######## design 1 ########
Figure 1. Clock nets (design 1).
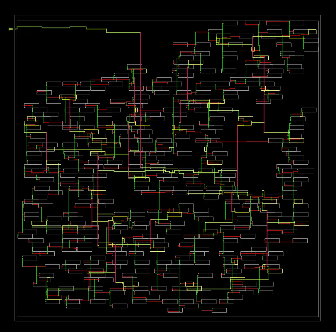
===== src/rtl/mc_core_pkg.sv =====
// Shared definitions for mc_core: FSM state encoding, opcode/funct constants,
// ALU control codes and the instruction legality/ALU-select decoder.
package mc_core_pkg;

  typedef enum logic [2:0] {
    S_FETCH  = 3'd0,
    S_DECODE = 3'd1,
    S_EXEC   = 3'd2,
    S_MEM    = 3'd3,
    S_WB     = 3'd4,
    S_HALT   = 3'd5
  } state_e;

  typedef enum logic [2:0] {
    ALU_ADD = 3'd0,
    ALU_SUB = 3'd1,
    ALU_AND = 3'd2,
    ALU_OR  = 3'd3,
    ALU_SLT = 3'd4
  } alu_op_e;

  localparam logic [6:0] OP_RTYPE  = 7'b0110011;
  localparam logic [6:0] OP_ITYPE  = 7'b0010011;
  localparam logic [6:0] OP_LOAD   = 7'b0000011;
  localparam logic [6:0] OP_STORE  = 7'b0100011;
  localparam logic [6:0] OP_BRANCH = 7'b1100011;

  localparam logic [2:0] F3_ADD = 3'b000;
  localparam logic [2:0] F3_SLT = 3'b010;
  localparam logic [2:0] F3_OR  = 3'b110;
  localparam logic [2:0] F3_AND = 3'b111;
  localparam logic [2:0] F3_LW  = 3'b010;
  localparam logic [2:0] F3_SW  = 3'b010;
  localparam logic [2:0] F3_BEQ = 3'b000;

  localparam logic [6:0] F7_BASE = 7'b0000000;
  localparam logic [6:0] F7_SUB  = 7'b0100000;

  typedef struct packed {
    logic    legal;
    alu_op_e op;
  } dec_t;

  // Anything not matched here is illegal and sends the core to HALT.
  function automatic dec_t decode_op(input logic [31:0] ir);
    dec_t d;
    d.legal = 1'b0;
    d.op    = ALU_ADD;
    case (ir[6:0])
      OP_RTYPE: begin
        case ({ir[31:25], ir[14:12]})
          {F7_BASE, F3_ADD}: begin d.legal = 1'b1; d.op = ALU_ADD; end
          {F7_SUB,  F3_ADD}: begin d.legal = 1'b1; d.op = ALU_SUB; end
          {F7_BASE, F3_AND}: begin d.legal = 1'b1; d.op = ALU_AND; end
          {F7_BASE, F3_OR }: begin d.legal = 1'b1; d.op = ALU_OR;  end
          {F7_BASE, F3_SLT}: begin d.legal = 1'b1; d.op = ALU_SLT; end
          default: ;
        endcase
      end
      OP_ITYPE: begin
        case (ir[14:12])
          F3_ADD: begin d.legal = 1'b1; d.op = ALU_ADD; end
          F3_AND: begin d.legal = 1'b1; d.op = ALU_AND; end
          F3_OR:  begin d.legal = 1'b1; d.op = ALU_OR;  end
          F3_SLT: begin d.legal = 1'b1; d.op = ALU_SLT; end
          default: ;
        endcase
      end
      OP_LOAD:   d.legal = (ir[14:12] == F3_LW);
      OP_STORE:  d.legal = (ir[14:12] == F3_SW);
      OP_BRANCH: begin d.legal = (ir[14:12] == F3_BEQ); d.op = ALU_SUB; end
      default: ;
    endcase
    return d;
  endfunction

endpackage


===== src/rtl/mc_regfile.sv =====
// Register file for mc_core: two asynchronous reads, one synchronous write.
// x0 and indices at or above NREG read as zero and discard writes.
module mc_regfile #(
  parameter int DATA_W = 8,
  parameter int NREG   = 32
) (
  input  logic              clk_i,
  input  logic              rst_i,
  input  logic [4:0]        raddr1_i,
  output logic [DATA_W-1:0] rdata1_o,
  input  logic [4:0]        raddr2_i,
  output logic [DATA_W-1:0] rdata2_o,
  input  logic              we_i,
  input  logic [4:0]        waddr_i,
  input  logic [DATA_W-1:0] wdata_i
);

  localparam int          IW     = (NREG > 1) ? $clog2(NREG) : 1;
  localparam int unsigned NREG_U = NREG;

  logic [DATA_W-1:0] regs_q [NREG];

  function automatic logic mapped(input logic [4:0] a);
    return (a != 5'd0) && (32'(a) < NREG_U);
  endfunction

  assign rdata1_o = mapped(raddr1_i) ? regs_q[raddr1_i[IW-1:0]] : '0;
  assign rdata2_o = mapped(raddr2_i) ? regs_q[raddr2_i[IW-1:0]] : '0;

  always_ff @(posedge clk_i or posedge rst_i) begin
    if (rst_i) begin
      for (int unsigned i = 0; i < NREG_U; i++) regs_q[i] <= '0;
    end else if (we_i && mapped(waddr_i)) begin
      regs_q[waddr_i[IW-1:0]] <= wdata_i;
    end
  end

endmodule


===== src/rtl/mc_core.sv =====
// Multi-cycle RV32-subset core (FETCH/DECODE/EXEC/MEM/WB/HALT).
// Define MC_CORE_SINGLE_STEP_EN to add the step port and single-step fetch gating.
module mc_core
  import mc_core_pkg::*;
#(
  parameter int DATA_W = 8,
  parameter int ADDR_W = 8,
  parameter int NREG   = 32
) (
  input  logic              clock_reg,
  input  logic              reset,
  output logic              instr_req,
  output logic [ADDR_W-1:0] instr_addr,
  input  logic [31:0]       instr_rdata,
  input  logic              instr_ready,
  output logic              data_req,
  output logic              data_we,
  output logic [ADDR_W-1:0] data_addr,
  output logic [DATA_W-1:0] data_wdata,
  input  logic [DATA_W-1:0] data_rdata,
  input  logic              data_ready,
  output logic [ADDR_W-1:0] pc,
  output logic [2:0]        state,
  output logic              halted,
  output logic              zero
`ifdef MC_CORE_SINGLE_STEP_EN
  ,
  input  logic              step
`endif
);

  state_e            state_q, state_d;
  logic              running_q;
  logic [ADDR_W-1:0] pc_q, old_pc_q, boff_q;
  logic [31:0]       ir_q;
  logic [DATA_W-1:0] a_q, b_q, imm_q, alu_q, mdr_q;
  logic              zero_q;

  dec_t              dec;
  logic              is_r, is_load, is_store, is_branch;
  logic signed [11:0] imm_i, imm_s;
  logic signed [12:0] imm_b;
  logic [DATA_W-1:0] rs1_val, rs2_val, opb, alu_res;
  logic              fetch_go, mem_done, step_ok;

  always_comb begin
    dec       = decode_op(ir_q);
    is_r      = (ir_q[6:0] == OP_RTYPE);
    is_load   = (ir_q[6:0] == OP_LOAD);
    is_store  = (ir_q[6:0] == OP_STORE);
    is_branch = (ir_q[6:0] == OP_BRANCH);
    imm_i     = ir_q[31:20];
    imm_s     = {ir_q[31:25], ir_q[11:7]};
    imm_b     = {ir_q[31], ir_q[7], ir_q[30:25], ir_q[11:8], 1'b0};
  end

  always_comb begin
    opb = (is_r || is_branch) ? b_q : imm_q;
    case (dec.op)
      ALU_ADD: alu_res = a_q + opb;
      ALU_SUB: alu_res = a_q - opb;
      ALU_AND: alu_res = a_q & opb;
      ALU_OR:  alu_res = a_q | opb;
      ALU_SLT: alu_res = DATA_W'($signed(a_q) < $signed(opb));
      default: alu_res = '0;
    endcase
  end

  mc_regfile #(.DATA_W(DATA_W), .NREG(NREG)) u_rf (
    .clk_i    (clock_reg),
    .rst_i    (reset),
    .raddr1_i (ir_q[19:15]),
    .rdata1_o (rs1_val),
    .raddr2_i (ir_q[24:20]),
    .rdata2_o (rs2_val),
    .we_i     (state_q == S_WB),
    .waddr_i  (ir_q[11:7]),
    .wdata_i  (is_load ? mdr_q : alu_q)
  );

`ifdef MC_CORE_SINGLE_STEP_EN
  logic [2:0] step_sync_q;
  logic       step_pend_q;

  // One-deep pending flag: a rising edge seen mid-instruction arms the next fetch.
  always_ff @(posedge clock_reg or posedge reset) begin
    if (reset) begin
      step_sync_q <= '0;
      step_pend_q <= 1'b0;
    end else begin
      step_sync_q <= {step_sync_q[1:0], step};
      step_pend_q <= (step_pend_q & ~fetch_go) | (step_sync_q[1] & ~step_sync_q[2]);
    end
  end
  assign step_ok = step_pend_q;
`else
  assign step_ok = 1'b1;
`endif

  always_ff @(posedge clock_reg or posedge reset) begin
    if (reset) state_q <= S_FETCH;
    else       state_q <= state_d;
  end

  always_comb begin
    state_d = state_q;
    case (state_q)
      S_FETCH:  if (fetch_go) state_d = S_DECODE;
      S_DECODE: state_d = dec.legal ? S_EXEC : S_HALT;
      S_EXEC: begin
        if (is_branch)                state_d = S_FETCH;
        else if (is_load || is_store) state_d = S_MEM;
        else                          state_d = S_WB;
      end
      S_MEM:    if (mem_done) state_d = is_load ? S_WB : S_FETCH;
      S_WB:     state_d = S_FETCH;
      S_HALT:   state_d = S_HALT;
      default:  state_d = S_HALT;
    endcase
  end

  // running_q keeps instr_req low for the first cycle after reset release.
  always_comb begin
    instr_req = 1'b0;
    data_req  = 1'b0;
    data_we   = 1'b0;
    case (state_q)
      S_FETCH: instr_req = running_q & step_ok;
      S_MEM: begin
        data_req = 1'b1;
        data_we  = is_store;
      end
      default: ;
    endcase
  end

  assign fetch_go   = instr_req & instr_ready;
  assign mem_done   = data_req & data_ready;
  assign instr_addr = pc_q;
  assign data_addr  = ADDR_W'(alu_q);
  assign data_wdata = b_q;
  assign pc         = pc_q;
  assign state      = state_q;
  assign halted     = (state_q == S_HALT);
  assign zero       = zero_q;

  always_ff @(posedge clock_reg or posedge reset) begin
    if (reset) begin
      running_q <= 1'b0;
      pc_q      <= '0;
      old_pc_q  <= '0;
      ir_q      <= '0;
      a_q       <= '0;
      b_q       <= '0;
      imm_q     <= '0;
      boff_q    <= '0;
      alu_q     <= '0;
      mdr_q     <= '0;
      zero_q    <= 1'b0;
    end else begin
      running_q <= 1'b1;
      case (state_q)
        S_FETCH: if (fetch_go) begin
          ir_q     <= instr_rdata;
          old_pc_q <= pc_q;
          pc_q     <= pc_q + ADDR_W'(4);
        end
        S_DECODE: begin
          a_q    <= rs1_val;
          b_q    <= rs2_val;
          imm_q  <= DATA_W'(is_store ? imm_s : imm_i);
          boff_q <= ADDR_W'(imm_b);
          if (!dec.legal) pc_q <= old_pc_q;
        end
        S_EXEC: begin
          alu_q  <= alu_res;
          zero_q <= (alu_res == '0);
          if (is_branch && alu_res == '0) pc_q <= old_pc_q + boff_q;
        end
        S_MEM: if (mem_done && is_load) mdr_q <= data_rdata;
        default: ;
      endcase
    end
  end

endmodule


===== config.mk =====
export PLATFORM = sky130hd
export DESIGN_NAME = mc_core
export DESIGN_NICKNAME = d
export VERILOG_FILES = /design/src/rtl/mc_core_pkg.sv /design/src/rtl/mc_regfile.sv /design/src/rtl/mc_core.sv
export SDC_FILE = /design/constraint.sdc
export NUM_CORES = 1
export LEC_CHECK = 0
export CAP_MARGIN = 40
export CORE_UTILIZATION = 56
export DETAILED_ROUTE_END_ITERATION = 7
export PLACE_DENSITY = 0.86
export SLEW_MARGIN = 20
export SYNTH_ARGS = -nofsm -noshare
export SYNTH_HDL_FRONTEND = slang
export SYNTH_HIERARCHICAL = 1
export SYNTH_SLANG_ARGS = --single-unit

===== constraint.sdc =====
create_clock -name clock_reg -period 9.02 [get_ports clock_reg]
set_input_delay 1.804 -clock clock_reg [delete_from_list [all_inputs] [get_ports clock_reg]]
set_output_delay 1.804 -clock clock_reg [all_outputs]
set_load 0.005 [all_outputs]

==> notes.md <==
Notes on the physical implementation.

- The STA report counts the stages on the worst setup path as 17.
- The xor/xnor cell area share of the yosys netlist is 0.006110, for reference.
- The total wire length is 52360 um, for reference.
- The number of global-route vias before repair is 14280, for reference.
- The number of antenna diodes in the final layout is 0.
- The area of combinational cells with multiple inputs is 10470 um2, for reference.
- Routing resource usage on met2 recorded by global route was 0.4724.
- The startpoint identified for the worst hold timing path is u_rf/regs_q[252]$_DFFE_PP0P_.
- The register area is 8846 um2, for reference.
- The share of cell area taken by muxes after synthesis is 0.3478, for reference.
- The growth of design area from synthesis to finish is 10.97%, for reference.
- In the per-layer breakdown of the detailed-route log, met1 shows 20940 um.
- The H-tree depth reported by CTS is 2, for reference.
- Averaged over all synthesized cells, the footprint is 12.82 um2.
- The count of max-cap constraint violations is 0, for reference.
- The most common cell in the synthesized netlist is sky130_fd_sc_hd__mux2_2, for reference.
- The flow ran to the end, and the final reports show no timing, DRC or antenna violations.
- The combinational family with the most area after synthesis is multiplexers, for reference.
- The startpoint kind of the worst setup timing path is a flip-flop, for reference.
- The total die size is 36600 um2, for reference.
- The met1 capacity usage during global routing is 0.3853, for reference.
- Ranking logic cells in the layout by count gives the top entries sky130_fd_sc_hd__mux2_2 (367), sky130_fd_sc_hd__dfrtp_1 (347), sky130_fd_sc_hd__mux4_2 (96).
- The power per cell area is 142.8 nW/um2, for reference.
- Per the synthesis report, the number of distinct cell types is 73.
- The cell sitting at the root of the clock tree is a sky130_fd_sc_hd__clkbuf_16.
- Yosys printed 6 warnings.
- The post-CTS setup repair buffer count is 0, for reference.
- Yosys reported a register bit count of 353.
- The arithmetic-cell share of the synthesized area counting full adders, half adders and majority gates is 0.02232, for reference.
Notes on Figure 1 above:
clk sink count: 353
clock latency (worst-skew pair): 540 ps
clock network power: 1.50 mW

-- state kept, by name, indices dropped and copies added (netlist names) --
register	flops
u_rf/regs_q	256
ir_q	32
a_q	8
data_addr	8
data_wdata	8
imm_q	8
instr_addr	8
mdr_q	8
old_pc_q	8
boff_q	4
state	3
running_q	1
zero	1
-- through the flow --
step	hold WS, ps	setup WS, ps	instance area [um2]
3_5_place_dp	384.2	4305	21060
2_1_floorplan	441.3	174.3	20070
3_3_place_gp	376.3	4255	20960
5_1_grt	410.6	3745	22270
6_report	400.8	4253	22270
4_1_cts	396.6	4260	22230
-- power breakdown --
group	leakage, nW	total (mW)	switching, mW	internal (mW)
sequential	4.89	1.59	0.00455	1.59
combinational	4.52	0.0895	0.0524	0.0371
clock	0.576	1.50	0.630	0.869
total	9.98	3.18	0.687	2.49
-- layout make-up --
class | instances | area share
Clock inverter | 6 | 0.001461
Sequential cell | 353 | 0.3972
Inverter | 29 | 0.005338
Multi-Input combinational cell | 1051 | 0.4703
Tap cell | 455 | 0.02556
Timing Repair Buffer | 107 | 0.04877
Clock buffer | 59 | 0.05135

######## design 2 ########
Figure 2. Clock network drawn from the DEF (design 2).
Drawn at 4 px/um.
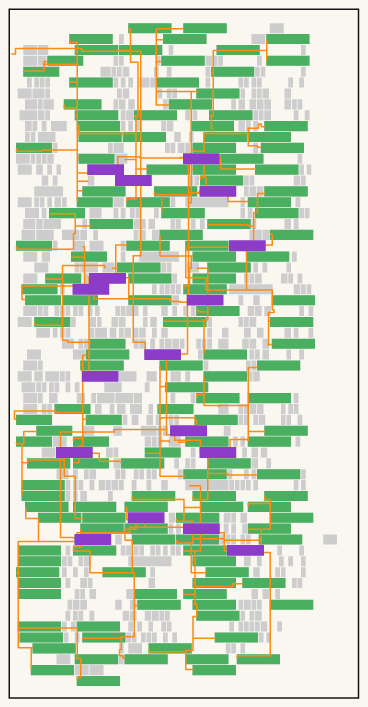
Figure 3. Wires at chosen ports, followed through buffers (design 2).
Drawn at 3 px/um.
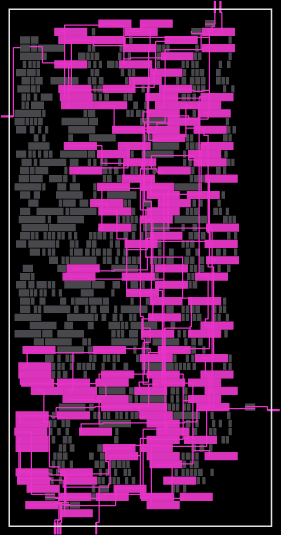
==> config.mk <==
export PLATFORM = sky130hd
export DESIGN_NAME = sync_fifo_flags_flat
export DESIGN_NICKNAME = d
export VERILOG_FILES = /design/src/rtl/fifo_pkg.sv /design/src/rtl/sync_fifo_flags_if.sv /design/src/rtl/fifo_mem.sv /design/src/rtl/sync_fifo_flags.sv /design/src/flat_wrapper.sv
export SDC_FILE = /design/constraint.sdc
export NUM_CORES = 1
export LEC_CHECK = 0
export ABC_AREA = 1
export CAP_MARGIN = 20
export CORE_ASPECT_RATIO = 2
export CORE_UTILIZATION = 47
export DETAILED_ROUTE_END_ITERATION = 8
export SYNTH_ARGS = -nofsm -noshare
export SYNTH_HDL_FRONTEND = slang
export SYNTH_SLANG_ARGS = --single-unit
==> constraint.sdc <==
create_clock -name clk -period 3.1 [get_ports clk]
set_input_delay 0.31 -clock clk [delete_from_list [all_inputs] [get_ports clk]]
set_output_delay 0.31 -clock clk [all_outputs]
set_load 0.02 [all_outputs]
==> src/rtl/fifo_pkg.sv <==
// Shared FIFO package.
// Width helper, read modes and default geometry.
package fifo_pkg;

    localparam int MODE_STD  = 0;
    localparam int MODE_FWFT = 1;

    localparam int DEF_WIDTH = 8;
    localparam int DEF_DEPTH = 16;

    function automatic int clog2(input int v);
        int r;
        int x;
        r = 0;
        x = v - 1;
        while (x > 0) begin
            r++;
            x = x >> 1;
        end
        return r;
    endfunction

endpackage

==> src/rtl/sync_fifo_flags_if.sv <==
// FIFO producer/consumer bundle.
// Master drives requests; slave is the FIFO.
interface sync_fifo_flags_if
    import fifo_pkg::*;
#(
    parameter int WIDTH = DEF_WIDTH,
    parameter int DEPTH = DEF_DEPTH
);
    localparam int CW = clog2(DEPTH) + 1;

    logic             wr_en;
    logic [WIDTH-1:0] wr_data;
    logic             rd_en;
    logic [WIDTH-1:0] rd_data;
    logic             rd_valid;
    logic             full;
    logic             empty;
    logic             almost_full;
    logic             almost_empty;
    logic [CW-1:0]    count;
    logic             overflow;
    logic             underflow;

    modport master (
        output wr_en, wr_data, rd_en,
        input  rd_data, rd_valid, full, empty,
        input  almost_full, almost_empty, count,
        input  overflow, underflow
    );

    modport slave (
        input  wr_en, wr_data, rd_en,
        output rd_data, rd_valid, full, empty,
        output almost_full, almost_empty, count,
        output overflow, underflow
    );

endinterface

==> src/rtl/fifo_mem.sv <==
// FIFO storage array.
// One synchronous write port, one async read port.
module fifo_mem
    import fifo_pkg::*;
#(
    parameter int WIDTH = DEF_WIDTH,
    parameter int DEPTH = DEF_DEPTH,
    localparam int AW   = clog2(DEPTH)
) (
    input  logic             clk,
    input  logic             i_we,
    input  logic [AW-1:0]    i_waddr,
    input  logic [WIDTH-1:0] i_wdata,
    input  logic [AW-1:0]    i_raddr,
    output logic [WIDTH-1:0] o_rdata
);

    logic [WIDTH-1:0] r_mem [DEPTH];

    // Contents are never reset; only written words are ever read.
    always_ff @(posedge clk) begin
        if (i_we) begin
            r_mem[i_waddr] <= i_wdata;
        end
    end

    assign o_rdata = r_mem[i_raddr];

endmodule

==> src/rtl/sync_fifo_flags.sv <==
// Single-clock FIFO with occupancy flags,
// error pulses and optional fall-through read.
module sync_fifo_flags
    import fifo_pkg::*;
#(
    parameter int WIDTH     = DEF_WIDTH,
    parameter int DEPTH     = DEF_DEPTH,
    parameter int AF_THRESH = 14,
    parameter int AE_THRESH = 2,
    parameter int FWFT      = MODE_STD
) (
    input  logic              clk,
    input  logic              rst,
    sync_fifo_flags_if.slave  bus
);

    localparam int AW = clog2(DEPTH);
    localparam logic [AW:0] L_DEPTH = (AW + 1)'(DEPTH);
    localparam logic [AW:0] L_AF    = (AW + 1)'(AF_THRESH);
    localparam logic [AW:0] L_AE    = (AW + 1)'(AE_THRESH);

    if (DEPTH < 2 || (DEPTH & (DEPTH - 1)) != 0) begin : g_bad_depth
        $error("sync_fifo_flags: DEPTH must be a power of two >= 2");
    end
    if (AF_THRESH < 1 || AF_THRESH > DEPTH) begin : g_bad_af
        $error("sync_fifo_flags: AF_THRESH out of range");
    end
    if (AE_THRESH < 0 || AE_THRESH > DEPTH - 1) begin : g_bad_ae
        $error("sync_fifo_flags: AE_THRESH out of range");
    end
    if (WIDTH < 1) begin : g_bad_width
        $error("sync_fifo_flags: WIDTH must be >= 1");
    end
    if (FWFT != MODE_STD && FWFT != MODE_FWFT) begin : g_bad_mode
        $error("sync_fifo_flags: FWFT must be 0 or 1");
    end

    logic [AW-1:0]    r_wr_ptr;
    logic [AW-1:0]    r_rd_ptr;
    logic [AW:0]      r_count;
    logic             r_overflow;
    logic             r_underflow;
    logic             w_full;
    logic             w_empty;
    logic             w_rd_ok;
    logic             w_wr_ok;
    logic [WIDTH-1:0] w_mem_rdata;

    assign w_full  = (r_count == L_DEPTH);
    assign w_empty = (r_count == '0);
    assign w_rd_ok = bus.rd_en && !w_empty;
    // A write into a full FIFO is fine when a pop frees a slot.
    assign w_wr_ok = bus.wr_en && (!w_full || w_rd_ok);

    fifo_mem #(
        .WIDTH (WIDTH),
        .DEPTH (DEPTH)
    ) u_mem (
        .clk     (clk),
        .i_we    (w_wr_ok),
        .i_waddr (r_wr_ptr),
        .i_wdata (bus.wr_data),
        .i_raddr (r_rd_ptr),
        .o_rdata (w_mem_rdata)
    );

    // Pointer and occupancy bookkeeping for accepted operations.
    always_ff @(posedge clk or negedge rst) begin
        if (!rst) begin
            r_wr_ptr <= '0;
            r_rd_ptr <= '0;
            r_count  <= '0;
        end else begin
            if (w_wr_ok) begin
                r_wr_ptr <= r_wr_ptr + 1'b1;
            end
            if (w_rd_ok) begin
                r_rd_ptr <= r_rd_ptr + 1'b1;
            end
            case ({w_wr_ok, w_rd_ok})
                2'b10:   r_count <= r_count + 1'b1;
                2'b01:   r_count <= r_count - 1'b1;
                default: r_count <= r_count;
            endcase
        end
    end

    // One-cycle pulses for rejected requests.
    always_ff @(posedge clk or negedge rst) begin
        if (!rst) begin
            r_overflow  <= 1'b0;
            r_underflow <= 1'b0;
        end else begin
            r_overflow  <= bus.wr_en && !w_wr_ok;
            r_underflow <= bus.rd_en && !w_rd_ok;
        end
    end

    assign bus.full         = w_full;
    assign bus.empty        = w_empty;
    assign bus.almost_full  = (r_count >= L_AF);
    assign bus.almost_empty = (r_count <= L_AE);
    assign bus.count        = r_count;
    assign bus.overflow     = r_overflow;
    assign bus.underflow    = r_underflow;

    if (FWFT == MODE_FWFT) begin : g_fwft
        assign bus.rd_data  = w_mem_rdata;
        assign bus.rd_valid = !w_empty;
    end else begin : g_std
        logic [WIDTH-1:0] r_rd_data;
        logic             r_rd_valid;

        // Registered read: data lands one cycle after an accepted pop.
        always_ff @(posedge clk or negedge rst) begin
            if (!rst) begin
                r_rd_data  <= '0;
                r_rd_valid <= 1'b0;
            end else begin
                r_rd_valid <= w_rd_ok;
                if (w_rd_ok) begin
                    r_rd_data <= w_mem_rdata;
                end
            end
        end

        assign bus.rd_data  = r_rd_data;
        assign bus.rd_valid = r_rd_valid;
    end

endmodule

==> src/flat_wrapper.sv <==
// flat-port wrapper written by rule: the top's interface ports become plain ports
module sync_fifo_flags_flat import fifo_pkg::*;
#(
    parameter int WIDTH     = DEF_WIDTH,
    parameter int DEPTH     = DEF_DEPTH,
    parameter int AF_THRESH = 14,
    parameter int AE_THRESH = 2,
    parameter int FWFT      = MODE_STD
)
  (clk, rst, bus_wr_en, bus_wr_data, bus_rd_en, bus_rd_data, bus_rd_valid, bus_full, bus_empty, bus_almost_full, bus_almost_empty, bus_count, bus_overflow, bus_underflow);
  sync_fifo_flags_if #(.WIDTH(WIDTH), .DEPTH(DEPTH)) bus_i ();
  input  logic clk;
  input  logic rst;
  input wire logic [$bits(bus_i.wr_en)-1:0] bus_wr_en;
  input wire logic [$bits(bus_i.wr_data)-1:0] bus_wr_data;
  input wire logic [$bits(bus_i.rd_en)-1:0] bus_rd_en;
  output wire logic [$bits(bus_i.rd_data)-1:0] bus_rd_data;
  output wire logic [$bits(bus_i.rd_valid)-1:0] bus_rd_valid;
  output wire logic [$bits(bus_i.full)-1:0] bus_full;
  output wire logic [$bits(bus_i.empty)-1:0] bus_empty;
  output wire logic [$bits(bus_i.almost_full)-1:0] bus_almost_full;
  output wire logic [$bits(bus_i.almost_empty)-1:0] bus_almost_empty;
  output wire logic [$bits(bus_i.count)-1:0] bus_count;
  output wire logic [$bits(bus_i.overflow)-1:0] bus_overflow;
  output wire logic [$bits(bus_i.underflow)-1:0] bus_underflow;
  assign bus_i.wr_en = bus_wr_en;
  assign bus_i.wr_data = bus_wr_data;
  assign bus_i.rd_en = bus_rd_en;
  assign bus_rd_data = bus_i.rd_data;
  assign bus_rd_valid = bus_i.rd_valid;
  assign bus_full = bus_i.full;
  assign bus_empty = bus_i.empty;
  assign bus_almost_full = bus_i.almost_full;
  assign bus_almost_empty = bus_i.almost_empty;
  assign bus_count = bus_i.count;
  assign bus_overflow = bus_i.overflow;
  assign bus_underflow = bus_i.underflow;
  sync_fifo_flags #(.WIDTH(WIDTH), .DEPTH(DEPTH), .AF_THRESH(AF_THRESH), .AE_THRESH(AE_THRESH), .FWFT(FWFT)) u_core (.clk(clk), .rst(rst), .bus(bus_i));
endmodule
==> notes.md <==
Notes on the physical implementation.

- Note that the worst hold path type here is in2async.
- According to the cell report, flip-flops and latches in the layout number 152.
- The floorplan step set the die width to 86.92 um.
- The max-slew check reports its worst relative slack as 0.4683.
- The ratio of routed vias to standard cells is 5.049, for reference.
- The total global-route track usage is 0.2304, for reference.
- The kind of capture point of the worst setup path is a flip-flop, for reference.
- The clock group power is 2.19 mW, for reference.
- Post-synthesis, Yosys gives the total cell area as 6778 um2.
- The delay of the slowest cell on the worst path is 440 ps, for reference.
- In the CTS report, the clock slew at the register clock pins of the worst setup and hold paths is listed as 60 ps.
- The share of cell area taken by muxes after synthesis is 0, for reference.
- The register bit count reported by yosys is 152, for reference.
- Ranked by flip-flop count, first place goes to u_core.u_mem.r_mem.
- By count the netlist is led by sky130_fd_sc_hd__nand2_1 (217), sky130_fd_sc_hd__edfxtp_1 (128), sky130_fd_sc_hd__inv_1 (113).
- The global-route wire length before repair is 24430 um, for reference.
- The critical path is of the reg2reg type.
- The count of hold buffers inserted by post-cts repair is 0, for reference.
- The layout summary lists the proportion of cells stronger than drive strength 1 as 0.07252.
- The net switching power figure is 2.781 mW, for reference.
- Looking at the area split, the leading class of cells is registers.
- The number of cells reported by Yosys stat comes to 672.
- The critical path endpoint has a required time of 3410 ps.
- The run finished with clean final reports.
- The sequential element share of the synthesized area is 0.6557, for reference.
- The combined buffer and inverter count along the critical path is 4, for reference.
- The number of I/O pins is 32, for reference.
- The non-clock inverters instantiated in the layout total 118.
- The total power of the final layout is 7.509 mW, for reference.
- In this run, the synthesized area fraction spent on and/or/nand/nor cells is recorded as 0.2173.
- The count of cells in the finished layout, fillers not included, comes to 906.
- The number of DRC markers in iteration 0 is 352, for reference.
- The HPWL after detailed placement is 10350 um.
- Detailed placement reports a standard cell area of 7254 um2.
- CTS added clock buffers totalling 17.
- The script computed a power per unit cell area of 953.2 nW/um2.
- The worst path arrival time is 2810 ps, for reference.
- The share of total power dissipated in combinational logic is 0.349.
- The stage logs contain a warning count of 29.
- The final layout contains routed wiring with a total length of 15690 um.
- Summing all multi-input logic gate instances after layout gives 1729 um2.
- The count of max-cap constraint violations is 0, for reference.
Notes on Figure 2 above:
Key: purple = cells driving clock nets [count 17]; orange = clock wires [length 1800 um]; green = flip-flops [count 152]
There are 18 routed clock nets.

Notes on Figure 3 above:
Key: magenta = bus_wr_data [bits 8, direction input, edge 4 bottom, 2 top, 1 right, 1 left, end cells 128, buffers 8, wire 2600 um]

## final timing paths
path                                                    from                           endpoint  depth (start not counted)
max reg2reg                  u_core.bus.count[1]$_DFFE_PN0P_    u_core.bus.count[4]$_DFFE_PN0P_                         14
max in group asynchronous                                rst     u_core.r_rd_ptr[0]$_DFFE_PN0P_                          2
min in group clk                                   bus_wr_en      u_core.bus.overflow$_DFF_PN0_                          3
max                          u_core.bus.count[1]$_DFFE_PN0P_    u_core.bus.count[4]$_DFFE_PN0P_                         14
min reg2reg                u_core.bus.rd_data[6]$_DFFE_PN0P_  u_core.bus.rd_data[6]$_DFFE_PN0P_                          2
min                                                      rst    u_core.bus.count[3]$_DFFE_PN0P_                          2
## cells in the final DEF, fill, tap and decap left out, drive strengths merged, types with 2 or more instances in the layout
cell type,n
clkbuf,18
inv,120
clkdlybuf4s50,31
ha,9
o21ai,5
buf,9
xor2,6
a21oi,3
clkinv,6
edfxtp,128
dfrtp,24
nor2,22
bufinv,4
xnor2,2
nand3,102
nand2,223
## per-layer routing
metal  global-route usage  routed length [um]  share of wire
met4               0.1101                 514          0.033
met5                    0                   0              0
met2               0.4173                8569           0.55
met3              0.04655                 747          0.048
met1               0.2521                5855           0.37

######## design 3 ########
Figure 4. Met2 routing (design 3).
Drawn at 6 px/um.
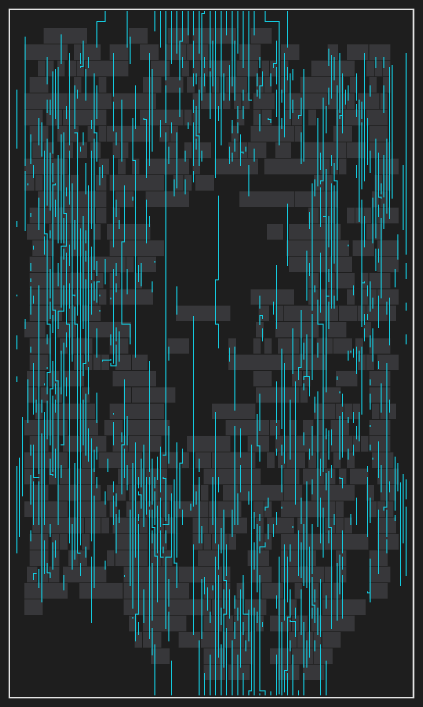
Figure 5. Clock nets (design 3).
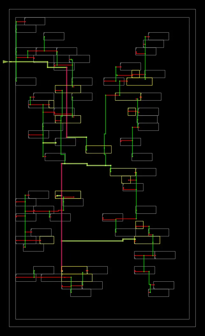
**src/rtl/extmemarb_if.sv**
```systemverilog
// Bundle of the CPU/ARM requester handshakes and the extended-memory RAM port.
// slave: the arbiter's view. master: requesters plus RAM, as seen from outside.
interface extmemarb_if;
  logic        c_req;
  logic        c_wena;
  logic [14:0] c_addr;
  logic [11:0] c_wdat;
  logic        c_ack;
  logic [11:0] c_rdat;

  logic        a_req;
  logic        a_wena;
  logic [14:0] a_addr;
  logic [11:0] a_wdat;
  logic        a_ack;
  logic [11:0] a_rdat;

  logic [14:0] xbraddr;
  logic [11:0] xbrwdat;
  logic [11:0] xbrrdat;
  logic        xbrenab;
  logic        xbrwena;
  logic        owner;

  modport slave (
    input  c_req, c_wena, c_addr, c_wdat, a_req, a_wena, a_addr, a_wdat, xbrrdat,
    output c_ack, c_rdat, a_ack, a_rdat, xbraddr, xbrwdat, xbrenab, xbrwena, owner
  );

  modport master (
    output c_req, c_wena, c_addr, c_wdat, a_req, a_wena, a_addr, a_wdat, xbrrdat,
    input  c_ack, c_rdat, a_ack, a_rdat, xbraddr, xbrwdat, xbrenab, xbrwena, owner
  );
endinterface

```
**src/rtl/extmemarb.sv**
```systemverilog
// Two-requester (CPU/ARM) arbiter for a single-port extended-memory block RAM.
// Define EXTMEMARB_FAIR_EN to let ARM win after STARVE consecutive CPU grants.
module extmemarb #(
  parameter int unsigned STARVE = 4
) (
  input logic        CLOCK,
  input logic        RESET_N,
  extmemarb_if.slave mem_if
);

  typedef enum logic [1:0] {StIdle, StAcc1, StAcc2, StDone} state_e;

  state_e      state_q;
  logic        owner_q;
  logic        enab_q;
  logic        wena_q;
  logic        c_ack_q;
  logic        a_ack_q;
  logic [14:0] addr_q;
  logic [11:0] wdat_q;
  logic [11:0] c_rdat_q;
  logic [11:0] a_rdat_q;
  logic        pick_arm;

  if (STARVE < 1 || STARVE > 15) begin : g_starve_range
    $error("extmemarb: STARVE must be in 1..15");
  end

`ifdef EXTMEMARB_FAIR_EN
  logic [3:0] starve_q;

  always_comb pick_arm = mem_if.a_req && (!mem_if.c_req || (starve_q == 4'(STARVE)));

  // Counts CPU wins while ARM is kept waiting; only updated on IDLE decisions.
  always_ff @(posedge CLOCK) begin
    if (!RESET_N) begin
      starve_q <= 4'd0;
    end else if (state_q == StIdle) begin
      if (!mem_if.a_req || pick_arm) begin
        starve_q <= 4'd0;
      end else if (mem_if.c_req) begin
        starve_q <= starve_q + 4'd1;
      end
    end
  end
`else
  always_comb pick_arm = mem_if.a_req && !mem_if.c_req;
`endif

  always_ff @(posedge CLOCK) begin
    if (!RESET_N) begin
      state_q  <= StIdle;
      owner_q  <= 1'b0;
      enab_q   <= 1'b0;
      wena_q   <= 1'b0;
      c_ack_q  <= 1'b0;
      a_ack_q  <= 1'b0;
      addr_q   <= 15'd0;
      wdat_q   <= 12'd0;
      c_rdat_q <= 12'd0;
      a_rdat_q <= 12'd0;
    end else begin
      c_ack_q <= 1'b0;
      a_ack_q <= 1'b0;
      unique case (state_q)
        StIdle: begin
          if (mem_if.c_req || mem_if.a_req) begin
            owner_q <= pick_arm;
            addr_q  <= pick_arm ? mem_if.a_addr : mem_if.c_addr;
            wdat_q  <= pick_arm ? mem_if.a_wdat : mem_if.c_wdat;
            wena_q  <= pick_arm ? mem_if.a_wena : mem_if.c_wena;
            enab_q  <= 1'b1;
            state_q <= StAcc1;
          end
        end
        StAcc1: state_q <= StAcc2;
        StAcc2: begin
          // RAM output registered at the ACC1->ACC2 edge is valid now.
          if (!wena_q) begin
            if (owner_q) a_rdat_q <= mem_if.xbrrdat;
            else         c_rdat_q <= mem_if.xbrrdat;
          end
          if (owner_q) a_ack_q <= 1'b1;
          else         c_ack_q <= 1'b1;
          enab_q  <= 1'b0;
          wena_q  <= 1'b0;
          state_q <= StDone;
        end
        StDone:  state_q <= StIdle;
        default: state_q <= StIdle;
      endcase
    end
  end

  assign mem_if.xbraddr = addr_q;
  assign mem_if.xbrwdat = wdat_q;
  assign mem_if.xbrenab = enab_q;
  assign mem_if.xbrwena = wena_q;
  assign mem_if.owner   = owner_q;
  assign mem_if.c_ack   = c_ack_q;
  assign mem_if.a_ack   = a_ack_q;
  assign mem_if.c_rdat  = c_rdat_q;
  assign mem_if.a_rdat  = a_rdat_q;

endmodule

```
**src/flat_wrapper.sv**
```systemverilog
// flat-port wrapper written by rule: the top's interface ports become plain ports
module extmemarb_flat 
#(
  parameter int unsigned STARVE = 4
)
  (CLOCK, RESET_N, mem_if_c_req, mem_if_c_wena, mem_if_c_addr, mem_if_c_wdat, mem_if_a_req, mem_if_a_wena, mem_if_a_addr, mem_if_a_wdat, mem_if_xbrrdat, mem_if_c_ack, mem_if_c_rdat, mem_if_a_ack, mem_if_a_rdat, mem_if_xbraddr, mem_if_xbrwdat, mem_if_xbrenab, mem_if_xbrwena, mem_if_owner);
  extmemarb_if mem_if_i ();
  input logic CLOCK;
  input logic RESET_N;
  input wire logic [$bits(mem_if_i.c_req)-1:0] mem_if_c_req;
  input wire logic [$bits(mem_if_i.c_wena)-1:0] mem_if_c_wena;
  input wire logic [$bits(mem_if_i.c_addr)-1:0] mem_if_c_addr;
  input wire logic [$bits(mem_if_i.c_wdat)-1:0] mem_if_c_wdat;
  input wire logic [$bits(mem_if_i.a_req)-1:0] mem_if_a_req;
  input wire logic [$bits(mem_if_i.a_wena)-1:0] mem_if_a_wena;
  input wire logic [$bits(mem_if_i.a_addr)-1:0] mem_if_a_addr;
  input wire logic [$bits(mem_if_i.a_wdat)-1:0] mem_if_a_wdat;
  input wire logic [$bits(mem_if_i.xbrrdat)-1:0] mem_if_xbrrdat;
  output wire logic [$bits(mem_if_i.c_ack)-1:0] mem_if_c_ack;
  output wire logic [$bits(mem_if_i.c_rdat)-1:0] mem_if_c_rdat;
  output wire logic [$bits(mem_if_i.a_ack)-1:0] mem_if_a_ack;
  output wire logic [$bits(mem_if_i.a_rdat)-1:0] mem_if_a_rdat;
  output wire logic [$bits(mem_if_i.xbraddr)-1:0] mem_if_xbraddr;
  output wire logic [$bits(mem_if_i.xbrwdat)-1:0] mem_if_xbrwdat;
  output wire logic [$bits(mem_if_i.xbrenab)-1:0] mem_if_xbrenab;
  output wire logic [$bits(mem_if_i.xbrwena)-1:0] mem_if_xbrwena;
  output wire logic [$bits(mem_if_i.owner)-1:0] mem_if_owner;
  assign mem_if_i.c_req = mem_if_c_req;
  assign mem_if_i.c_wena = mem_if_c_wena;
  assign mem_if_i.c_addr = mem_if_c_addr;
  assign mem_if_i.c_wdat = mem_if_c_wdat;
  assign mem_if_i.a_req = mem_if_a_req;
  assign mem_if_i.a_wena = mem_if_a_wena;
  assign mem_if_i.a_addr = mem_if_a_addr;
  assign mem_if_i.a_wdat = mem_if_a_wdat;
  assign mem_if_i.xbrrdat = mem_if_xbrrdat;
  assign mem_if_c_ack = mem_if_i.c_ack;
  assign mem_if_c_rdat = mem_if_i.c_rdat;
  assign mem_if_a_ack = mem_if_i.a_ack;
  assign mem_if_a_rdat = mem_if_i.a_rdat;
  assign mem_if_xbraddr = mem_if_i.xbraddr;
  assign mem_if_xbrwdat = mem_if_i.xbrwdat;
  assign mem_if_xbrenab = mem_if_i.xbrenab;
  assign mem_if_xbrwena = mem_if_i.xbrwena;
  assign mem_if_owner = mem_if_i.owner;
  extmemarb #(.STARVE(STARVE)) u_core (.CLOCK(CLOCK), .RESET_N(RESET_N), .mem_if(mem_if_i));
endmodule
```
**config.mk**
```make
export PLATFORM = sky130hd
export DESIGN_NAME = extmemarb_flat
export DESIGN_NICKNAME = d
export VERILOG_FILES = /design/src/rtl/extmemarb_if.sv /design/src/rtl/extmemarb.sv /design/src/flat_wrapper.sv
export SDC_FILE = /design/constraint.sdc
export NUM_CORES = 1
export LEC_CHECK = 0
export ABC_AREA = 1
export CAP_MARGIN = 20
export CORE_ASPECT_RATIO = 1.75
export CORE_MARGIN = 2
export CORE_UTILIZATION = 35
export DETAILED_ROUTE_END_ITERATION = 10
export PLACE_DENSITY_LB_ADDON = 0.3
export SYNTH_ARGS = -nofsm -noshare
export SYNTH_HDL_FRONTEND = slang
export SYNTH_SLANG_ARGS = --single-unit
```
**constraint.sdc**
```tcl
create_clock -name CLOCK -period 1.5 [get_ports CLOCK]
set_input_delay 0.3 -clock CLOCK [delete_from_list [all_inputs] [get_ports CLOCK]]
set_output_delay 0.3 -clock CLOCK [all_outputs]
set_load 0.02 [all_outputs]
```
==> notes.md <==
Notes on the physical implementation.

- The number of vias in the routed layout is 2726, for reference.
- The combinational family with the most area after synthesis is simple AND/OR/NAND/NOR gates, for reference.
- At the floorplan stage, the core utilization is reported as 0.3586.
- The peak supply drop is 810.9 uV, for reference.
- The routed design uses 4156 um of met2 wire.
- The distinct cell type count of the synthesized netlist is 18, for reference.
- The area share of and/or/nand/nor cells after synthesis is 0.3301, for reference.
- The global routing report lists combined usage of all routing layers as 0.1911.
- For the worst reg-to-reg path, the endpoint reported by OpenROAD is u_core.mem_if.xbrenab$_SDFFE_PN0P_.
- The standby leakage power is 2.034 nW, for reference.
- The final number of setup-violating endpoints is 0, for reference.
- The fraction of final layout cells with drive strength greater than 1 is 0.09200, for reference.
- Of the available clock period, the critical path in the final layout requires 0.9693.
- The number of global-route vias before repair is 2515, for reference.
- The placement-stage cell area is 3908 um2, for reference.
- The H-tree depth reported by CTS is 3, for reference.
- The leading cell type in the layout, fill and taps excluded is sky130_fd_sc_hd__nand2_1, for reference.
- The global placer's final weighted congestion is 0.7807, for reference.
- The run finished with clean final reports.
- Counting endpoints that fail hold in the final report gives 0.
- The worst register-to-register path begins at u_core.state_q[1]$_SDFFE_PN0P_.
- Per the Yosys statistics, synthesis produced 359 cells.
- The maximum number of pins on one net before global-route repair is 32, for reference.
- Sorting the synthesis cell report by count puts at the top sky130_fd_sc_hd__nand2_1.
- The clock latency at the later pin of the worst-skew pair is 320 ps, for reference.
- The maximum number of buffers from clock root to sink is 2, for reference.
- On the final layout, the worst clock skew is 6.859 ps.
- Per STA, the startpoint of the critical path is mem_if_c_req.
About Figure 4:
The layer holds 56% of the routed length. The wires run mostly vertical. 452 nets have wire on it. The layer carries 4160 um of wire.

About Figure 5:
Layout clock buffers: 10
clk sink count: 58

==> area by class of cell <==
type | count | area [um2]
tap | 84 | 105.1
clock buffer | 10 | 239.0
timing repair buffer | 143 | 1414
inverter | 10 | 41.29
fill | 670 | 2610
multi-input combinational | 272 | 1165
timing repair inverter | 1 | 5.005
clock inverter | 6 | 66.31
sequential | 58 | 1161
==> report_power, final <==
group	leakage [nW]	total, mW	switching [mW]	internal [mW]
logic	1.42	2.32	1.32	1.00
clock network	0.141	1.99	0.664	1.33
registers	0.474	2.02	0.157	1.87
total	2.03	6.33	2.14	4.19
==> repair_timing <==
item	4_1_cts	5_1_grt
endpoints found under the setup margin	56	14
resized	56	8
cloned	0	2
==> registers in the layout, summed over array words and instances (netlist names) <==
register and cells:
u_core.mem_if.xbraddr 15, u_core.mem_if.a_rdat 12, u_core.mem_if.c_rdat 12, u_core.mem_if.xbrwdat 12
u_core.state_q 2, u_core.mem_if.a_ack 1, u_core.mem_if.c_ack 1, u_core.mem_if.owner 1
u_core.mem_if.xbrenab 1, u_core.mem_if.xbrwena 1
==> critical path: cells and delay by family <==
kind,cells,cell delay [ps]
AOI/OAI and AO/OA,1,310
buffers and inverters,2,740
and+or+nand+nor,4,340

######## design 4 ########
Figure 6. Clock nets (design 4).
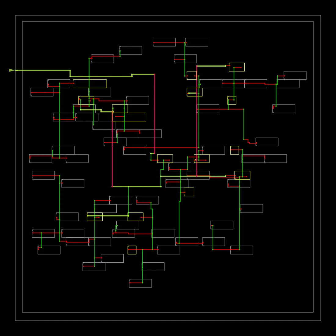
Figure 7. Clock network drawn from the DEF (design 4).
Drawn at 4 px/um.
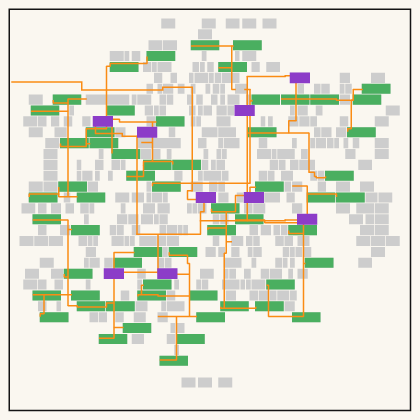
===== src/rtl/mole_round_if.sv =====
// Handshake bundle between the whack-a-mole round controller, the centisecond
// counter stage and the button/LED front end.
interface mole_round_if #(parameter int N_HOLES = 8);
  logic               start;
  logic [N_HOLES-1:0] buttons;
  logic [9:0]         timer_cs;
  logic               timer_clr;
  logic [N_HOLES-1:0] mole;
  logic [7:0]         score;
  logic [7:0]         misses;
  logic               hit_pulse;
  logic               miss_pulse;
  logic               busy;
  logic               done;

  modport master (
    output start, buttons, timer_cs,
    input  timer_clr, mole, score, misses, hit_pulse, miss_pulse, busy, done
  );

  modport slave (
    input  start, buttons, timer_cs,
    output timer_clr, mole, score, misses, hit_pulse, miss_pulse, busy, done
  );
endinterface


===== src/rtl/mole_round_ctrl.sv =====
// Whack-a-mole round controller: picks holes from an LFSR, times the gap/up
// windows against the external centisecond counter and tallies hits and misses.
module mole_round_ctrl #(
  parameter int         N_HOLES     = 8,
  parameter int         UP_TIME_CS  = 100,
  parameter int         GAP_CS      = 50,
  parameter int         ROUND_MOLES = 20,
  parameter logic [7:0] LFSR_SEED   = 8'hA5
) (
  input logic        clk,
  input logic        reset,
  mole_round_if.slave bus
);
  typedef enum logic [1:0] {IDLE, GAP, UP, DONE} state_e;

  state_e             state_q, state_d;
  logic               arm_q, arm_d;
  logic [7:0]         lfsr_q, lfsr_d;
  logic [N_HOLES-1:0] buttons_q;
  logic [2:0]         prev_hole_q, prev_hole_d;
  logic [7:0]         moles_left_q, moles_left_d;
  logic [N_HOLES-1:0] mole_q, mole_d;
  logic [7:0]         score_q, score_d;
  logic [7:0]         misses_q, misses_d;
  logic               hit_q, hit_d, miss_q, miss_d, clr_q, clr_d;
  logic               busy_q, busy_d, done_q, done_d;
  logic               win_end;

  logic [N_HOLES-1:0] press;
  logic [2:0]         h_raw, h_inc, hole;

  assign press  = bus.buttons & ~buttons_q;
  assign lfsr_d = {lfsr_q[6:0], lfsr_q[7] ^ lfsr_q[5] ^ lfsr_q[4] ^ lfsr_q[3]};

  // Never light the same hole twice in a row.
  assign h_raw = 3'(32'(lfsr_q[2:0]) % N_HOLES);
  assign h_inc = 3'((32'(h_raw) + 32'd1) % N_HOLES);
  assign hole  = (h_raw == prev_hole_q) ? h_inc : h_raw;

  always_comb begin
    state_d      = state_q;
    mole_d       = mole_q;
    score_d      = score_q;
    misses_d     = misses_q;
    moles_left_d = moles_left_q;
    prev_hole_d  = prev_hole_q;
    hit_d        = 1'b0;
    miss_d       = 1'b0;
    clr_d        = 1'b0;
    win_end      = 1'b0;
    case (state_q)
      IDLE, DONE: begin
        if (bus.start) begin
          score_d      = '0;
          misses_d     = '0;
          moles_left_d = 8'(ROUND_MOLES);
          state_d      = GAP;
          clr_d        = 1'b1;
        end
      end
      GAP: begin
        if (arm_q && bus.timer_cs >= 10'(GAP_CS)) begin
          mole_d      = N_HOLES'(1) << hole;
          prev_hole_d = hole;
          state_d     = UP;
          clr_d       = 1'b1;
        end
      end
      UP: begin
        // A hit beats a timeout landing on the same cycle.
        if (arm_q) begin
          if ((press & mole_q) != '0) begin
            hit_d   = 1'b1;
            score_d = (score_q == 8'hFF) ? score_q : score_q + 8'd1;
            win_end = 1'b1;
          end else if (bus.timer_cs >= 10'(UP_TIME_CS)) begin
            miss_d   = 1'b1;
            misses_d = (misses_q == 8'hFF) ? misses_q : misses_q + 8'd1;
            win_end  = 1'b1;
          end
        end
      end
      default: state_d = IDLE;
    endcase
    if (win_end) begin
      mole_d       = '0;
      moles_left_d = moles_left_q - 8'd1;
      if (moles_left_q == 8'd1) begin
        state_d = DONE;
      end else begin
        state_d = GAP;
        clr_d   = 1'b1;
      end
    end
    // The count is stale on the clear cycle; hold off comparisons until after it.
    arm_d  = !clr_d;
    busy_d = (state_d == GAP) || (state_d == UP);
    done_d = (state_d == DONE);
  end

  always_ff @(posedge clk) begin
    if (reset) begin
      state_q      <= IDLE;
      arm_q        <= 1'b0;
      lfsr_q       <= LFSR_SEED;
      buttons_q    <= '0;
      prev_hole_q  <= '0;
      moles_left_q <= '0;
      mole_q       <= '0;
      score_q      <= '0;
      misses_q     <= '0;
      hit_q        <= 1'b0;
      miss_q       <= 1'b0;
      clr_q        <= 1'b0;
      busy_q       <= 1'b0;
      done_q       <= 1'b0;
    end else begin
      state_q      <= state_d;
      arm_q        <= arm_d;
      lfsr_q       <= lfsr_d;
      buttons_q    <= bus.buttons;
      prev_hole_q  <= prev_hole_d;
      moles_left_q <= moles_left_d;
      mole_q       <= mole_d;
      score_q      <= score_d;
      misses_q     <= misses_d;
      hit_q        <= hit_d;
      miss_q       <= miss_d;
      clr_q        <= clr_d;
      busy_q       <= busy_d;
      done_q       <= done_d;
    end
  end

  assign bus.timer_clr  = clr_q;
  assign bus.mole       = mole_q;
  assign bus.score      = score_q;
  assign bus.misses     = misses_q;
  assign bus.hit_pulse  = hit_q;
  assign bus.miss_pulse = miss_q;
  assign bus.busy       = busy_q;
  assign bus.done       = done_q;
endmodule


===== src/flat_wrapper.sv =====
// flat-port wrapper written by rule: the top's interface ports become plain ports
module mole_round_ctrl_flat 
#(
  parameter int         N_HOLES     = 8,
  parameter int         UP_TIME_CS  = 100,
  parameter int         GAP_CS      = 50,
  parameter int         ROUND_MOLES = 20,
  parameter logic [7:0] LFSR_SEED   = 8'hA5
)
  (clk, reset, bus_start, bus_buttons, bus_timer_cs, bus_timer_clr, bus_mole, bus_score, bus_misses, bus_hit_pulse, bus_miss_pulse, bus_busy, bus_done);
  mole_round_if #(.N_HOLES(N_HOLES)) bus_i ();
  input logic clk;
  input logic reset;
  input wire logic [$bits(bus_i.start)-1:0] bus_start;
  input wire logic [$bits(bus_i.buttons)-1:0] bus_buttons;
  input wire logic [$bits(bus_i.timer_cs)-1:0] bus_timer_cs;
  output wire logic [$bits(bus_i.timer_clr)-1:0] bus_timer_clr;
  output wire logic [$bits(bus_i.mole)-1:0] bus_mole;
  output wire logic [$bits(bus_i.score)-1:0] bus_score;
  output wire logic [$bits(bus_i.misses)-1:0] bus_misses;
  output wire logic [$bits(bus_i.hit_pulse)-1:0] bus_hit_pulse;
  output wire logic [$bits(bus_i.miss_pulse)-1:0] bus_miss_pulse;
  output wire logic [$bits(bus_i.busy)-1:0] bus_busy;
  output wire logic [$bits(bus_i.done)-1:0] bus_done;
  assign bus_i.start = bus_start;
  assign bus_i.buttons = bus_buttons;
  assign bus_i.timer_cs = bus_timer_cs;
  assign bus_timer_clr = bus_i.timer_clr;
  assign bus_mole = bus_i.mole;
  assign bus_score = bus_i.score;
  assign bus_misses = bus_i.misses;
  assign bus_hit_pulse = bus_i.hit_pulse;
  assign bus_miss_pulse = bus_i.miss_pulse;
  assign bus_busy = bus_i.busy;
  assign bus_done = bus_i.done;
  mole_round_ctrl #(.N_HOLES(N_HOLES), .UP_TIME_CS(UP_TIME_CS), .GAP_CS(GAP_CS), .ROUND_MOLES(ROUND_MOLES), .LFSR_SEED(LFSR_SEED)) u_core (.clk(clk), .reset(reset), .bus(bus_i));
endmodule

===== config.mk =====
export PLATFORM = sky130hd
export DESIGN_NAME = mole_round_ctrl_flat
export DESIGN_NICKNAME = d
export VERILOG_FILES = /design/src/rtl/mole_round_if.sv /design/src/rtl/mole_round_ctrl.sv /design/src/flat_wrapper.sv
export SDC_FILE = /design/constraint.sdc
export NUM_CORES = 1
export LEC_CHECK = 0
export ABC_AREA = 0
export CORE_MARGIN = 2
export CORE_UTILIZATION = 30
export CTS_BUF_LIST = sky130_fd_sc_hd__clkbuf_2 sky130_fd_sc_hd__clkbuf_4 sky130_fd_sc_hd__clkbuf_8
export DETAILED_ROUTE_END_ITERATION = 16
export GPL_TIMING_DRIVEN = 0
export HOLD_SLACK_MARGIN = 0.02
export PLACE_DENSITY = 0.58
export SYNTH_ARGS = -nofsm -noshare
export SYNTH_HDL_FRONTEND = slang
export SYNTH_SLANG_ARGS = --single-unit
export TNS_END_PERCENT = 20

===== constraint.sdc =====
create_clock -name clk -period 6.8 [get_ports clk]
set_input_delay 1.36 -clock clk [delete_from_list [all_inputs] [get_ports clk]]
set_output_delay 1.36 -clock clk [all_outputs]
set_load 0.02 [all_outputs]

==> notes.md <==
Notes on the physical implementation.

- The number of maximum-capacitance violations recorded for the run is 0.
- The pin closest to its max-slew limit shows a slew of 1099 ps.
- Per the OpenROAD floorplan log, the area of the core is 9065 um2.
- The flow ran to the end, and the final reports show no timing, DRC or antenna violations.
- For this sky-water flow run, the detailed-routed wirelength per cell is reported as 13.50 um.
- The number of I/O pins is 50, for reference.
- The chip occupies 9984 um2.
- The biggest area contributor in the post-synthesis netlist is sky130_fd_sc_hd__dfxtp_1.
- The layer with the highest usage after global routing is met2, for reference.
- The number of gates resized after CTS was 0.
- The total negative setup slack is 0 ps, for reference.
- By area the synthesized netlist is led by sky130_fd_sc_hd__dfxtp_1 (43%), sky130_fd_sc_hd__nor2_1 (4.1%), sky130_fd_sc_hd__ha_1 (3.6%).
- For this run, the script counts the antenna cells in the layout as 0.
- Yosys reported that registers with async set or reset make up 0.
- After synthesis, the most frequently instantiated cells are sky130_fd_sc_hd__dfxtp_1 (59), sky130_fd_sc_hd__nor2_1 (30), sky130_fd_sc_hd__nand2_1 (23).
- The max-slew violation total from the final report is 0, for reference.
- The initialized floorplan defines 35 standard-cell rows.
- At the later pin of the worst-skew pair, clock insertion delay measures 340 ps.
- The global placer's final weighted congestion is 0.7926, for reference.
- The count of antenna-violating nets left after detailed routing is 0, for reference.
- The clock root buffer is sky130_fd_sc_hd__clkbuf_8, for reference.
- The timing report attributes the biggest portion of critical-path delay to simple AND/OR/NAND/NOR gates.
- In the floorplan report the effective utilization is 0.3045.
- Per the OpenROAD floorplan log, the height of the die is 99.92 um.
- Synthesis produced a netlist whose cell count is 320.
- The worst-case setup margin in the final layout is 3093 ps, for reference.
- The kind of capture point of the worst setup path is a flip-flop, for reference.
- The H-tree depth reported by CTS is 3, for reference.
- The number of antenna violations at the first check in global routing is 0, for reference.
- The leakage power in the latest report is 1.298 nW.
- Looking at the clock tree report, the maximum root-to-sink buffer count equals 2.
- Detailed routing inserted a total of 2543 vias.
- STA reports the tightest min-delay check as being of type reg2reg.
- The largest individual stage delay along the critical path comes from the cell sky130_fd_sc_hd__nor4_2.
About Figure 6:
Layout clock buffers: 9
CTS buffer count: 9
clock network power: 0.365 mW

About Figure 7:
Key: orange = clock wires [length 867 um]; green = flip-flops [count 59]; purple = cells driving clock nets [count 9]
There are 10 routed clock nets.

## cell type report
type                    instances  area share
plain buffers                  15     0.01915
clock buffers                   9     0.03447
clock inverters                 7     0.02786
inverters                      10     0.01045
multi-input cells             236      0.4098
flip-flops and latches         59      0.3287
well taps                     111     0.03865
repair buffers                 47      0.1309
## through the flow
stage / power [mW] / utilization / cell area, um2
floorplan: 0.6497 / - / 2760
global route: 1.182 / 0.3964 / 3593
detailed placement: 0.7517 / 0.3717 / 3369
CTS: 1.120 / 0.3964 / 3593
global placement: 0.7503 / 0.3717 / 3369
finish: 1.109 / 0.3964 / 3593
## layer usage
| metal | vias to the layer above | routed length (um) | share of wire |
|---|---|---|---|
| met2 | 59 | 2966 | 0.44 |
| met4 | 0 | 86 | 0.013 |
| met3 | 8 | 371 | 0.056 |
| met5 | - | 0 | 0 |
| met1 | 1204 | 3247 | 0.49 |
| li1 | 1272 | - | - |
## cells by family after synthesis
kind of cell	count (synthesis)	synth area share
AND/OR/NAND/NOR	144	0.2783
buffers and inverters	25	0.03853
adder cells (fa/ha/maj)	8	0.03627
AND-OR/OR-AND	65	0.1541
multiplexers	9	0.03309
flip-flops	59	0.4279
XOR/XNOR	10	0.03173

######## design 5 ########
**config.mk**
```make
export PLATFORM = sky130hd
export DESIGN_NAME = arbitro_bombas_refrigeracao
export DESIGN_NICKNAME = d
export VERILOG_FILES = /design/src/rtl/reator_pkg.sv /design/src/rtl/seletor_rr.sv /design/src/rtl/arbitro_bombas_refrigeracao.sv
export SDC_FILE = /design/constraint.sdc
export NUM_CORES = 1
export LEC_CHECK = 0
export ABC_AREA = 0
export CAP_MARGIN = 30
export CORE_ASPECT_RATIO = 1.4
export CORE_MARGIN = 3
export CORE_UTILIZATION = 55
export CTS_CLUSTER_DIAMETER = 40
export CTS_CLUSTER_SIZE = 28
export DETAILED_ROUTE_END_ITERATION = 16
export GPL_TIMING_DRIVEN = 0
export PLACE_DENSITY = 0.83
export SLEW_MARGIN = 30
export SYNTH_ARGS = -nofsm -noshare
export SYNTH_HDL_FRONTEND = slang
export SYNTH_SLANG_ARGS = --single-unit
```
**constraint.sdc**
```tcl
create_clock -name CLOCK -period 11.5 [get_ports CLOCK]
set_input_delay 1.725 -clock CLOCK [delete_from_list [all_inputs] [get_ports CLOCK]]
set_output_delay 1.725 -clock CLOCK [all_outputs]
set_load 0.005 [all_outputs]
```
**src/rtl/reator_pkg.sv**
```systemverilog
`default_nettype none
// +--------------------------------------------------------------------+
// | reator_pkg: shared types, defaults and popcount for the pump arbiter |
// | Rev 1.0                                                            |
// +--------------------------------------------------------------------+
package reator_pkg;

    typedef enum logic [1:0] {
        LIVRE    = 2'd0,
        ESPERA   = 2'd1,
        PARTIDA  = 2'd2,
        OPERANDO = 2'd3
    } estado_t;

    localparam int C_N_REATORES  = 4;
    localparam int C_N_BOMBAS    = 2;
    localparam int C_T_MIN       = 8;
    localparam int C_POP_LARGURA = 32;

    // Vectors up to 32 bits; callers zero-extend narrower ones.
    function automatic int unsigned popcount(input logic [C_POP_LARGURA-1:0] v);
        int unsigned n;
        n = 0;
        for (int i = 0; i < C_POP_LARGURA; i++) begin
            n = n + 32'(v[i]);
        end
        return n;
    endfunction

endpackage
`default_nettype wire

```
**src/rtl/seletor_rr.sv**
```systemverilog
`default_nettype none
// +--------------------------------------------------------------------+
// | seletor_rr: combinational circular selector, at most i_max grants   |
// | Rev 1.0                                                            |
// +--------------------------------------------------------------------+
module seletor_rr
    import reator_pkg::*;
#(
    parameter int N = C_N_REATORES
)(
    input  logic [N-1:0]             i_req,
    input  logic [$clog2(N)-1:0]     i_inicio,
    input  logic [$clog2(N+1)-1:0]   i_max,
    output logic [N-1:0]             o_sel,
    output logic [$clog2(N)-1:0]     o_ultimo
);

    localparam int IW = $clog2(N);
    localparam int CW = $clog2(N+1);

    logic [IW:0]   w_idx;
    logic [CW-1:0] w_qtd;

    always_comb begin
        o_sel    = '0;
        o_ultimo = i_inicio;
        w_qtd    = '0;
        w_idx    = '0;
        for (int k = 0; k < N; k++) begin
            w_idx = {1'b0, i_inicio} + (IW+1)'(k);
            if (w_idx >= (IW+1)'(N)) begin
                w_idx = w_idx - (IW+1)'(N);
            end
            if (i_req[w_idx[IW-1:0]] && (w_qtd < i_max)) begin
                o_sel[w_idx[IW-1:0]] = 1'b1;
                w_qtd                = w_qtd + CW'(1);
                o_ultimo             = w_idx[IW-1:0];
            end
        end
    end

endmodule
`default_nettype wire

```
**src/rtl/arbitro_bombas_refrigeracao.sv**
```systemverilog
`default_nettype none
// +--------------------------------------------------------------------+
// | arbitro_bombas_refrigeracao: critical-first round-robin pump arbiter|
// | with minimum run time. Optional: PREEMPCAO_CRITICA_EN. Rev 1.0     |
// +--------------------------------------------------------------------+
module arbitro_bombas_refrigeracao
    import reator_pkg::*;
#(
    parameter int N_REATORES = C_N_REATORES,
    parameter int N_BOMBAS   = C_N_BOMBAS,
    parameter int T_MIN      = C_T_MIN
)(
    input  logic                          CLOCK,
    input  logic                          RESET,
    input  logic [N_REATORES-1:0]         pedido,
    input  logic [N_REATORES-1:0]         critico,
    output logic [N_REATORES-1:0]         concessao,
    output logic [$clog2(N_BOMBAS+1)-1:0] ocupadas,
    output logic                          sobrecarga
);

    localparam int IW = $clog2(N_REATORES);
    localparam int CW = $clog2(N_REATORES+1);
    localparam int OW = $clog2(N_BOMBAS+1);
    localparam int KW = (T_MIN > 1) ? $clog2(T_MIN) : 1;

    logic [N_REATORES-1:0] w_dem;
    logic [N_REATORES-1:0] w_espera;
    logic [N_REATORES-1:0] w_operando;
    logic [N_REATORES-1:0] w_esp_crit;
    logic [N_REATORES-1:0] w_esp_norm;
    logic [N_REATORES-1:0] w_sel_crit;
    logic [N_REATORES-1:0] w_sel_norm;
    logic [N_REATORES-1:0] w_sel;
    logic [N_REATORES-1:0] w_revoga;
    logic [N_REATORES-1:0] w_conc;
    logic [N_REATORES-1:0] w_conc_prox;

    logic [OW-1:0] w_livres;
    logic [CW-1:0] w_max_crit;
    logic [CW-1:0] w_qtd_crit;
    logic [CW-1:0] w_max_norm;
    logic [IW-1:0] w_ult_crit;
    logic [IW-1:0] w_ult_norm;
    logic [IW-1:0] w_ult;
    logic [IW-1:0] w_rr_prox;

    logic [IW-1:0] r_rr_ptr;
    logic [OW-1:0] r_ocupadas;
    logic          r_sobrecarga;

    assign w_dem      = pedido | critico;
    assign w_esp_crit = w_espera & critico;
    assign w_esp_norm = w_espera & pedido & ~critico;

    // Free pumps come from registered occupancy: a release is visible one cycle later.
    assign w_livres   = OW'(N_BOMBAS) - r_ocupadas;
    assign w_max_crit = CW'(w_livres);
    assign w_qtd_crit = CW'(popcount(32'(w_sel_crit)));
    assign w_max_norm = w_max_crit - w_qtd_crit;
    assign w_sel      = w_sel_crit | w_sel_norm;

    seletor_rr #(.N(N_REATORES)) u_sel_crit (
        .i_req    (w_esp_crit),
        .i_inicio (r_rr_ptr),
        .i_max    (w_max_crit),
        .o_sel    (w_sel_crit),
        .o_ultimo (w_ult_crit)
    );

    seletor_rr #(.N(N_REATORES)) u_sel_norm (
        .i_req    (w_esp_norm),
        .i_inicio (r_rr_ptr),
        .i_max    (w_max_norm),
        .o_sel    (w_sel_norm),
        .o_ultimo (w_ult_norm)
    );

    // Normal waiters are served after critical ones, so they hold the last index when present.
    always_comb begin
        w_ult     = (|w_sel_norm) ? w_ult_norm : w_ult_crit;
        w_rr_prox = r_rr_ptr;
        if (|w_sel) begin
            w_rr_prox = (w_ult == IW'(N_REATORES-1)) ? '0 : w_ult + IW'(1);
        end
    end

`ifdef PREEMPCAO_CRITICA_EN
    logic w_achou;

    always_comb begin
        w_revoga = '0;
        w_achou  = 1'b0;
        if ((|w_esp_crit) && (w_livres == '0)) begin
            for (int i = 0; i < N_REATORES; i++) begin
                if (!w_achou && w_operando[i] && !critico[i]) begin
                    w_revoga[i] = 1'b1;
                    w_achou     = 1'b1;
                end
            end
        end
    end
`else
    assign w_revoga = '0;
`endif

    generate
        for (genvar i = 0; i < N_REATORES; i++) begin : g_reator
            estado_t       r_estado;
            estado_t       w_prox;
            logic [KW-1:0] r_cnt;
            logic [KW-1:0] w_cnt_prox;

            always_ff @(posedge CLOCK) begin
                if (RESET) begin
                    r_estado <= LIVRE;
                    r_cnt    <= '0;
                end else begin
                    r_estado <= w_prox;
                    r_cnt    <= w_cnt_prox;
                end
            end

            always_comb begin
                w_prox     = r_estado;
                w_cnt_prox = r_cnt;
                case (r_estado)
                    LIVRE: begin
                        if (w_dem[i]) w_prox = ESPERA;
                    end
                    ESPERA: begin
                        if (w_sel[i]) begin
                            w_prox     = PARTIDA;
                            w_cnt_prox = KW'(T_MIN-1);
                        end else if (!w_dem[i]) begin
                            w_prox = LIVRE;
                        end
                    end
                    PARTIDA: begin
                        if (r_cnt == '0) w_prox = OPERANDO;
                        else             w_cnt_prox = r_cnt - KW'(1);
                    end
                    OPERANDO: begin
                        if (!w_dem[i])        w_prox = LIVRE;
                        else if (w_revoga[i]) w_prox = ESPERA;
                    end
                    default: w_prox = LIVRE;
                endcase
            end

            assign w_espera[i]    = (r_estado == ESPERA);
            assign w_operando[i]  = (r_estado == OPERANDO);
            assign w_conc[i]      = (r_estado == PARTIDA) || (r_estado == OPERANDO);
            assign w_conc_prox[i] = (w_prox == PARTIDA) || (w_prox == OPERANDO);
        end
    endgenerate

    always_ff @(posedge CLOCK) begin
        if (RESET) begin
            r_rr_ptr     <= '0;
            r_ocupadas   <= '0;
            r_sobrecarga <= 1'b0;
        end else begin
            r_rr_ptr     <= w_rr_prox;
            r_ocupadas   <= OW'(popcount(32'(w_conc_prox)));
            r_sobrecarga <= (popcount(32'(critico)) > 32'(N_BOMBAS));
        end
    end

    assign concessao  = w_conc;
    assign ocupadas   = r_ocupadas;
    assign sobrecarga = r_sobrecarga;

endmodule
`default_nettype wire

```
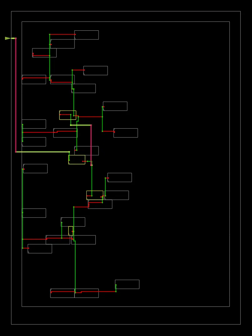
Figure 8: design 5, clock nets.
clock latency (worst-skew pair): 270 ps

==> notes.md <==
Notes on the physical implementation.

- The final count of hold timing violations is 0, for reference.
- The met2 layer usage reported by global route is 0.4385, for reference.
- In this run the standard cell core region covers 5525 um2.
- The library cells used most frequently in the layout, excluding fill and tap cells, are sky130_fd_sc_hd__ha_1 (43), sky130_fd_sc_hd__inv_1 (36), sky130_fd_sc_hd__nor2_1 (30).
- The synthesis log from Yosys contains 0 warnings.
- The maximum number of pins on one net before global-route repair is 14, for reference.
- The floorplan die width is 70.03 um, for reference.
- Of the total synthesized cell area, the portion taken by XOR and XNOR cells is 0.008323.
- The clock transition at the registers of the reported paths is 90 ps, for reference.
- The sequential element share of the synthesized area is 0.1585, for reference.
- Per the timing report, the most critical flop-to-flop path originates at g_reator[0].r_estado[1]$_SDFF_PP0_.
- The maximum fanout along the worst path is 10, for reference.
- The endpoint of the worst register-to-register path is ocupadas[1]$_SDFF_PP0_, for reference.
- Post-route period utilization is reported as 0.9517.
- The total grt overflow is 0, for reference.
- The final net count is 474, for reference.
- Counting instances, the worst hold path has a depth of 1.
- The combinational family with the most area after synthesis is AND-OR/OR-AND gates, for reference.
- TritonCTS built the clock tree.
- For this run, asynchronously set or reset flops after synthesis account for 0.
- The count of antenna-violating nets left after detailed routing is 0, for reference.
- The number of rows created at floorplan is 32, for reference.
- The maximum number of buffers from clock root to sink is 2, for reference.
- Per STA, the startpoint of the critical path is critico[3].
- Counting every instance in the synthesized netlist gives 391.
- Across all layers, the routed design uses 3040 vias.
- The number of antenna violations at the first check in global routing came to 0.
- The area share of the largest cell type after synthesis is 0.1784, for reference.
- The worst setup timing slack at the placement stage is -1586 ps, for reference.
- Setup repair after global routing left no endpoint under its margin.
- The number of global-route vias before repair was 3007.
- The post-synth count of flops with an enable pin is 0.
- The HPWL after detailed placement is 5928 um, for reference.
- The yosys-reported design area after synthesis is 3157 um2, for reference.
- The flow ran to the end, and the final reports show no timing, DRC or antenna violations.
- At the worst endpoint, the arrival time is 11090 ps.
- On met3, the global router reports a usage of 0.02110.
- The critical-path cell with the highest stage delay is sky130_fd_sc_hd__mux4_2, for reference.
==> registers in the layout (all words and copies together), names as in the netlist <==
signal / cells
g_reator.r_cnt: 12
ocupadas: 2
sobrecarga: 1
r_rr_ptr: 2
g_reator.r_estado: 8
==> worst max-delay path: cells and delay by family <==
kind | cells | cell delay [ps]
adder cells (fa/ha/maj) | 10 | 3140
multiplexers | 2 | 800
AND/OR/NAND/NOR | 13 | 1700
buffers and inverters | 2 | 270
AND-OR/OR-AND | 12 | 3050
XOR/XNOR | 2 | 420
==> cell type report <==
cell class	instances	area (um2)	share of cell area
multi-input cells	318	2586	0.7260
clock buffers	4	45.04	0.01264
repair buffers	19	162.7	0.04566
inverters	39	146.4	0.04110
flip-flops and latches	25	500.5	0.1405
plain buffers	9	36.28	0.01019
well taps	68	85.08	0.02388
==> per-stage QoR <==
step	hold slack, ps	cell area [um2]	util
after global placement	452.7	3402	0.6157
after floorplan	437.8	3157	-
after global routing	499.9	3562	0.6447
final	468.3	3562	0.6447
after CTS	469.7	3547	0.6420
after detailed placement	453.7	3402	0.6157

######## design 6 ########
Figure 9. Cells colored by class (design 6).
Drawn at 2 px/um. Fill, decap, tap and diode cells in gray.
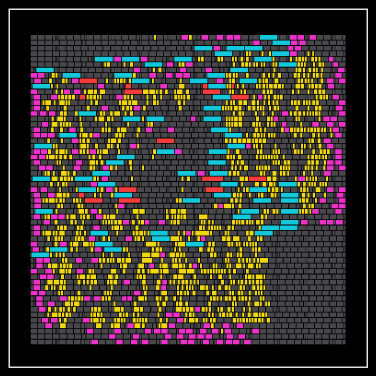
Figure 10. Clock nets (design 6).
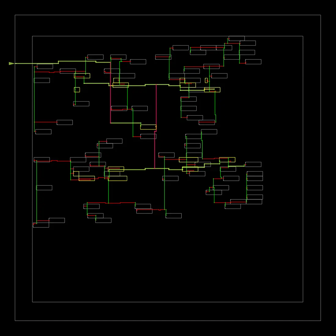
Figure 11. Wires at chosen ports, followed through buffers (design 6).
Drawn at 2 px/um.
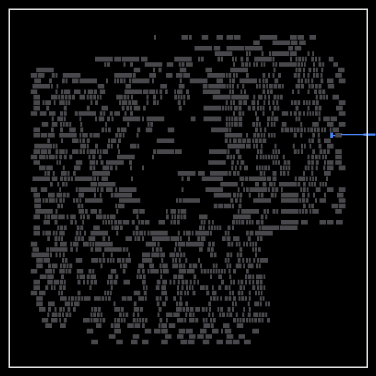
===== config.mk =====
export PLATFORM = sky130hd
export DESIGN_NAME = regfile_wb_scheduler
export DESIGN_NICKNAME = d
export VERILOG_FILES = /design/src/rtl/regfile_wb_scheduler.sv
export SDC_FILE = /design/constraint.sdc
export NUM_CORES = 1
export LEC_CHECK = 0
export ABC_AREA = 1
export CAP_MARGIN = 10
export CORE_MARGIN = 10
export CORE_UTILIZATION = 30
export DETAILED_ROUTE_END_ITERATION = 6
export SYNTH_ARGS = -nofsm -noshare
export SYNTH_HDL_FRONTEND = slang
export SYNTH_SLANG_ARGS = --single-unit

===== constraint.sdc =====
create_clock -name clk -period 6.3 [get_ports clk]
set_input_delay 1.575 -clock clk [delete_from_list [all_inputs] [get_ports clk]]
set_output_delay 1.575 -clock clk [all_outputs]
set_load 0.005 [all_outputs]

===== src/rtl/regfile_wb_scheduler.sv =====
// Writeback scheduler for the integer register file.
// Arbitrates N_REQ writeback requesters round-robin onto a single registered
// register-file write port and keeps a pending-write scoreboard (busy) that
// stalls issue of instructions touching a register with an outstanding write.
//
// Handshake: a writeback from requester i is accepted in the cycle where
// wb_valid[i] and wb_ready[i] are both high. wb_ready is one-hot (or zero),
// combinational, and may depend on wb_valid; a requester must hold its
// rd/data stable until accepted. Acceptance is the only event that moves
// the round-robin pointer.
module regfile_wb_scheduler #(
    parameter int DATA_W = 32,
    parameter int N_REQ  = 3
) (
    input  logic                       clk,
    input  logic                       reset,
    input  logic                       issue_valid,
    input  logic [4:0]                 issue_rs1,
    input  logic [4:0]                 issue_rs2,
    input  logic [4:0]                 issue_rd,
    output logic                       issue_stall,
    input  logic [N_REQ-1:0]           wb_valid,
    input  logic [5*N_REQ-1:0]         wb_rd,
    input  logic [DATA_W*N_REQ-1:0]    wb_data,
    output logic [N_REQ-1:0]           wb_ready,
    output logic                       rf_reg_write,
    output logic [4:0]                 rf_rd,
    output logic [DATA_W-1:0]          rf_write_data,
    output logic [31:0]                busy
);

    localparam int PTR_W = (N_REQ > 1) ? $clog2(N_REQ) : 1;

    // rr_ptr_q names the requester with highest priority this cycle.
    logic [PTR_W-1:0]  rr_ptr_q, rr_ptr_d;
    logic [31:0]       busy_q, busy_d;
    logic              rf_reg_write_q, rf_reg_write_d;
    logic [4:0]        rf_rd_q, rf_rd_d;
    logic [DATA_W-1:0] rf_write_data_q, rf_write_data_d;

    logic [N_REQ-1:0]  grant;
    logic              acc_found;
    logic [PTR_W-1:0]  acc_idx;
    logic [4:0]        acc_rd;
    logic [DATA_W-1:0] acc_data;
    logic              issue_fire;

    // Round-robin search starting at rr_ptr_q, wrapping past N_REQ-1 to 0.
    always_comb begin
        int cand;
        grant     = '0;
        acc_found = 1'b0;
        acc_idx   = '0;
        acc_rd    = '0;
        acc_data  = '0;
        cand      = 0;
        for (int k = 0; k < N_REQ; k++) begin
            cand = int'(rr_ptr_q) + k;
            if (cand >= N_REQ) begin
                cand = cand - N_REQ;
            end
            if (!acc_found && wb_valid[cand]) begin
                acc_found   = 1'b1;
                grant[cand] = 1'b1;
                acc_idx     = cand[PTR_W-1:0];
                acc_rd      = wb_rd[5*cand +: 5];
                acc_data    = wb_data[DATA_W*cand +: DATA_W];
            end
        end
    end

    assign wb_ready = grant;

    // Stall looks only at the registered scoreboard; a clear landing this
    // cycle is not forwarded, so the instruction issues one cycle later.
    assign issue_stall = issue_valid &&
                         (busy_q[issue_rs1] || busy_q[issue_rs2] || busy_q[issue_rd]);
    assign issue_fire  = issue_valid && !issue_stall && (issue_rd != 5'd0);

    // Next-state: pointer, scoreboard (issue set wins over writeback clear), write port.
    always_comb begin
        rr_ptr_d        = rr_ptr_q;
        busy_d          = busy_q;
        rf_reg_write_d  = 1'b0;
        rf_rd_d         = rf_rd_q;
        rf_write_data_d = rf_write_data_q;
        if (acc_found) begin
            if (acc_idx == PTR_W'(N_REQ - 1)) begin
                rr_ptr_d = '0;
            end else begin
                rr_ptr_d = acc_idx + 1'b1;
            end
            if (acc_rd != 5'd0) begin
                busy_d[acc_rd]  = 1'b0;
                rf_reg_write_d  = 1'b1;
                rf_rd_d         = acc_rd;
                rf_write_data_d = acc_data;
            end
        end
        if (issue_fire) begin
            busy_d[issue_rd] = 1'b1;
        end
        busy_d[0] = 1'b0;
    end

    // State registers; reset clears the scoreboard and drops any pending write.
    always_ff @(posedge clk or posedge reset) begin
        if (reset) begin
            rr_ptr_q        <= '0;
            busy_q          <= '0;
            rf_reg_write_q  <= 1'b0;
            rf_rd_q         <= '0;
            rf_write_data_q <= '0;
        end else begin
            rr_ptr_q        <= rr_ptr_d;
            busy_q          <= busy_d;
            rf_reg_write_q  <= rf_reg_write_d;
            rf_rd_q         <= rf_rd_d;
            rf_write_data_q <= rf_write_data_d;
        end
    end

    assign rf_reg_write  = rf_reg_write_q;
    assign rf_rd         = rf_rd_q;
    assign rf_write_data = rf_write_data_q;
    assign busy          = busy_q;

endmodule

==> notes.md <==
Notes on the physical implementation.

- The run finished with clean final reports.
- The leading cell type in the layout, fill and taps excluded is sky130_fd_sc_hd__nand2_1, for reference.
- On the critical path, the stage with the largest delay is an instance of sky130_fd_sc_hd__clkdlybuf4s50_1.
- Headroom to the max-slew limit came out at 0.4460.
- Setup repair after global routing left no endpoint under its margin.
- The stage logs contain a warning count of 32.
- The total wire length is 34080 um, for reference.
- The number of port buffers is 204, for reference.
- The register with the most flip-flops in the layout has 32 of them.
- The startpoint kind of the worst setup timing path is a primary input, for reference.
- In this run the worst path has a maximum fanout of 18.
- The number of synthesized flops with an enable pin is 0, for reference.
- The clock net in this run drives a total of 71 sinks.
- The dominant register cell is sky130_fd_sc_hd__dfrtp_1, for reference.
- The post-route non-filler standard cell count is 1771, for reference.
- The max-slew violation total from the final report is 0, for reference.
- The cell seen most often among critical-path stages is sky130_fd_sc_hd__nor2_1, for reference.
- The hold slack is 504.9 ps, for reference.
- The worst-case setup margin in the final layout is 822.3 ps, for reference.
- The final critical-path required period is 5478 ps, for reference.
- The timing report attributes the biggest portion of critical-path delay to buffers and inverters.
- The script reports the combined buffer and inverter count of the critical path as 4.
- The clock latency at the later pin of the worst-skew pair is 340 ps, for reference.
- The share of flip-flops with an asynchronous set or reset after synthesis is 1.000, for reference.
- The delay of the slowest cell on the worst path is 800 ps, for reference.
- The beginning of the critical path is issue_rd[0], for reference.
- The startpoint identified for the worst hold timing path is rf_write_data[0]$_DFFE_PP0P_.
- The H-tree depth reported by CTS is 3, for reference.
- Across the run, the number of max-cap violations was 0.
- The number of antenna violations at the first check in global routing is 5, for reference.
- Compared with the post-synthesis result, the final layout area differs by 33.88%.
- The register bit count reported by yosys is 71, for reference.
- The area fraction of the largest cell type after synthesis is 0.2365.
- The clock tree from TritonCTS is built, for reference.
- The clock transition at the registers of the reported paths is 60 ps, for reference.
- The number of placed cells counting well taps is 1754, for reference.
- In the final routed layout, each cell accounts on average for 19.25 um.
- The classification of the worst setup path is in2out, for reference.
- The clock root buffer is sky130_fd_sc_hd__clkbuf_16, for reference.
Notes on Figure 9 above:
Key: cyan = flip-flops [cells 71, share of their area 18%]; magenta = other buffers and delay cells [cells 225, share of their area 23%]; yellow = all other logic [cells 1134, share of their area 55%]; red = clock drivers and dummy loads [cells 16, share of their area 3.3%]

Notes on Figure 10 above:
final clock skew: 11.16 ps
CTS buffer count: 9
number of flip-flops and latches: 71

Notes on Figure 11 above:
Key: blue = issue_stall [bits 1, direction output, edge right, end cells 1, buffers 1, wire 14.0 um]

==> where the power goes <==
group | leakage [nW] | internal (mW) | total (mW) | switching [mW]
logic | 3.60 | 1.54 | 4.51 | 2.97
clock network | 0.153 | 0.350 | 0.566 | 0.216
registers | 0.915 | 0.684 | 0.875 | 0.191
total | 4.67 | 2.57 | 5.95 | 3.38
==> cell families after synthesis <==
| family | synth area share |
|---|---|
| buf+inv | 0.1104 |
| flops | 0.2365 |
| other cells | 0.0009999 |
| fa+ha+maj | 0.01599 |
| compound gates | 0.2176 |
| simple gates | 0.4185 |
==> metal layers <==
layer  global-route usage  part of all wire  up-vias
met4              0.06373             0.023       10
li1                     -                 -     4638
met3              0.07696              0.11       55
met1               0.2497              0.40     4523
met5                    0            0.0021        -
met2               0.3410              0.46      491
==> final cells by class <==
cell class | count | area, um2
Fill cell | 2605 | 14410
Multi-Input combinational cell | 1019 | 4916
Timing Repair Buffer | 225 | 2200
Sequential cell | 71 | 1777
Inverter | 115 | 432.9
Tap cell | 324 | 405.4
Clock buffer | 10 | 229.0
Clock inverter | 6 | 93.84
Antenna cell | 1 | 2.502

######## design 7 ########
Figure 12. Met2 routing (design 7).
Drawn at 6 px/um.
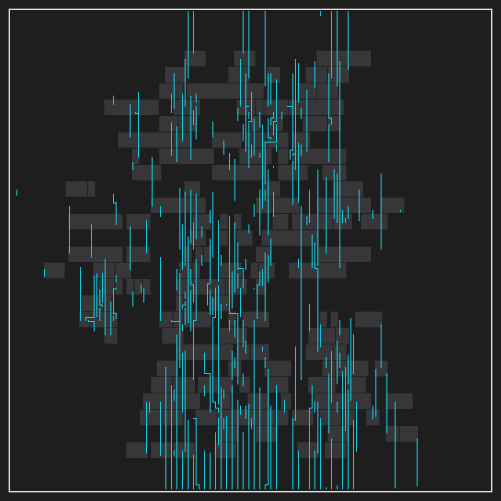
Figure 13. Clock network drawn from the DEF (design 7).
Drawn at 6 px/um.
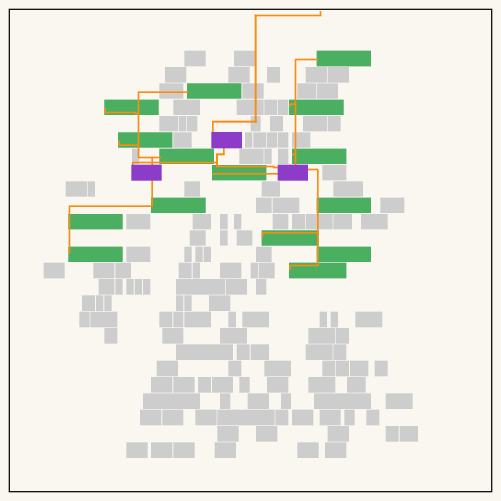
==> config.mk <==
export PLATFORM = sky130hd
export DESIGN_NAME = fifo_wr_arbiter_flat
export DESIGN_NICKNAME = d
export VERILOG_FILES = /design/src/rtl/gcd_arb_pkg.sv /design/src/rtl/fifo_wr_arbiter_if.sv /design/src/rtl/fifo_wr_arbiter_rr_pick.sv /design/src/rtl/fifo_wr_arbiter.sv /design/src/flat_wrapper.sv
export SDC_FILE = /design/constraint.sdc
export NUM_CORES = 1
export LEC_CHECK = 0
export CAP_MARGIN = 5
export CORE_MARGIN = 5
export CORE_UTILIZATION = 24
export DETAILED_ROUTE_END_ITERATION = 8
export GPL_TIMING_DRIVEN = 0
export HOLD_SLACK_MARGIN = 0.1
export MAX_ROUTING_LAYER = met4
export PLACE_DENSITY = 0.48
export REMOVE_ABC_BUFFERS = 1
export SLEW_MARGIN = 20
export SYNTH_ARGS = -nofsm -noshare
export SYNTH_HDL_FRONTEND = slang
export SYNTH_HIERARCHICAL = 1
export SYNTH_SLANG_ARGS = --single-unit
==> constraint.sdc <==
create_clock -name clk_i -period 2.3 [get_ports clk_i]
set_clock_uncertainty 0.2 [all_clocks]
set_input_delay 0.23 -clock clk_i [delete_from_list [all_inputs] [get_ports clk_i]]
set_output_delay 0.23 -clock clk_i [all_outputs]
set_load 0.03 [all_outputs]
==> src/rtl/gcd_arb_pkg.sv <==
// Shared types and helpers for the GCD input-FIFO write arbiter.
package gcd_arb_pkg;

  typedef enum logic {ARB_IDLE, ARB_OWN} arb_state_e;

  // Index width for a vector of n entries; never narrower than one bit.
  function automatic int idx_w(input int n);
    return (n > 1) ? $clog2(n) : 1;
  endfunction

endpackage

==> src/rtl/fifo_wr_arbiter_if.sv <==
// Producer-side handshake plus the FIFO write port seen by the arbiter.
interface fifo_wr_arbiter_if #(
  parameter int NUM_REQ    = 4,
  parameter int DATA_WIDTH = 4
);
  logic [NUM_REQ-1:0]            req_valid_i;
  logic [NUM_REQ*DATA_WIDTH-1:0] req_data_i;
  logic [NUM_REQ-1:0]            req_ready_o;
  logic                          fifo_full_i;
  logic                          fifo_wr_en_o;
  logic [DATA_WIDTH-1:0]         fifo_data_o;
  logic [NUM_REQ-1:0]            grant_o;

  modport master (
    input  req_valid_i, req_data_i, fifo_full_i,
    output req_ready_o, fifo_wr_en_o, fifo_data_o, grant_o
  );

  modport slave (
    output req_valid_i, req_data_i, fifo_full_i,
    input  req_ready_o, fifo_wr_en_o, fifo_data_o, grant_o
  );
endinterface

==> src/rtl/fifo_wr_arbiter_rr_pick.sv <==
// Combinational round-robin search: first valid index at or after start_i, with wrap.
module rr_pick
  import gcd_arb_pkg::*;
#(
  parameter int NUM_REQ = 4,
  localparam int IW = idx_w(NUM_REQ)
) (
  input  logic [NUM_REQ-1:0] valid_i,
  input  logic [IW-1:0]      start_i,
  output logic               found_o,
  output logic [IW-1:0]      idx_o
);

  logic [IW-1:0]      cand_idx [NUM_REQ];
  logic [NUM_REQ-1:0] cand_hit;

  // Position gi of the rotated view is the requester gi steps past the pointer.
  genvar gi;
  generate
    for (gi = 0; gi < NUM_REQ; gi++) begin : g_rot
      assign cand_idx[gi] = IW'((int'(start_i) + gi) % NUM_REQ);
      assign cand_hit[gi] = valid_i[cand_idx[gi]];
    end
  endgenerate

  always_comb begin
    found_o = 1'b0;
    idx_o   = '0;
    for (int k = NUM_REQ - 1; k >= 0; k--) begin
      if (cand_hit[k]) begin
        found_o = 1'b1;
        idx_o   = cand_idx[k];
      end
    end
  end

endmodule

==> src/rtl/fifo_wr_arbiter.sv <==
// Round-robin, burst-capped arbiter sharing one FIFO write port among NUM_REQ producers.
module fifo_wr_arbiter
  import gcd_arb_pkg::*;
#(
  parameter int NUM_REQ    = 4,
  parameter int DATA_WIDTH = 4,
  parameter int MAX_BURST  = 4,
  parameter int STALL_W    = 8
) (
  input  logic               clk_i,
  input  logic               rst_i,
  fifo_wr_arbiter_if.master  bus,
  output logic [STALL_W-1:0] stall_cnt_o
);

  localparam int IW = idx_w(NUM_REQ);
  localparam int BW = idx_w(MAX_BURST);

  arb_state_e         state_q, state_d;
  logic [IW-1:0]      owner_q, owner_d;
  logic [IW-1:0]      rr_ptr_q, rr_ptr_d;
  logic [BW-1:0]      burst_q, burst_d;
  logic [STALL_W-1:0] stall_q, stall_d;

  logic               idle_found, rel_found;
  logic [IW-1:0]      idle_idx, rel_idx, owner_inc;
  logic               owner_valid, full, rel_en;
  logic [NUM_REQ-1:0] ready, grant;
  logic               wr_en;
  logic [DATA_WIDTH-1:0] data;

  assign full        = bus.fifo_full_i;
  assign owner_valid = bus.req_valid_i[owner_q];
  assign owner_inc   = (int'(owner_q) == NUM_REQ - 1) ? '0 : owner_q + 1'b1;

  rr_pick #(.NUM_REQ(NUM_REQ)) u_idle_pick (
    .valid_i (bus.req_valid_i),
    .start_i (rr_ptr_q),
    .found_o (idle_found),
    .idx_o   (idle_idx)
  );

  // Release pick starts just past the current owner, so it sees the pointer being written.
  rr_pick #(.NUM_REQ(NUM_REQ)) u_rel_pick (
    .valid_i (bus.req_valid_i),
    .start_i (owner_inc),
    .found_o (rel_found),
    .idx_o   (rel_idx)
  );

  always_comb begin
    state_d  = state_q;
    owner_d  = owner_q;
    rr_ptr_d = rr_ptr_q;
    burst_d  = burst_q;
    stall_d  = stall_q;
    ready    = '0;
    grant    = '0;
    wr_en    = 1'b0;
    data     = '0;
    rel_en   = 1'b0;

    case (state_q)
      ARB_IDLE: begin
        if (idle_found) begin
          state_d = ARB_OWN;
          owner_d = idle_idx;
          burst_d = '0;
        end
      end
      ARB_OWN: begin
        grant[owner_q] = 1'b1;
        ready[owner_q] = !full;
        wr_en          = owner_valid && !full;
        data           = bus.req_data_i[int'(owner_q)*DATA_WIDTH +: DATA_WIDTH];

        // A dropped valid wins over full: release without counting a stall.
        if (!owner_valid) begin
          rel_en = 1'b1;
        end else if (full) begin
          if (stall_q != '1) stall_d = stall_q + 1'b1;
        end else if (int'(burst_q) + 1 < MAX_BURST) begin
          burst_d = burst_q + 1'b1;
        end else begin
          rel_en = 1'b1;
        end

        if (rel_en) begin
          rr_ptr_d = owner_inc;
          burst_d  = '0;
          if (rel_found) owner_d = rel_idx;
          else           state_d = ARB_IDLE;
        end
      end
      default: state_d = ARB_IDLE;
    endcase
  end

  always_ff @(posedge clk_i or posedge rst_i) begin
    if (rst_i) begin
      state_q  <= ARB_IDLE;
      owner_q  <= '0;
      rr_ptr_q <= '0;
      burst_q  <= '0;
      stall_q  <= '0;
    end else begin
      state_q  <= state_d;
      owner_q  <= owner_d;
      rr_ptr_q <= rr_ptr_d;
      burst_q  <= burst_d;
      stall_q  <= stall_d;
    end
  end

  assign bus.req_ready_o  = ready;
  assign bus.grant_o      = grant;
  assign bus.fifo_wr_en_o = wr_en;
  assign bus.fifo_data_o  = data;
  assign stall_cnt_o      = stall_q;

endmodule
==> src/flat_wrapper.sv <==
// flat-port wrapper written by rule: the top's interface ports become plain ports
module fifo_wr_arbiter_flat import gcd_arb_pkg::*;
#(
  parameter int NUM_REQ    = 4,
  parameter int DATA_WIDTH = 4,
  parameter int MAX_BURST  = 4,
  parameter int STALL_W    = 8
)
  (clk_i, rst_i, stall_cnt_o, bus_req_valid_i, bus_req_data_i, bus_fifo_full_i, bus_req_ready_o, bus_fifo_wr_en_o, bus_fifo_data_o, bus_grant_o);
  fifo_wr_arbiter_if #(.NUM_REQ(NUM_REQ), .DATA_WIDTH(DATA_WIDTH)) bus_i ();
  input  logic clk_i;
  input  logic rst_i;
  output logic [STALL_W-1:0] stall_cnt_o;
  input wire logic [$bits(bus_i.req_valid_i)-1:0] bus_req_valid_i;
  input wire logic [$bits(bus_i.req_data_i)-1:0] bus_req_data_i;
  input wire logic [$bits(bus_i.fifo_full_i)-1:0] bus_fifo_full_i;
  output wire logic [$bits(bus_i.req_ready_o)-1:0] bus_req_ready_o;
  output wire logic [$bits(bus_i.fifo_wr_en_o)-1:0] bus_fifo_wr_en_o;
  output wire logic [$bits(bus_i.fifo_data_o)-1:0] bus_fifo_data_o;
  output wire logic [$bits(bus_i.grant_o)-1:0] bus_grant_o;
  assign bus_i.req_valid_i = bus_req_valid_i;
  assign bus_i.req_data_i = bus_req_data_i;
  assign bus_i.fifo_full_i = bus_fifo_full_i;
  assign bus_req_ready_o = bus_i.req_ready_o;
  assign bus_fifo_wr_en_o = bus_i.fifo_wr_en_o;
  assign bus_fifo_data_o = bus_i.fifo_data_o;
  assign bus_grant_o = bus_i.grant_o;
  fifo_wr_arbiter #(.NUM_REQ(NUM_REQ), .DATA_WIDTH(DATA_WIDTH), .MAX_BURST(MAX_BURST), .STALL_W(STALL_W)) u_core (.clk_i(clk_i), .rst_i(rst_i), .bus(bus_i), .stall_cnt_o(stall_cnt_o));
endmodule
==> notes.md <==
Notes on the physical implementation.

- The count of cell instances traversed by the critical path is 4, for reference.
- Logic depth along the worst register-to-register path is recorded as 4.
- Of the total synthesized cell area, the portion taken by XOR and XNOR cells is 0.03708.
- According to the timing report, the critical path is launched from bus_req_valid_i[3].
- The checks that failed: setup timing.
- The layout report lists the multi-input gate area as 772.0 um2.
- For this run, the script counts the antenna cells in the layout as 0.
- STA classifies the critical path endpoint as a primary output.
- The number of I/O pins is 44, for reference.
- The number of signal-net inverters in the final layout is 4, for reference.
- Tap insertion was completed with 67 tapcells.
- The critical-path cell with the highest stage delay is sky130_fd_sc_hd__mux4_2, for reference.
- The power report puts the net switching power at 0.9328 mW.
- The power report attributes to the combinational group a share of 0.635.
- The share of cell area taken by muxes after synthesis is 0.1822, for reference.
- The synthesized area is 1181 um2, for reference.
- The final net count is 190, for reference.
- The total negative setup slack is -6.887 ps, for reference.
- The final layout report lists a filler cell count of 500.
- Overall routing resource usage recorded by global route was 0.1031.
- The run finished, with violations left.
- The last timing report of the flow puts the setup violation total at 1.
- The leading cell type in the layout, fill and taps excluded is sky130_fd_sc_hd__clkdlybuf4s50_1, for reference.
- The post-synthesis compound-gate area fraction is 0.1144, for reference.
- The power per cell area is 1194 nW/um2, for reference.
- The endpoint identified for the worst register-to-register timing path is u_core/burst_q[0]$_DFFE_PP0P_.
- The distinct cell type count of the synthesized netlist is 38, for reference.
- The H-tree depth reported by CTS is 1, for reference.
- The synthesis report gives the async set-or-reset register share as 1.000.
- The reg2reg setup slack is 220 ps, for reference.
- The commonest cells after synthesis are sky130_fd_sc_hd__dfrtp_1 (15), sky130_fd_sc_hd__nand2_1 (10), sky130_fd_sc_hd__nor2_1 (10).
- The first global-routing pass estimated 5168 um of wire.
- Per STA, the endpoint of the critical path is bus_fifo_wr_en_o.
- The worst-case setup margin in the final layout is -6.887 ps, for reference.
- The global placer's final weighted congestion is 0.8313, for reference.
- The post-layout period usage of the worst path is 1.003, for reference.
- The path category of the worst min-delay check is in2async, for reference.
## Picture notes: Figure 12
The longest straight run is 34.3 um. The layer carries 1660 um of wire. The wires run mostly vertical. The layer holds 54% of the routed length.

## Picture notes: Figure 13
Key: purple = cells driving clock nets [count 3]; orange = clock wires [length 209 um]; green = flip-flops [count 15]
There are 4 routed clock nets.

==> registers in the layout (all words and copies together), names as in the netlist <==
signal and cells:
u_core/stall_cnt_o 8, u_core/state_q 1, u_core/rr_ptr_q 2, u_core/burst_q 2, u_core/owner_q 2
==> metal layers <==
metal  track usage  up-vias  wire [um]
met5             -        -          0
li1              -      508          -
met3       0.02578        2         85
met1        0.1184      497       1312
met2        0.1829       14       1659
met4       0.01858        0         17
==> kinds of logic after synthesis <==
kind of cell / count (synthesis)
multiplexers: 13
AND/OR/NAND/NOR: 54
AND-OR/OR-AND: 16
XOR/XNOR: 5
buffers and inverters: 7
adder cells (fa/ha/maj): 6
flip-flops: 15
==> stage by stage <==
stage | util | total power, mW | cell area (um2) | hold WS (ps)
final | 0.3600 | 2.044 | 1712 | 143.8
after global routing | 0.3600 | 2.193 | 1712 | 212.6
after CTS | 0.3611 | 2.089 | 1717 | 175.0
after detailed placement | 0.3526 | 1.908 | 1677 | 297.2
after global placement | 0.3526 | 1.894 | 1677 | 292.3
after floorplan | - | 1.411 | 1162 | -68.52

######## design 8 ########
Figure 14. Clock nets (design 8).
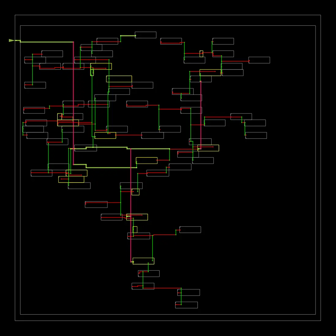
Figure 15. Wires at chosen ports, followed through buffers (design 8).
Drawn at 3 px/um.
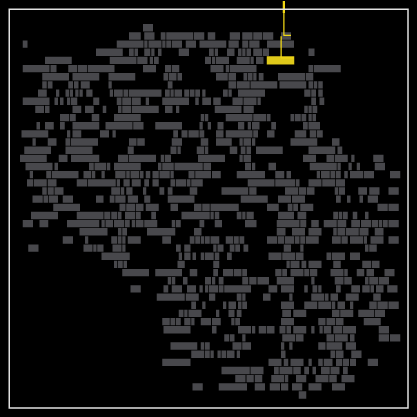
--- config.mk ---
export PLATFORM = sky130hd
export DESIGN_NAME = pong_ball_engine
export DESIGN_NICKNAME = d
export VERILOG_FILES = /design/src/rtl/pong_ball_engine.sv
export SDC_FILE = /design/constraint.sdc
export NUM_CORES = 1
export LEC_CHECK = 0
export CAP_MARGIN = 10
export CORE_MARGIN = 2
export CORE_UTILIZATION = 30
export CTS_CLUSTER_DIAMETER = 60
export DETAILED_ROUTE_END_ITERATION = 16
export MAX_ROUTING_LAYER = met4
export PLACE_DENSITY_LB_ADDON = 0.2
export SLEW_MARGIN = 0
export SYNTH_ARGS = -nofsm -noshare
export SYNTH_HDL_FRONTEND = slang
export SYNTH_SLANG_ARGS = --single-unit
export TNS_END_PERCENT = 50
--- constraint.sdc ---
create_clock -name pixel_clk -period 3.7 [get_ports pixel_clk]
set_input_delay 0.555 -clock pixel_clk [delete_from_list [all_inputs] [get_ports pixel_clk]]
set_output_delay 0.555 -clock pixel_clk [all_outputs]
set_load 0.005 [all_outputs]
--- src/rtl/pong_ball_engine.sv ---
// Ball/score engine for the pong display pipeline: 2-D ball motion with wall and paddle
// reflection, per-player scoring, and an idle/play/scored/over state machine.
module pong_ball_engine #(
  parameter int unsigned H_RES       = 640,
  parameter int unsigned V_RES       = 480,
  parameter int unsigned COORD_W     = 10,
  parameter int unsigned BALL_SIZE   = 4,
  parameter int unsigned PADDLE_W    = 5,
  parameter int unsigned PADDLE_H    = 50,
  parameter int unsigned P1_X        = 0,
  parameter int unsigned P2_X        = 635,
  parameter int unsigned TICK_DIV    = 500000,
  parameter int unsigned PAUSE_TICKS = 60,
  parameter int unsigned SCORE_W     = 4,
  parameter int unsigned WIN_SCORE   = 9
) (
  input  logic               pixel_clk,
  input  logic               rst_n,
  input  logic               serve,
  input  logic [COORD_W-1:0] p1_y,
  input  logic [COORD_W-1:0] p2_y,
  output logic [COORD_W-1:0] ball_x,
  output logic [COORD_W-1:0] ball_y,
  output logic [SCORE_W-1:0] score1,
  output logic [SCORE_W-1:0] score2,
  output logic               paddle_hit,
  output logic               point,
  output logic               game_over,
  output logic               playing
);

  localparam int unsigned TickW  = $clog2(TICK_DIV);
  localparam int unsigned PauseW = $clog2(PAUSE_TICKS + 1);
  localparam int unsigned ExtW   = COORD_W + 1;

  localparam logic [COORD_W-1:0] CenterX    = COORD_W'((H_RES - BALL_SIZE) / 2);
  localparam logic [COORD_W-1:0] CenterY    = COORD_W'((V_RES - BALL_SIZE) / 2);
  localparam logic [COORD_W-1:0] BottomY    = COORD_W'(V_RES - BALL_SIZE);
  localparam logic [COORD_W-1:0] RightMissX = COORD_W'(H_RES - BALL_SIZE);
  localparam logic [COORD_W-1:0] P1HitX     = COORD_W'(P1_X + PADDLE_W);
  localparam logic [SCORE_W-1:0] WinScore   = SCORE_W'(WIN_SCORE);

  typedef enum logic [1:0] {StIdle, StPlay, StScored, StOver} state_e;

  state_e             r_state, w_state_nxt;
  logic [COORD_W-1:0] r_ball_x, w_ball_x_nxt;
  logic [COORD_W-1:0] r_ball_y, w_ball_y_nxt;
  logic               r_dx, w_dx_nxt;  // 1 = right
  logic               r_dy, w_dy_nxt;  // 1 = down
  logic [SCORE_W-1:0] r_score1, w_score1_nxt;
  logic [SCORE_W-1:0] r_score2, w_score2_nxt;
  logic               r_hit, w_hit_nxt;
  logic               r_point, w_point_nxt;
  logic [PauseW-1:0]  r_pause_cnt, w_pause_nxt;
  logic [TickW-1:0]   r_tick_cnt;

  logic               w_tick;
  logic [COORD_W:0]   w_bx_ext, w_by_ext;
  logic               w_ov1, w_ov2, w_p2_edge;
  logic               w_miss_l, w_miss_r;
  logic [SCORE_W-1:0] w_score1_inc, w_score2_inc;

  assign w_tick = (r_tick_cnt == TickW'(TICK_DIV - 1));

  always_ff @(posedge pixel_clk or negedge rst_n) begin
    if (!rst_n) begin
      r_tick_cnt <= '0;
    end else if (w_tick) begin
      r_tick_cnt <= '0;
    end else begin
      r_tick_cnt <= r_tick_cnt + TickW'(1);
    end
  end

  // Overlap and edge tests are widened by one bit so paddles near the bottom cannot wrap.
  assign w_bx_ext  = {1'b0, r_ball_x};
  assign w_by_ext  = {1'b0, r_ball_y};
  assign w_ov1     = ((w_by_ext + ExtW'(BALL_SIZE)) > {1'b0, p1_y}) &&
                     (w_by_ext < ({1'b0, p1_y} + ExtW'(PADDLE_H)));
  assign w_ov2     = ((w_by_ext + ExtW'(BALL_SIZE)) > {1'b0, p2_y}) &&
                     (w_by_ext < ({1'b0, p2_y} + ExtW'(PADDLE_H)));
  assign w_p2_edge = ((w_bx_ext + ExtW'(BALL_SIZE)) == ExtW'(P2_X));

  assign w_score1_inc = r_score1 + SCORE_W'(1);
  assign w_score2_inc = r_score2 + SCORE_W'(1);

  always_comb begin
    w_state_nxt  = r_state;
    w_ball_x_nxt = r_ball_x;
    w_ball_y_nxt = r_ball_y;
    w_dx_nxt     = r_dx;
    w_dy_nxt     = r_dy;
    w_score1_nxt = r_score1;
    w_score2_nxt = r_score2;
    w_pause_nxt  = r_pause_cnt;
    w_hit_nxt    = 1'b0;
    w_point_nxt  = 1'b0;
    w_miss_l     = 1'b0;
    w_miss_r     = 1'b0;

    unique case (r_state)
      StIdle: begin
        w_ball_x_nxt = CenterX;
        w_ball_y_nxt = CenterY;
        if (serve) begin
          w_state_nxt = StPlay;
          w_dx_nxt    = 1'b0;
          w_dy_nxt    = 1'b1;
        end
      end

      StPlay: begin
        if (w_tick) begin
          if (!r_dy) begin
            if (r_ball_y == '0) begin
              w_dy_nxt     = 1'b1;
              w_ball_y_nxt = COORD_W'(1);
            end else begin
              w_ball_y_nxt = r_ball_y - COORD_W'(1);
            end
          end else if (r_ball_y == BottomY) begin
            w_dy_nxt     = 1'b0;
            w_ball_y_nxt = r_ball_y - COORD_W'(1);
          end else begin
            w_ball_y_nxt = r_ball_y + COORD_W'(1);
          end

          if (!r_dx) begin
            if ((r_ball_x == P1HitX) && w_ov1) begin
              w_dx_nxt     = 1'b1;
              w_ball_x_nxt = r_ball_x + COORD_W'(1);
              w_hit_nxt    = 1'b1;
            end else if (r_ball_x == '0) begin
              w_miss_l = 1'b1;
            end else begin
              w_ball_x_nxt = r_ball_x - COORD_W'(1);
            end
          end else begin
            if (w_p2_edge && w_ov2) begin
              w_dx_nxt     = 1'b0;
              w_ball_x_nxt = r_ball_x - COORD_W'(1);
              w_hit_nxt    = 1'b1;
            end else if (r_ball_x == RightMissX) begin
              w_miss_r = 1'b1;
            end else begin
              w_ball_x_nxt = r_ball_x + COORD_W'(1);
            end
          end

          // A miss keeps dx pointing at the conceding player, ready for the re-serve.
          if (w_miss_l || w_miss_r) begin
            w_ball_x_nxt = CenterX;
            w_ball_y_nxt = CenterY;
            w_dy_nxt     = 1'b1;
            w_point_nxt  = 1'b1;
            w_state_nxt  = StScored;
            if (w_miss_l && (r_score2 < WinScore)) begin
              w_score2_nxt = w_score2_inc;
              if (w_score2_inc == WinScore) w_state_nxt = StOver;
            end
            if (w_miss_r && (r_score1 < WinScore)) begin
              w_score1_nxt = w_score1_inc;
              if (w_score1_inc == WinScore) w_state_nxt = StOver;
            end
          end
        end
      end

      StScored: begin
        w_ball_x_nxt = CenterX;
        w_ball_y_nxt = CenterY;
        if (w_tick) begin
          if (r_pause_cnt == PauseW'(PAUSE_TICKS - 1)) begin
            w_pause_nxt = '0;
            w_state_nxt = StPlay;
            w_dy_nxt    = 1'b1;
          end else begin
            w_pause_nxt = r_pause_cnt + PauseW'(1);
          end
        end
      end

      StOver: begin
        w_ball_x_nxt = CenterX;
        w_ball_y_nxt = CenterY;
        if (serve) begin
          w_score1_nxt = '0;
          w_score2_nxt = '0;
          w_state_nxt  = StPlay;
          w_dx_nxt     = 1'b0;
          w_dy_nxt     = 1'b1;
        end
      end

      default: w_state_nxt = StIdle;
    endcase
  end

  always_ff @(posedge pixel_clk or negedge rst_n) begin
    if (!rst_n) begin
      r_state     <= StIdle;
      r_ball_x    <= CenterX;
      r_ball_y    <= CenterY;
      r_dx        <= 1'b0;
      r_dy        <= 1'b1;
      r_score1    <= '0;
      r_score2    <= '0;
      r_pause_cnt <= '0;
      r_hit       <= 1'b0;
      r_point     <= 1'b0;
    end else begin
      r_state     <= w_state_nxt;
      r_ball_x    <= w_ball_x_nxt;
      r_ball_y    <= w_ball_y_nxt;
      r_dx        <= w_dx_nxt;
      r_dy        <= w_dy_nxt;
      r_score1    <= w_score1_nxt;
      r_score2    <= w_score2_nxt;
      r_pause_cnt <= w_pause_nxt;
      r_hit       <= w_hit_nxt;
      r_point     <= w_point_nxt;
    end
  end

  assign ball_x     = r_ball_x;
  assign ball_y     = r_ball_y;
  assign score1     = r_score1;
  assign score2     = r_score2;
  assign paddle_hit = r_hit;
  assign point      = r_point;
  assign game_over  = (r_state == StOver);
  assign playing    = (r_state == StPlay);

endmodule

==> notes.md <==
Notes on the physical implementation.

- The run finished with clean final reports.
- The number of placed cells counting well taps is 876, for reference.
- The global placer's final weighted congestion is 0.8519, for reference.
- The post-CTS setup repair buffer count is 0, for reference.
- The first global-routing pass estimated 22910 um of wire.
- The number of rows created at floorplan is 46, for reference.
- The worst setup timing slack at the placement stage is -316.7 ps, for reference.
- Per the synth stats, the flop cell with the highest instance count is sky130_fd_sc_hd__dfrtp_1.
- The clock root buffer is sky130_fd_sc_hd__clkbuf_16, for reference.
- After the flow finishes, the layout carries non-filler instances totaling 895.
- The share of the Yosys chip area taken by registers is 0.3017.
- The reg2reg setup slack is 170 ps, for reference.
- The most common cell in the synthesized netlist is sky130_fd_sc_hd__ha_1, for reference.
- The number of CTS-inserted buffers is 9, for reference.
- Setup violations remaining at the end of the flow were counted as 0.
- The area fraction of the largest cell type after synthesis is 0.2327.
- Per the layout area report, the register area comes to 1493 um2.
Notes on Figure 14 above:
number of flip-flops and latches: 59
final clock skew: 6.916 ps
clock latency (worst-skew pair): 330 ps
clock network power: 0.896 mW

Notes on Figure 15 above:
Key: yellow = paddle_hit [bits 1, direction output, edge top, end cells 1, buffers 1, wire 21.9 um]

## cells by family (layout without fill, tap and decap cells)
logic type,after synthesis,in the layout,share of synthesized area
buffers and inverters,59,160,0.05159
AND/OR/NAND/NOR,211,211,0.2198
adder cells (fa/ha/maj),58,58,0.1467
multiplexers,15,15,0.03187
XOR/XNOR,40,40,0.07082
flip-flops,59,59,0.3017
AND-OR/OR-AND,136,136,0.1775
## power by group through the flow
stage          sequential (mW)  combinational [mW]  clock [mW]
3_5_place_dp             0.657               0.165           0
2_1_floorplan            0.657              0.0814           0
4_1_cts                  0.646               0.166       0.924
3_3_place_gp             0.657               0.160           0
5_1_grt                  0.646               0.194       0.949
6_report                 0.646               0.169       0.896
## flip-flops by register name, indices dropped and copies added, names as in the netlist
name,count
ball_x,10
ball_y,10
paddle_hit,1
point,1
r_dx,1
r_dy,1
r_pause_cnt,6
r_state,2
r_tick_cnt,19
score1,4
score2,4
## layer usage
metal | up-vias | share of wire | track usage
met2 | 88 | 0.47 | 0.2691
met5 | - | 0 | -
met3 | 9 | 0.039 | 0.02874
met4 | 0 | 0.013 | 0.05197
met1 | 2177 | 0.48 | 0.2092
li1 | 2276 | - | -

######## design 9 ########
Figure 16. Clock network drawn from the DEF (design 9).
Drawn at 6 px/um.
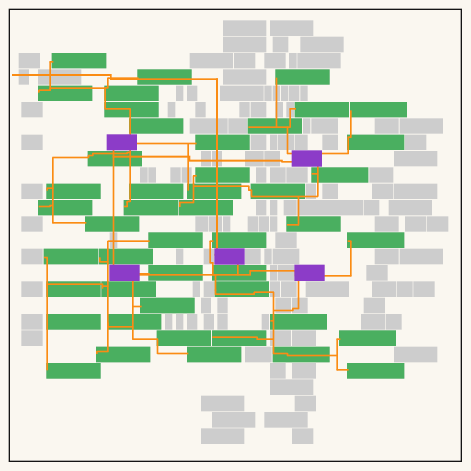
Figure 17. Met2 routing (design 9).
Drawn at 6 px/um.
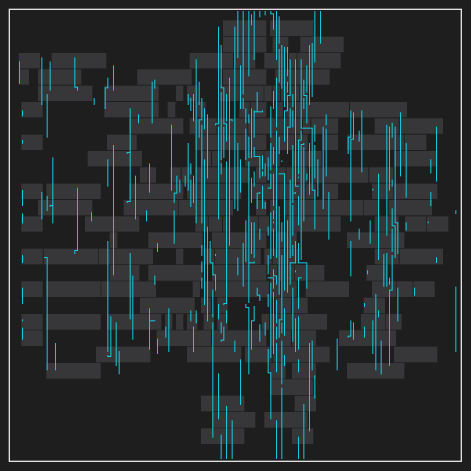
Figure 18. Cells colored by class (design 9).
Drawn at 4 px/um. Fill, decap, tap and diode cells in gray.
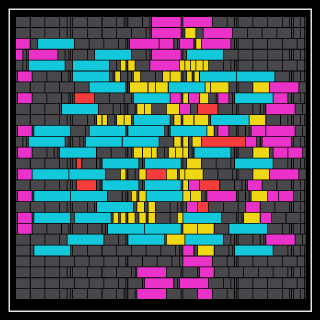
`src/rtl/int_ctrl_pkg.sv`:
```
// Shared state encoding, default sizing and the priority helper
// used by the interrupt controller.
package int_ctrl_pkg;

  typedef enum logic [1:0] {
    IDLE    = 2'd0,
    REQ     = 2'd1,
    SERVICE = 2'd2
  } state_t;

  localparam int DEFAULT_NUM_IRQ = 8;
  localparam int DEFAULT_ID_W    = 3;

  // Index of the lowest set bit; 0 when the vector is empty.
  function automatic int unsigned lowest_set(input logic [31:0] vec);
    int unsigned idx;
    idx = 0;
    for (int i = 31; i >= 0; i--) begin
      if (vec[i]) idx = unsigned'(i);
    end
    return idx;
  endfunction

endpackage

```
`src/rtl/irq_sync_edge.sv`:
```
// One interrupt line: two-flop synchronizer followed by a rising-edge
// detector, so a level-high input yields a single one-cycle event.
module irq_sync_edge (
  input  logic clk,
  input  logic reset,
  input  logic irq,
  output logic edge_o
);

  logic sync1_reg;
  logic sync2_reg;
  logic sync2_d_reg;

  always_ff @(posedge clk or negedge reset) begin
    if (!reset) begin
      sync1_reg   <= 1'b0;
      sync2_reg   <= 1'b0;
      sync2_d_reg <= 1'b0;
    end else begin
      sync1_reg   <= irq;
      sync2_reg   <= sync1_reg;
      sync2_d_reg <= sync2_reg;
    end
  end

  assign edge_o = sync2_reg & ~sync2_d_reg;

endmodule

```
`src/rtl/int_controller.sv`:
```
// Interrupt controller: latches edge events as pending, masks, picks the
// lowest-index source and runs the INT / INT_ACK / eoi handshake.
module int_controller
  import int_ctrl_pkg::*;
#(
  parameter int NUM_IRQ = DEFAULT_NUM_IRQ,
  parameter int ID_W    = DEFAULT_ID_W
) (
  input  logic               clk,
  input  logic               reset,
  input  logic [NUM_IRQ-1:0] irq_i,
  input  logic               mask_we,
  input  logic [NUM_IRQ-1:0] mask_wdata,
  output logic [NUM_IRQ-1:0] mask_o,
  output logic [NUM_IRQ-1:0] pending_o,
  output logic               INT,
  input  logic               INT_ACK,
  output logic [ID_W-1:0]    irq_id_o,
  input  logic               eoi
);

  logic [NUM_IRQ-1:0] edge_vec;
  logic [NUM_IRQ-1:0] pending_reg, pending_next;
  logic [NUM_IRQ-1:0] mask_reg;
  logic [NUM_IRQ-1:0] clr_vec;
  logic [NUM_IRQ-1:0] active;
  logic [31:0]        active_ext;
  logic [ID_W-1:0]    winner;
  logic [ID_W-1:0]    id_reg, id_next;
  logic               int_reg, int_next;
  state_t             state_reg, state_next;

  for (genvar gi = 0; gi < NUM_IRQ; gi++) begin : g_sync
    irq_sync_edge u_sync (
      .clk    (clk),
      .reset  (reset),
      .irq    (irq_i[gi]),
      .edge_o (edge_vec[gi])
    );
  end

  assign active     = pending_reg & mask_reg;
  assign active_ext = 32'(active);
  assign winner     = ID_W'(lowest_set(active_ext));

  // A new event on the acknowledged source outranks its clear.
  assign pending_next = (pending_reg & ~clr_vec) | edge_vec;

  always_comb begin
    state_next = state_reg;
    int_next   = int_reg;
    id_next    = id_reg;
    clr_vec    = '0;
    unique case (state_reg)
      IDLE: begin
        if (|active) begin
          state_next = REQ;
          int_next   = 1'b1;
          id_next    = winner;
        end
      end
      REQ: begin
        if (INT_ACK) begin
          state_next = SERVICE;
          int_next   = 1'b0;
          clr_vec    = NUM_IRQ'(1) << id_reg;
        end
      end
      SERVICE: begin
        if (eoi) state_next = IDLE;
      end
      default: begin
        state_next = IDLE;
        int_next   = 1'b0;
      end
    endcase
  end

  always_ff @(posedge clk or negedge reset) begin
    if (!reset) begin
      state_reg   <= IDLE;
      int_reg     <= 1'b0;
      id_reg      <= '0;
      pending_reg <= '0;
      mask_reg    <= '1;
    end else begin
      state_reg   <= state_next;
      int_reg     <= int_next;
      id_reg      <= id_next;
      pending_reg <= pending_next;
      if (mask_we) mask_reg <= mask_wdata;
    end
  end

  assign INT       = int_reg;
  assign irq_id_o  = id_reg;
  assign pending_o = pending_reg;
  assign mask_o    = mask_reg;

endmodule
```
`config.mk`:
```
export PLATFORM = sky130hd
export DESIGN_NAME = int_controller
export DESIGN_NICKNAME = d
export VERILOG_FILES = /design/src/rtl/int_ctrl_pkg.sv /design/src/rtl/irq_sync_edge.sv /design/src/rtl/int_controller.sv
export SDC_FILE = /design/constraint.sdc
export NUM_CORES = 1
export LEC_CHECK = 0
export ABC_AREA = 0
export CORE_UTILIZATION = 30
export DETAILED_ROUTE_END_ITERATION = 12
export PLACE_DENSITY = 0.6
export SKIP_CTS_REPAIR_TIMING = 1
export SYNTH_ARGS = -nofsm -noshare
export SYNTH_HDL_FRONTEND = slang
export SYNTH_SLANG_ARGS = --single-unit
```
`constraint.sdc`:
```
create_clock -name clk -period 1.47 [get_ports clk]
set_input_delay 0.294 -clock clk [delete_from_list [all_inputs] [get_ports clk]]
set_output_delay 0.294 -clock clk [all_outputs]
set_load 0.05 [all_outputs]
```
==> notes.md <==
Notes on the physical implementation.

- The flow ran to the end, and the final reports show no timing, DRC or antenna violations.
- The highest layer touched by signal routing is met4.
- Dividing the detail-routed wire length by the instance count gives 13.03 um.
- The number of antenna violations at the first check in global routing is 0, for reference.
- The final number of setup-violating endpoints is 0, for reference.
- Max-cap violations in this run came to 0.
- Input and output buffers added on the ports amount to 40.
- In the synthesis report, Yosys lists the chip area as 1603 um2.
- The placement-stage cell area is 2354 um2, for reference.
- The leakage component of the power was reported as 1.079 nW.
- The non-clock buffer total of the final layout is 53, for reference.
- After clock tree synthesis, the clock-pin slew on the worst setup and hold paths is 80 ps.
- The total global-route track usage is 0.1335, for reference.
- The kind of capture point of the worst setup path is a primary output, for reference.
- The share of the core area taken by cells at floorplan is 0.3118.
- The arithmetic-cell share of the synthesized area counting full adders, half adders and majority gates is 0, for reference.
- Per the timing report, the achievable frequency comes out to 709.4 MHz.
- Yosys reported a register bit count of 46.
- Yosys reports the multiplexer fraction of the synthesized area as 0.05621.
- The number of CTS-inserted buffers is 5, for reference.
- The cell-mix breakdown from Yosys lists the XOR/XNOR area share as 0.
- By area the synthesized netlist is led by sky130_fd_sc_hd__dfrtp_1 (59%), sky130_fd_sc_hd__dfstp_2 (13%), sky130_fd_sc_hd__mux2_2 (5.6%).
- The distinct cell type count of the synthesized netlist is 23, for reference.
- The combined buffer and inverter count along the critical path is 2, for reference.
- The die extent in y is 75.10 um, for reference.
- Global route summary, busiest routing layer listed as met2.
- After the flow finishes, the layout carries non-filler instances totaling 248.
- The area share of buffers outside the clock network is 0.2817, for reference.
- Across all hold checks on the routed design, the worst slack comes to 351.5 ps.
- The area share of the largest cell type after synthesis is 0.5933, for reference.
- Per the summary, power density relative to cell area is 1797 nW/um2.
- Per the final report, max-transition violations number 0.
- The ratio of routed vias to standard cells is 4.633, for reference.
- From left edge to right edge, the die measures 75.10 um.
- The flow reports power dissipated in the clock network as 0.914 mW.
- The number of vias in the routed layout is 1149, for reference.
- For this design the total switching power over the nets is 1.638 mW.
- In the global route stage, met3 resource usage came out at 0.05355.
- The count of nets left with antenna violations once routing finished came out at 0.
- In this run the number of H-tree levels came out at 2.
## Picture notes: Figure 16
Key: green = flip-flops [count 46]; orange = clock wires [length 516 um]; purple = cells driving clock nets [count 5]
There are 6 routed clock nets.

## Picture notes: Figure 17
The layer holds 53% of the routed length. The wires run mostly vertical. The longest straight run is 30.3 um. The layer carries 1720 um of wire.

## Picture notes: Figure 18
Key: red = clock drivers and dummy loads [cells 8, share of their area 4.5%]; cyan = flip-flops [cells 46, share of their area 48%]; yellow = all other logic [cells 71, share of their area 18%]; magenta = other buffers and delay cells [cells 53, share of their area 29%]

[layout by cell type (no fill, tap or decap), drive strengths merged]
master / n
or2: 1
buf: 33
a211oi: 1
a21oi: 5
clkinvlp: 1
nor2: 3
a31oi: 1
mux2: 8
o21ai: 17
a222oi: 1
bufinv: 1
dfstp: 8
dlygate4sd3: 1
dfrtp: 38
clkdlybuf4s50: 19
nand2b: 2
nand4b: 1
nand2: 10
a32o: 2
o31ai: 2
nand4: 1
inv: 10
a22oi: 5
nand3b: 1
clkbuf: 6
[path summary, 6_finish.rpt]
path                       slack, ps                            startpoint                              endpoint
min reg2reg                      350  g_sync[3].u_sync.sync1_reg$_DFF_PN0_  g_sync[3].u_sync.sync2_reg$_DFF_PN0_
min in group asynchronous        500                                 reset  g_sync[0].u_sync.sync1_reg$_DFF_PN0_
max in group asynchronous        700                                 reset                 mask_o[4]$_DFFE_PN1P_
max reg2reg                       70                 mask_o[2]$_DFFE_PN1P_              state_reg[0]$_DFFE_PN0P_
min                              350  g_sync[3].u_sync.sync1_reg$_DFF_PN0_  g_sync[3].u_sync.sync2_reg$_DFF_PN0_
max                               60                 mask_o[2]$_DFFE_PN1P_                             mask_o[2]

######## design 10 ########
Figure 19. Clock network drawn from the DEF (design 10).
Drawn at 4 px/um.
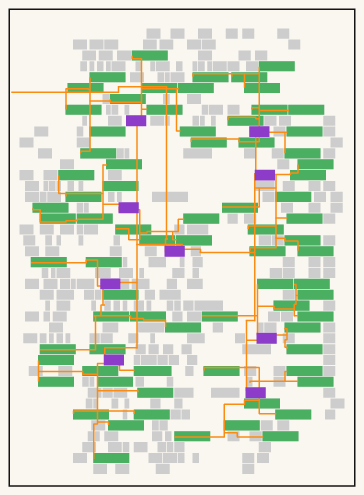
`config.mk`:
```
export PLATFORM = sky130hd
export DESIGN_NAME = alu_negate_serial
export DESIGN_NICKNAME = d
export VERILOG_FILES = /design/src/rtl/alu_negate_serial.sv
export SDC_FILE = /design/constraint.sdc
export NUM_CORES = 1
export LEC_CHECK = 0
export CAP_MARGIN = 5
export CORE_ASPECT_RATIO = 1.4
export CORE_MARGIN = 2
export CORE_UTILIZATION = 35
export CTS_BUF_LIST = sky130_fd_sc_hd__clkbuf_4 sky130_fd_sc_hd__clkbuf_8
export DETAILED_ROUTE_END_ITERATION = 6
export PLACE_DENSITY = 0.65
export SLEW_MARGIN = 40
export SYNTH_ARGS = -nofsm -noshare
export SYNTH_HDL_FRONTEND = slang
export SYNTH_SLANG_ARGS = --single-unit
```
`constraint.sdc`:
```
create_clock -name clk -period 1.7 [get_ports clk]
set_clock_uncertainty 0.15 [all_clocks]
set_input_delay 0.34 -clock clk [delete_from_list [all_inputs] [get_ports clk]]
set_output_delay 0.34 -clock clk [all_outputs]
set_load 0.02 [all_outputs]
```
`src/rtl/alu_negate_serial.sv`:
```
// alu_negate_serial: bit-serial complement unit for the KGP-RISC ALU.
//
// Turns an operand into its one's complement (NOT), two's-complement negation
// (NEG), absolute value (ABS) or an unchanged copy (PASS). It handles one bit
// per clock, starting at the LSB, and uses a start/done handshake. The
// controller holds off while busy is high.
//
// Ports:
//   clk     system clock; all state changes on the rising edge
//   rst_n   asynchronous active-low reset
//   start   request; only looked at in IDLE
//   mode    00 NOT, 01 NEG, 10 ABS, 11 PASS; captured together with start
//   a       operand; captured together with start
//   busy    high while the unit is in RUN
//   done    one-cycle pulse; result/ovf are valid from this cycle on
//   result  computed value; held until the next start is accepted
//   ovf     overflow flag (negating the most negative value); held with result
//
// Timing: start is captured at edge E0. busy is high from E0 to E_WIDTH. done is
// high between E_WIDTH and E_WIDTH+1. The earliest next capture is E_WIDTH+2.

module alu_negate_serial #(
  parameter int unsigned WIDTH = 32
) (
  input  logic             clk,
  input  logic             rst_n,
  input  logic             start,
  input  logic [1:0]       mode,
  input  logic [WIDTH-1:0] a,
  output logic             busy,
  output logic             done,
  output logic [WIDTH-1:0] result,
  output logic             ovf
);

  localparam int unsigned CntW = (WIDTH > 2) ? $clog2(WIDTH) : 1;
  localparam logic [CntW-1:0] CntLast = CntW'(WIDTH - 1);

  typedef enum logic [1:0] {
    ModeNot  = 2'b00,
    ModeNeg  = 2'b01,
    ModeAbs  = 2'b10,
    ModePass = 2'b11
  } mode_e;

  typedef enum logic [1:0] {
    StIdle = 2'b00,
    StRun  = 2'b01,
    StDone = 2'b10
  } state_e;

  state_e           state_q, state_d;
  logic [CntW-1:0]  cnt_q, cnt_d;
  logic             carry_q, carry_d;
  logic [WIDTH-1:0] opnd_q, opnd_d;
  logic [WIDTH-1:0] result_q, result_d;
  logic             ovf_q, ovf_d;
  // inv_q: invert each bit. neg_q: the op is a true negation, so it can overflow.
  logic             inv_q, inv_d;
  logic             neg_q, neg_d;
  logic             sign_q, sign_d;

  logic             cur_bit;
  logic             out_bit;

  // The operand register shifts right, so the bit being worked on is always at bit 0.
  assign cur_bit = opnd_q[0];
  assign out_bit = inv_q ? (~cur_bit ^ carry_q) : cur_bit;

  always_comb begin
    state_d  = state_q;
    cnt_d    = cnt_q;
    carry_d  = carry_q;
    opnd_d   = opnd_q;
    result_d = result_q;
    ovf_d    = ovf_q;
    inv_d    = inv_q;
    neg_d    = neg_q;
    sign_d   = sign_q;

    unique case (state_q)
      StIdle: begin
        if (start) begin
          opnd_d   = a;
          sign_d   = a[WIDTH-1];
          cnt_d    = '0;
          result_d = '0;
          ovf_d    = 1'b0;
          state_d  = StRun;
          unique case (mode_e'(mode))
            ModeNot: begin
              inv_d   = 1'b1;
              carry_d = 1'b0;
              neg_d   = 1'b0;
            end
            ModeNeg: begin
              inv_d   = 1'b1;
              carry_d = 1'b1;
              neg_d   = 1'b1;
            end
            // ABS works like NEG for a negative operand and like PASS otherwise.
            ModeAbs: begin
              inv_d   = a[WIDTH-1];
              carry_d = a[WIDTH-1];
              neg_d   = a[WIDTH-1];
            end
            ModePass: begin
              inv_d   = 1'b0;
              carry_d = 1'b0;
              neg_d   = 1'b0;
            end
            default: begin
              inv_d   = 1'b0;
              carry_d = 1'b0;
              neg_d   = 1'b0;
            end
          endcase
        end
      end

      StRun: begin
        opnd_d   = {1'b0, opnd_q[WIDTH-1:1]};
        result_d = {out_bit, result_q[WIDTH-1:1]};
        // The carry stays 0 for PASS and NOT. It can only die out, never start
        // again, so the carry out of the MSB is simply dropped.
        carry_d  = ~cur_bit & carry_q;
        if (cnt_q == CntLast) begin
          cnt_d   = '0;
          state_d = StDone;
          // out_bit is the MSB of the final result. It is only set when
          // 100...0 is negated.
          ovf_d   = neg_q & sign_q & out_bit;
        end else begin
          cnt_d = cnt_q + CntW'(1);
        end
      end

      StDone: begin
        state_d = StIdle;
      end

      default: begin
        state_d = StIdle;
      end
    endcase
  end

  always_ff @(posedge clk or negedge rst_n) begin
    if (!rst_n) begin
      state_q  <= StIdle;
      cnt_q    <= '0;
      carry_q  <= 1'b0;
      opnd_q   <= '0;
      result_q <= '0;
      ovf_q    <= 1'b0;
      inv_q    <= 1'b0;
      neg_q    <= 1'b0;
      sign_q   <= 1'b0;
    end else begin
      state_q  <= state_d;
      cnt_q    <= cnt_d;
      carry_q  <= carry_d;
      opnd_q   <= opnd_d;
      result_q <= result_d;
      ovf_q    <= ovf_d;
      inv_q    <= inv_d;
      neg_q    <= neg_d;
      sign_q   <= sign_d;
    end
  end

  assign busy   = (state_q == StRun);
  assign done   = (state_q == StDone);
  assign result = result_q;
  assign ovf    = ovf_q;

endmodule

```
==> notes.md <==
Notes on the physical implementation.

- The run finished with clean final reports.
- Across all stage logs, warnings added up to 28.
- Once layout is complete, the cells apart from fillers number 463.
- The met2 layer usage reported by global route is 0.2141, for reference.
- The worst setup path is captured at a primary output.
- Looking at the reg2reg group, the worst path starts from cnt_q[0]$_DFFE_PN0P_.
- The final timing summary puts the cycle share of the worst path at 0.9642.
- The detailed router reported a total wirelength of 6452 um.
- Of the total power, registers draw 0.460.
- The floorplan step set the die width to 86.00 um.
- The met1 wire length is 2990 um, for reference.
- The logic gate share of total power is 0.356, for reference.
- For this run, the number of Yosys warnings is 0.
- The share of the core area taken by cells at floorplan is 0.3628.
- The area share of the largest cell type after synthesis is 0.5773, for reference.
- The number of setup buffers added after CTS is 0.
- The final count of hold timing violations is 0, for reference.
- The combinational family with the most area after synthesis is AND-OR/OR-AND gates, for reference.
- The post-synthesis instance total is 270, for reference.
- The count of max-cap constraint violations is 0, for reference.
- For this run, the total global-route usage over all layers was measured as 0.1426.
- Leaving out fill and tap cells, the most frequent cell in the layout is sky130_fd_sc_hd__dfrtp_1.
- The worst register-to-register path ends at ovf$_DFFE_PN0P_.
- The reg2reg setup slack is 90 ps, for reference.
- In the power breakdown, the internal column shows 4.190 mW.
- The number of antenna violations at the first check in global routing was 0.
- Of the total synthesized cell area, the portion taken by AND, OR, NAND and NOR gates is 0.07368.
- Setup repair after global routing left no endpoint under its margin.
- After global routing, the most crowded layer is met2.
About Figure 19:
Key: purple = cells driving clock nets [count 9]; orange = clock wires [length 930 um]; green = flip-flops [count 76]
There are 10 routed clock nets. Position of the flops: all over the die.

## logic make-up (layout without fill, tap and decap cells)
logic type      count (synthesis)  count (layout)
flops                          76              76
simple gates                   50              50
compound gates                 83              83
fa+ha+maj                       6               6
buf+inv                        23             109
mux                            32              32
## through the flow
stage	TNS (ps)	power (mW)	instance area (um2)	hold slack, ps	util
floorplan	0	4.482	3294	-105.6	-
global placement	-8282	5.355	4182	152.9	0.4605
detailed placement	-9742	5.438	4182	152.5	0.4605
CTS	0	6.454	4304	318.0	0.4740
global route	0	6.908	4334	335.2	0.4773
finish	0	6.406	4334	311.4	0.4773
## state kept, by name, summed over array words and instances, names as in the netlist
name and flops:
result 32, carry_q 1, opnd_q 32, inv_q 1, ovf 1, state_q 2
cnt_q 5, neg_q 1, sign_q 1
## area by class of cell
class | instances | area, um2 | share of cell area
flip-flops and latches | 76 | 1903 | 0.4391
clock buffers | 11 | 145.1 | 0.03349
well taps | 107 | 133.9 | 0.03089
multi-input cells | 171 | 1256 | 0.2898
repair buffers | 92 | 867.1 | 0.2001
inverters | 3 | 13.76 | 0.003176
clock inverters | 3 | 15.01 | 0.003464


==> layout pictures side by side <==
Clock network drawn from the DEF.
image #1
Drawn at 6 px/um.
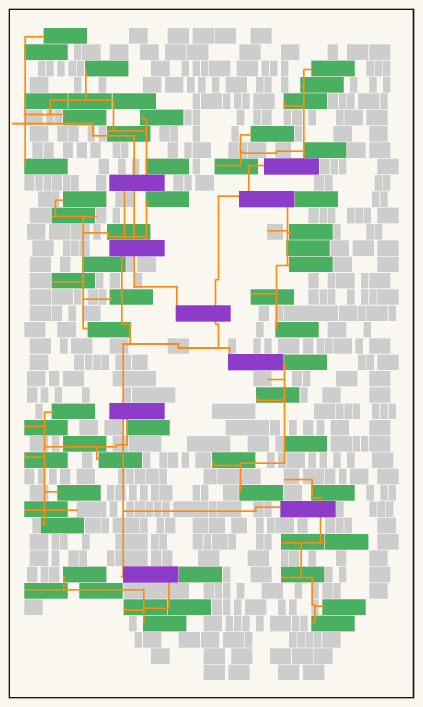
image #2
Drawn at 4 px/um.
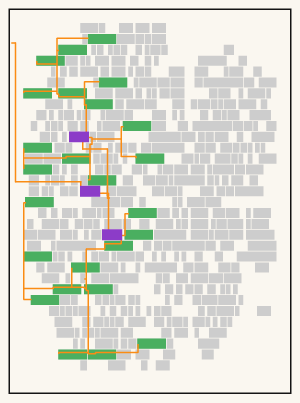
image #3
Drawn at 2 px/um.
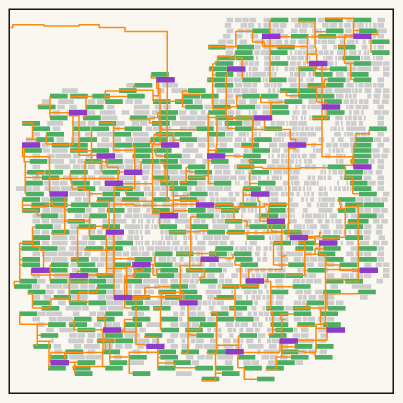
image #4
Drawn at 3 px/um.
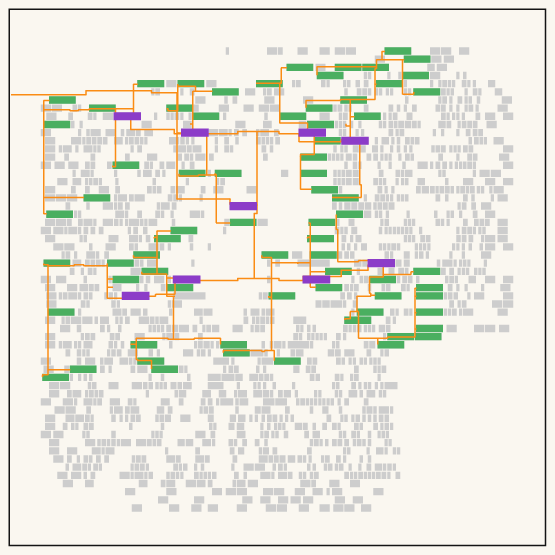
image #5
Drawn at 4 px/um.
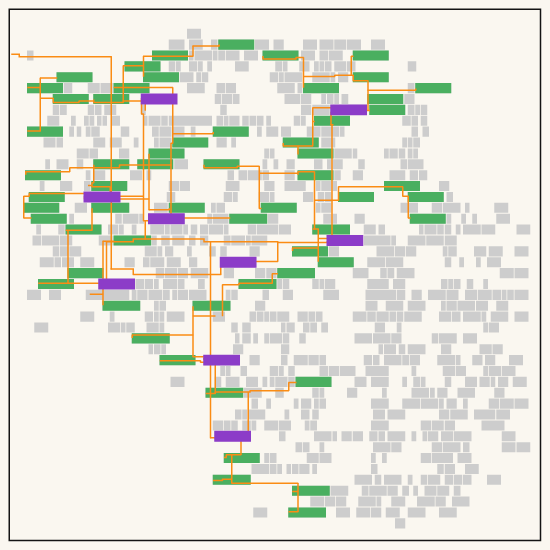
The one with the largest die is image #3.
The one with the fewest sequential cells is image #2.
- design 1 = image #3
- design 8 = image #5
- design 6 = image #4
- design 5 = image #2
- design 3 = image #1


==> screenshots <==
Clock nets.
picture 1
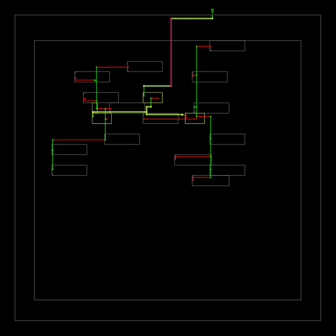
picture 2
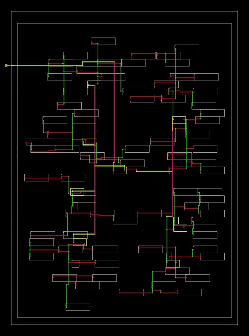
picture 3
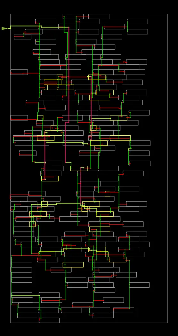
picture 4
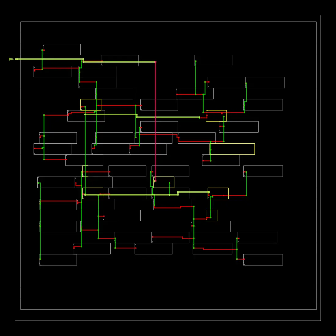
- picture 4 = design 9
- picture 2 = design 10
- picture 1 = design 7
- picture 3 = design 2
Of these, most sequential cells: picture 3
Of these, most clock buffers: picture 3

Power figures rest on the tool's default switching activity, not on a simulated workload.
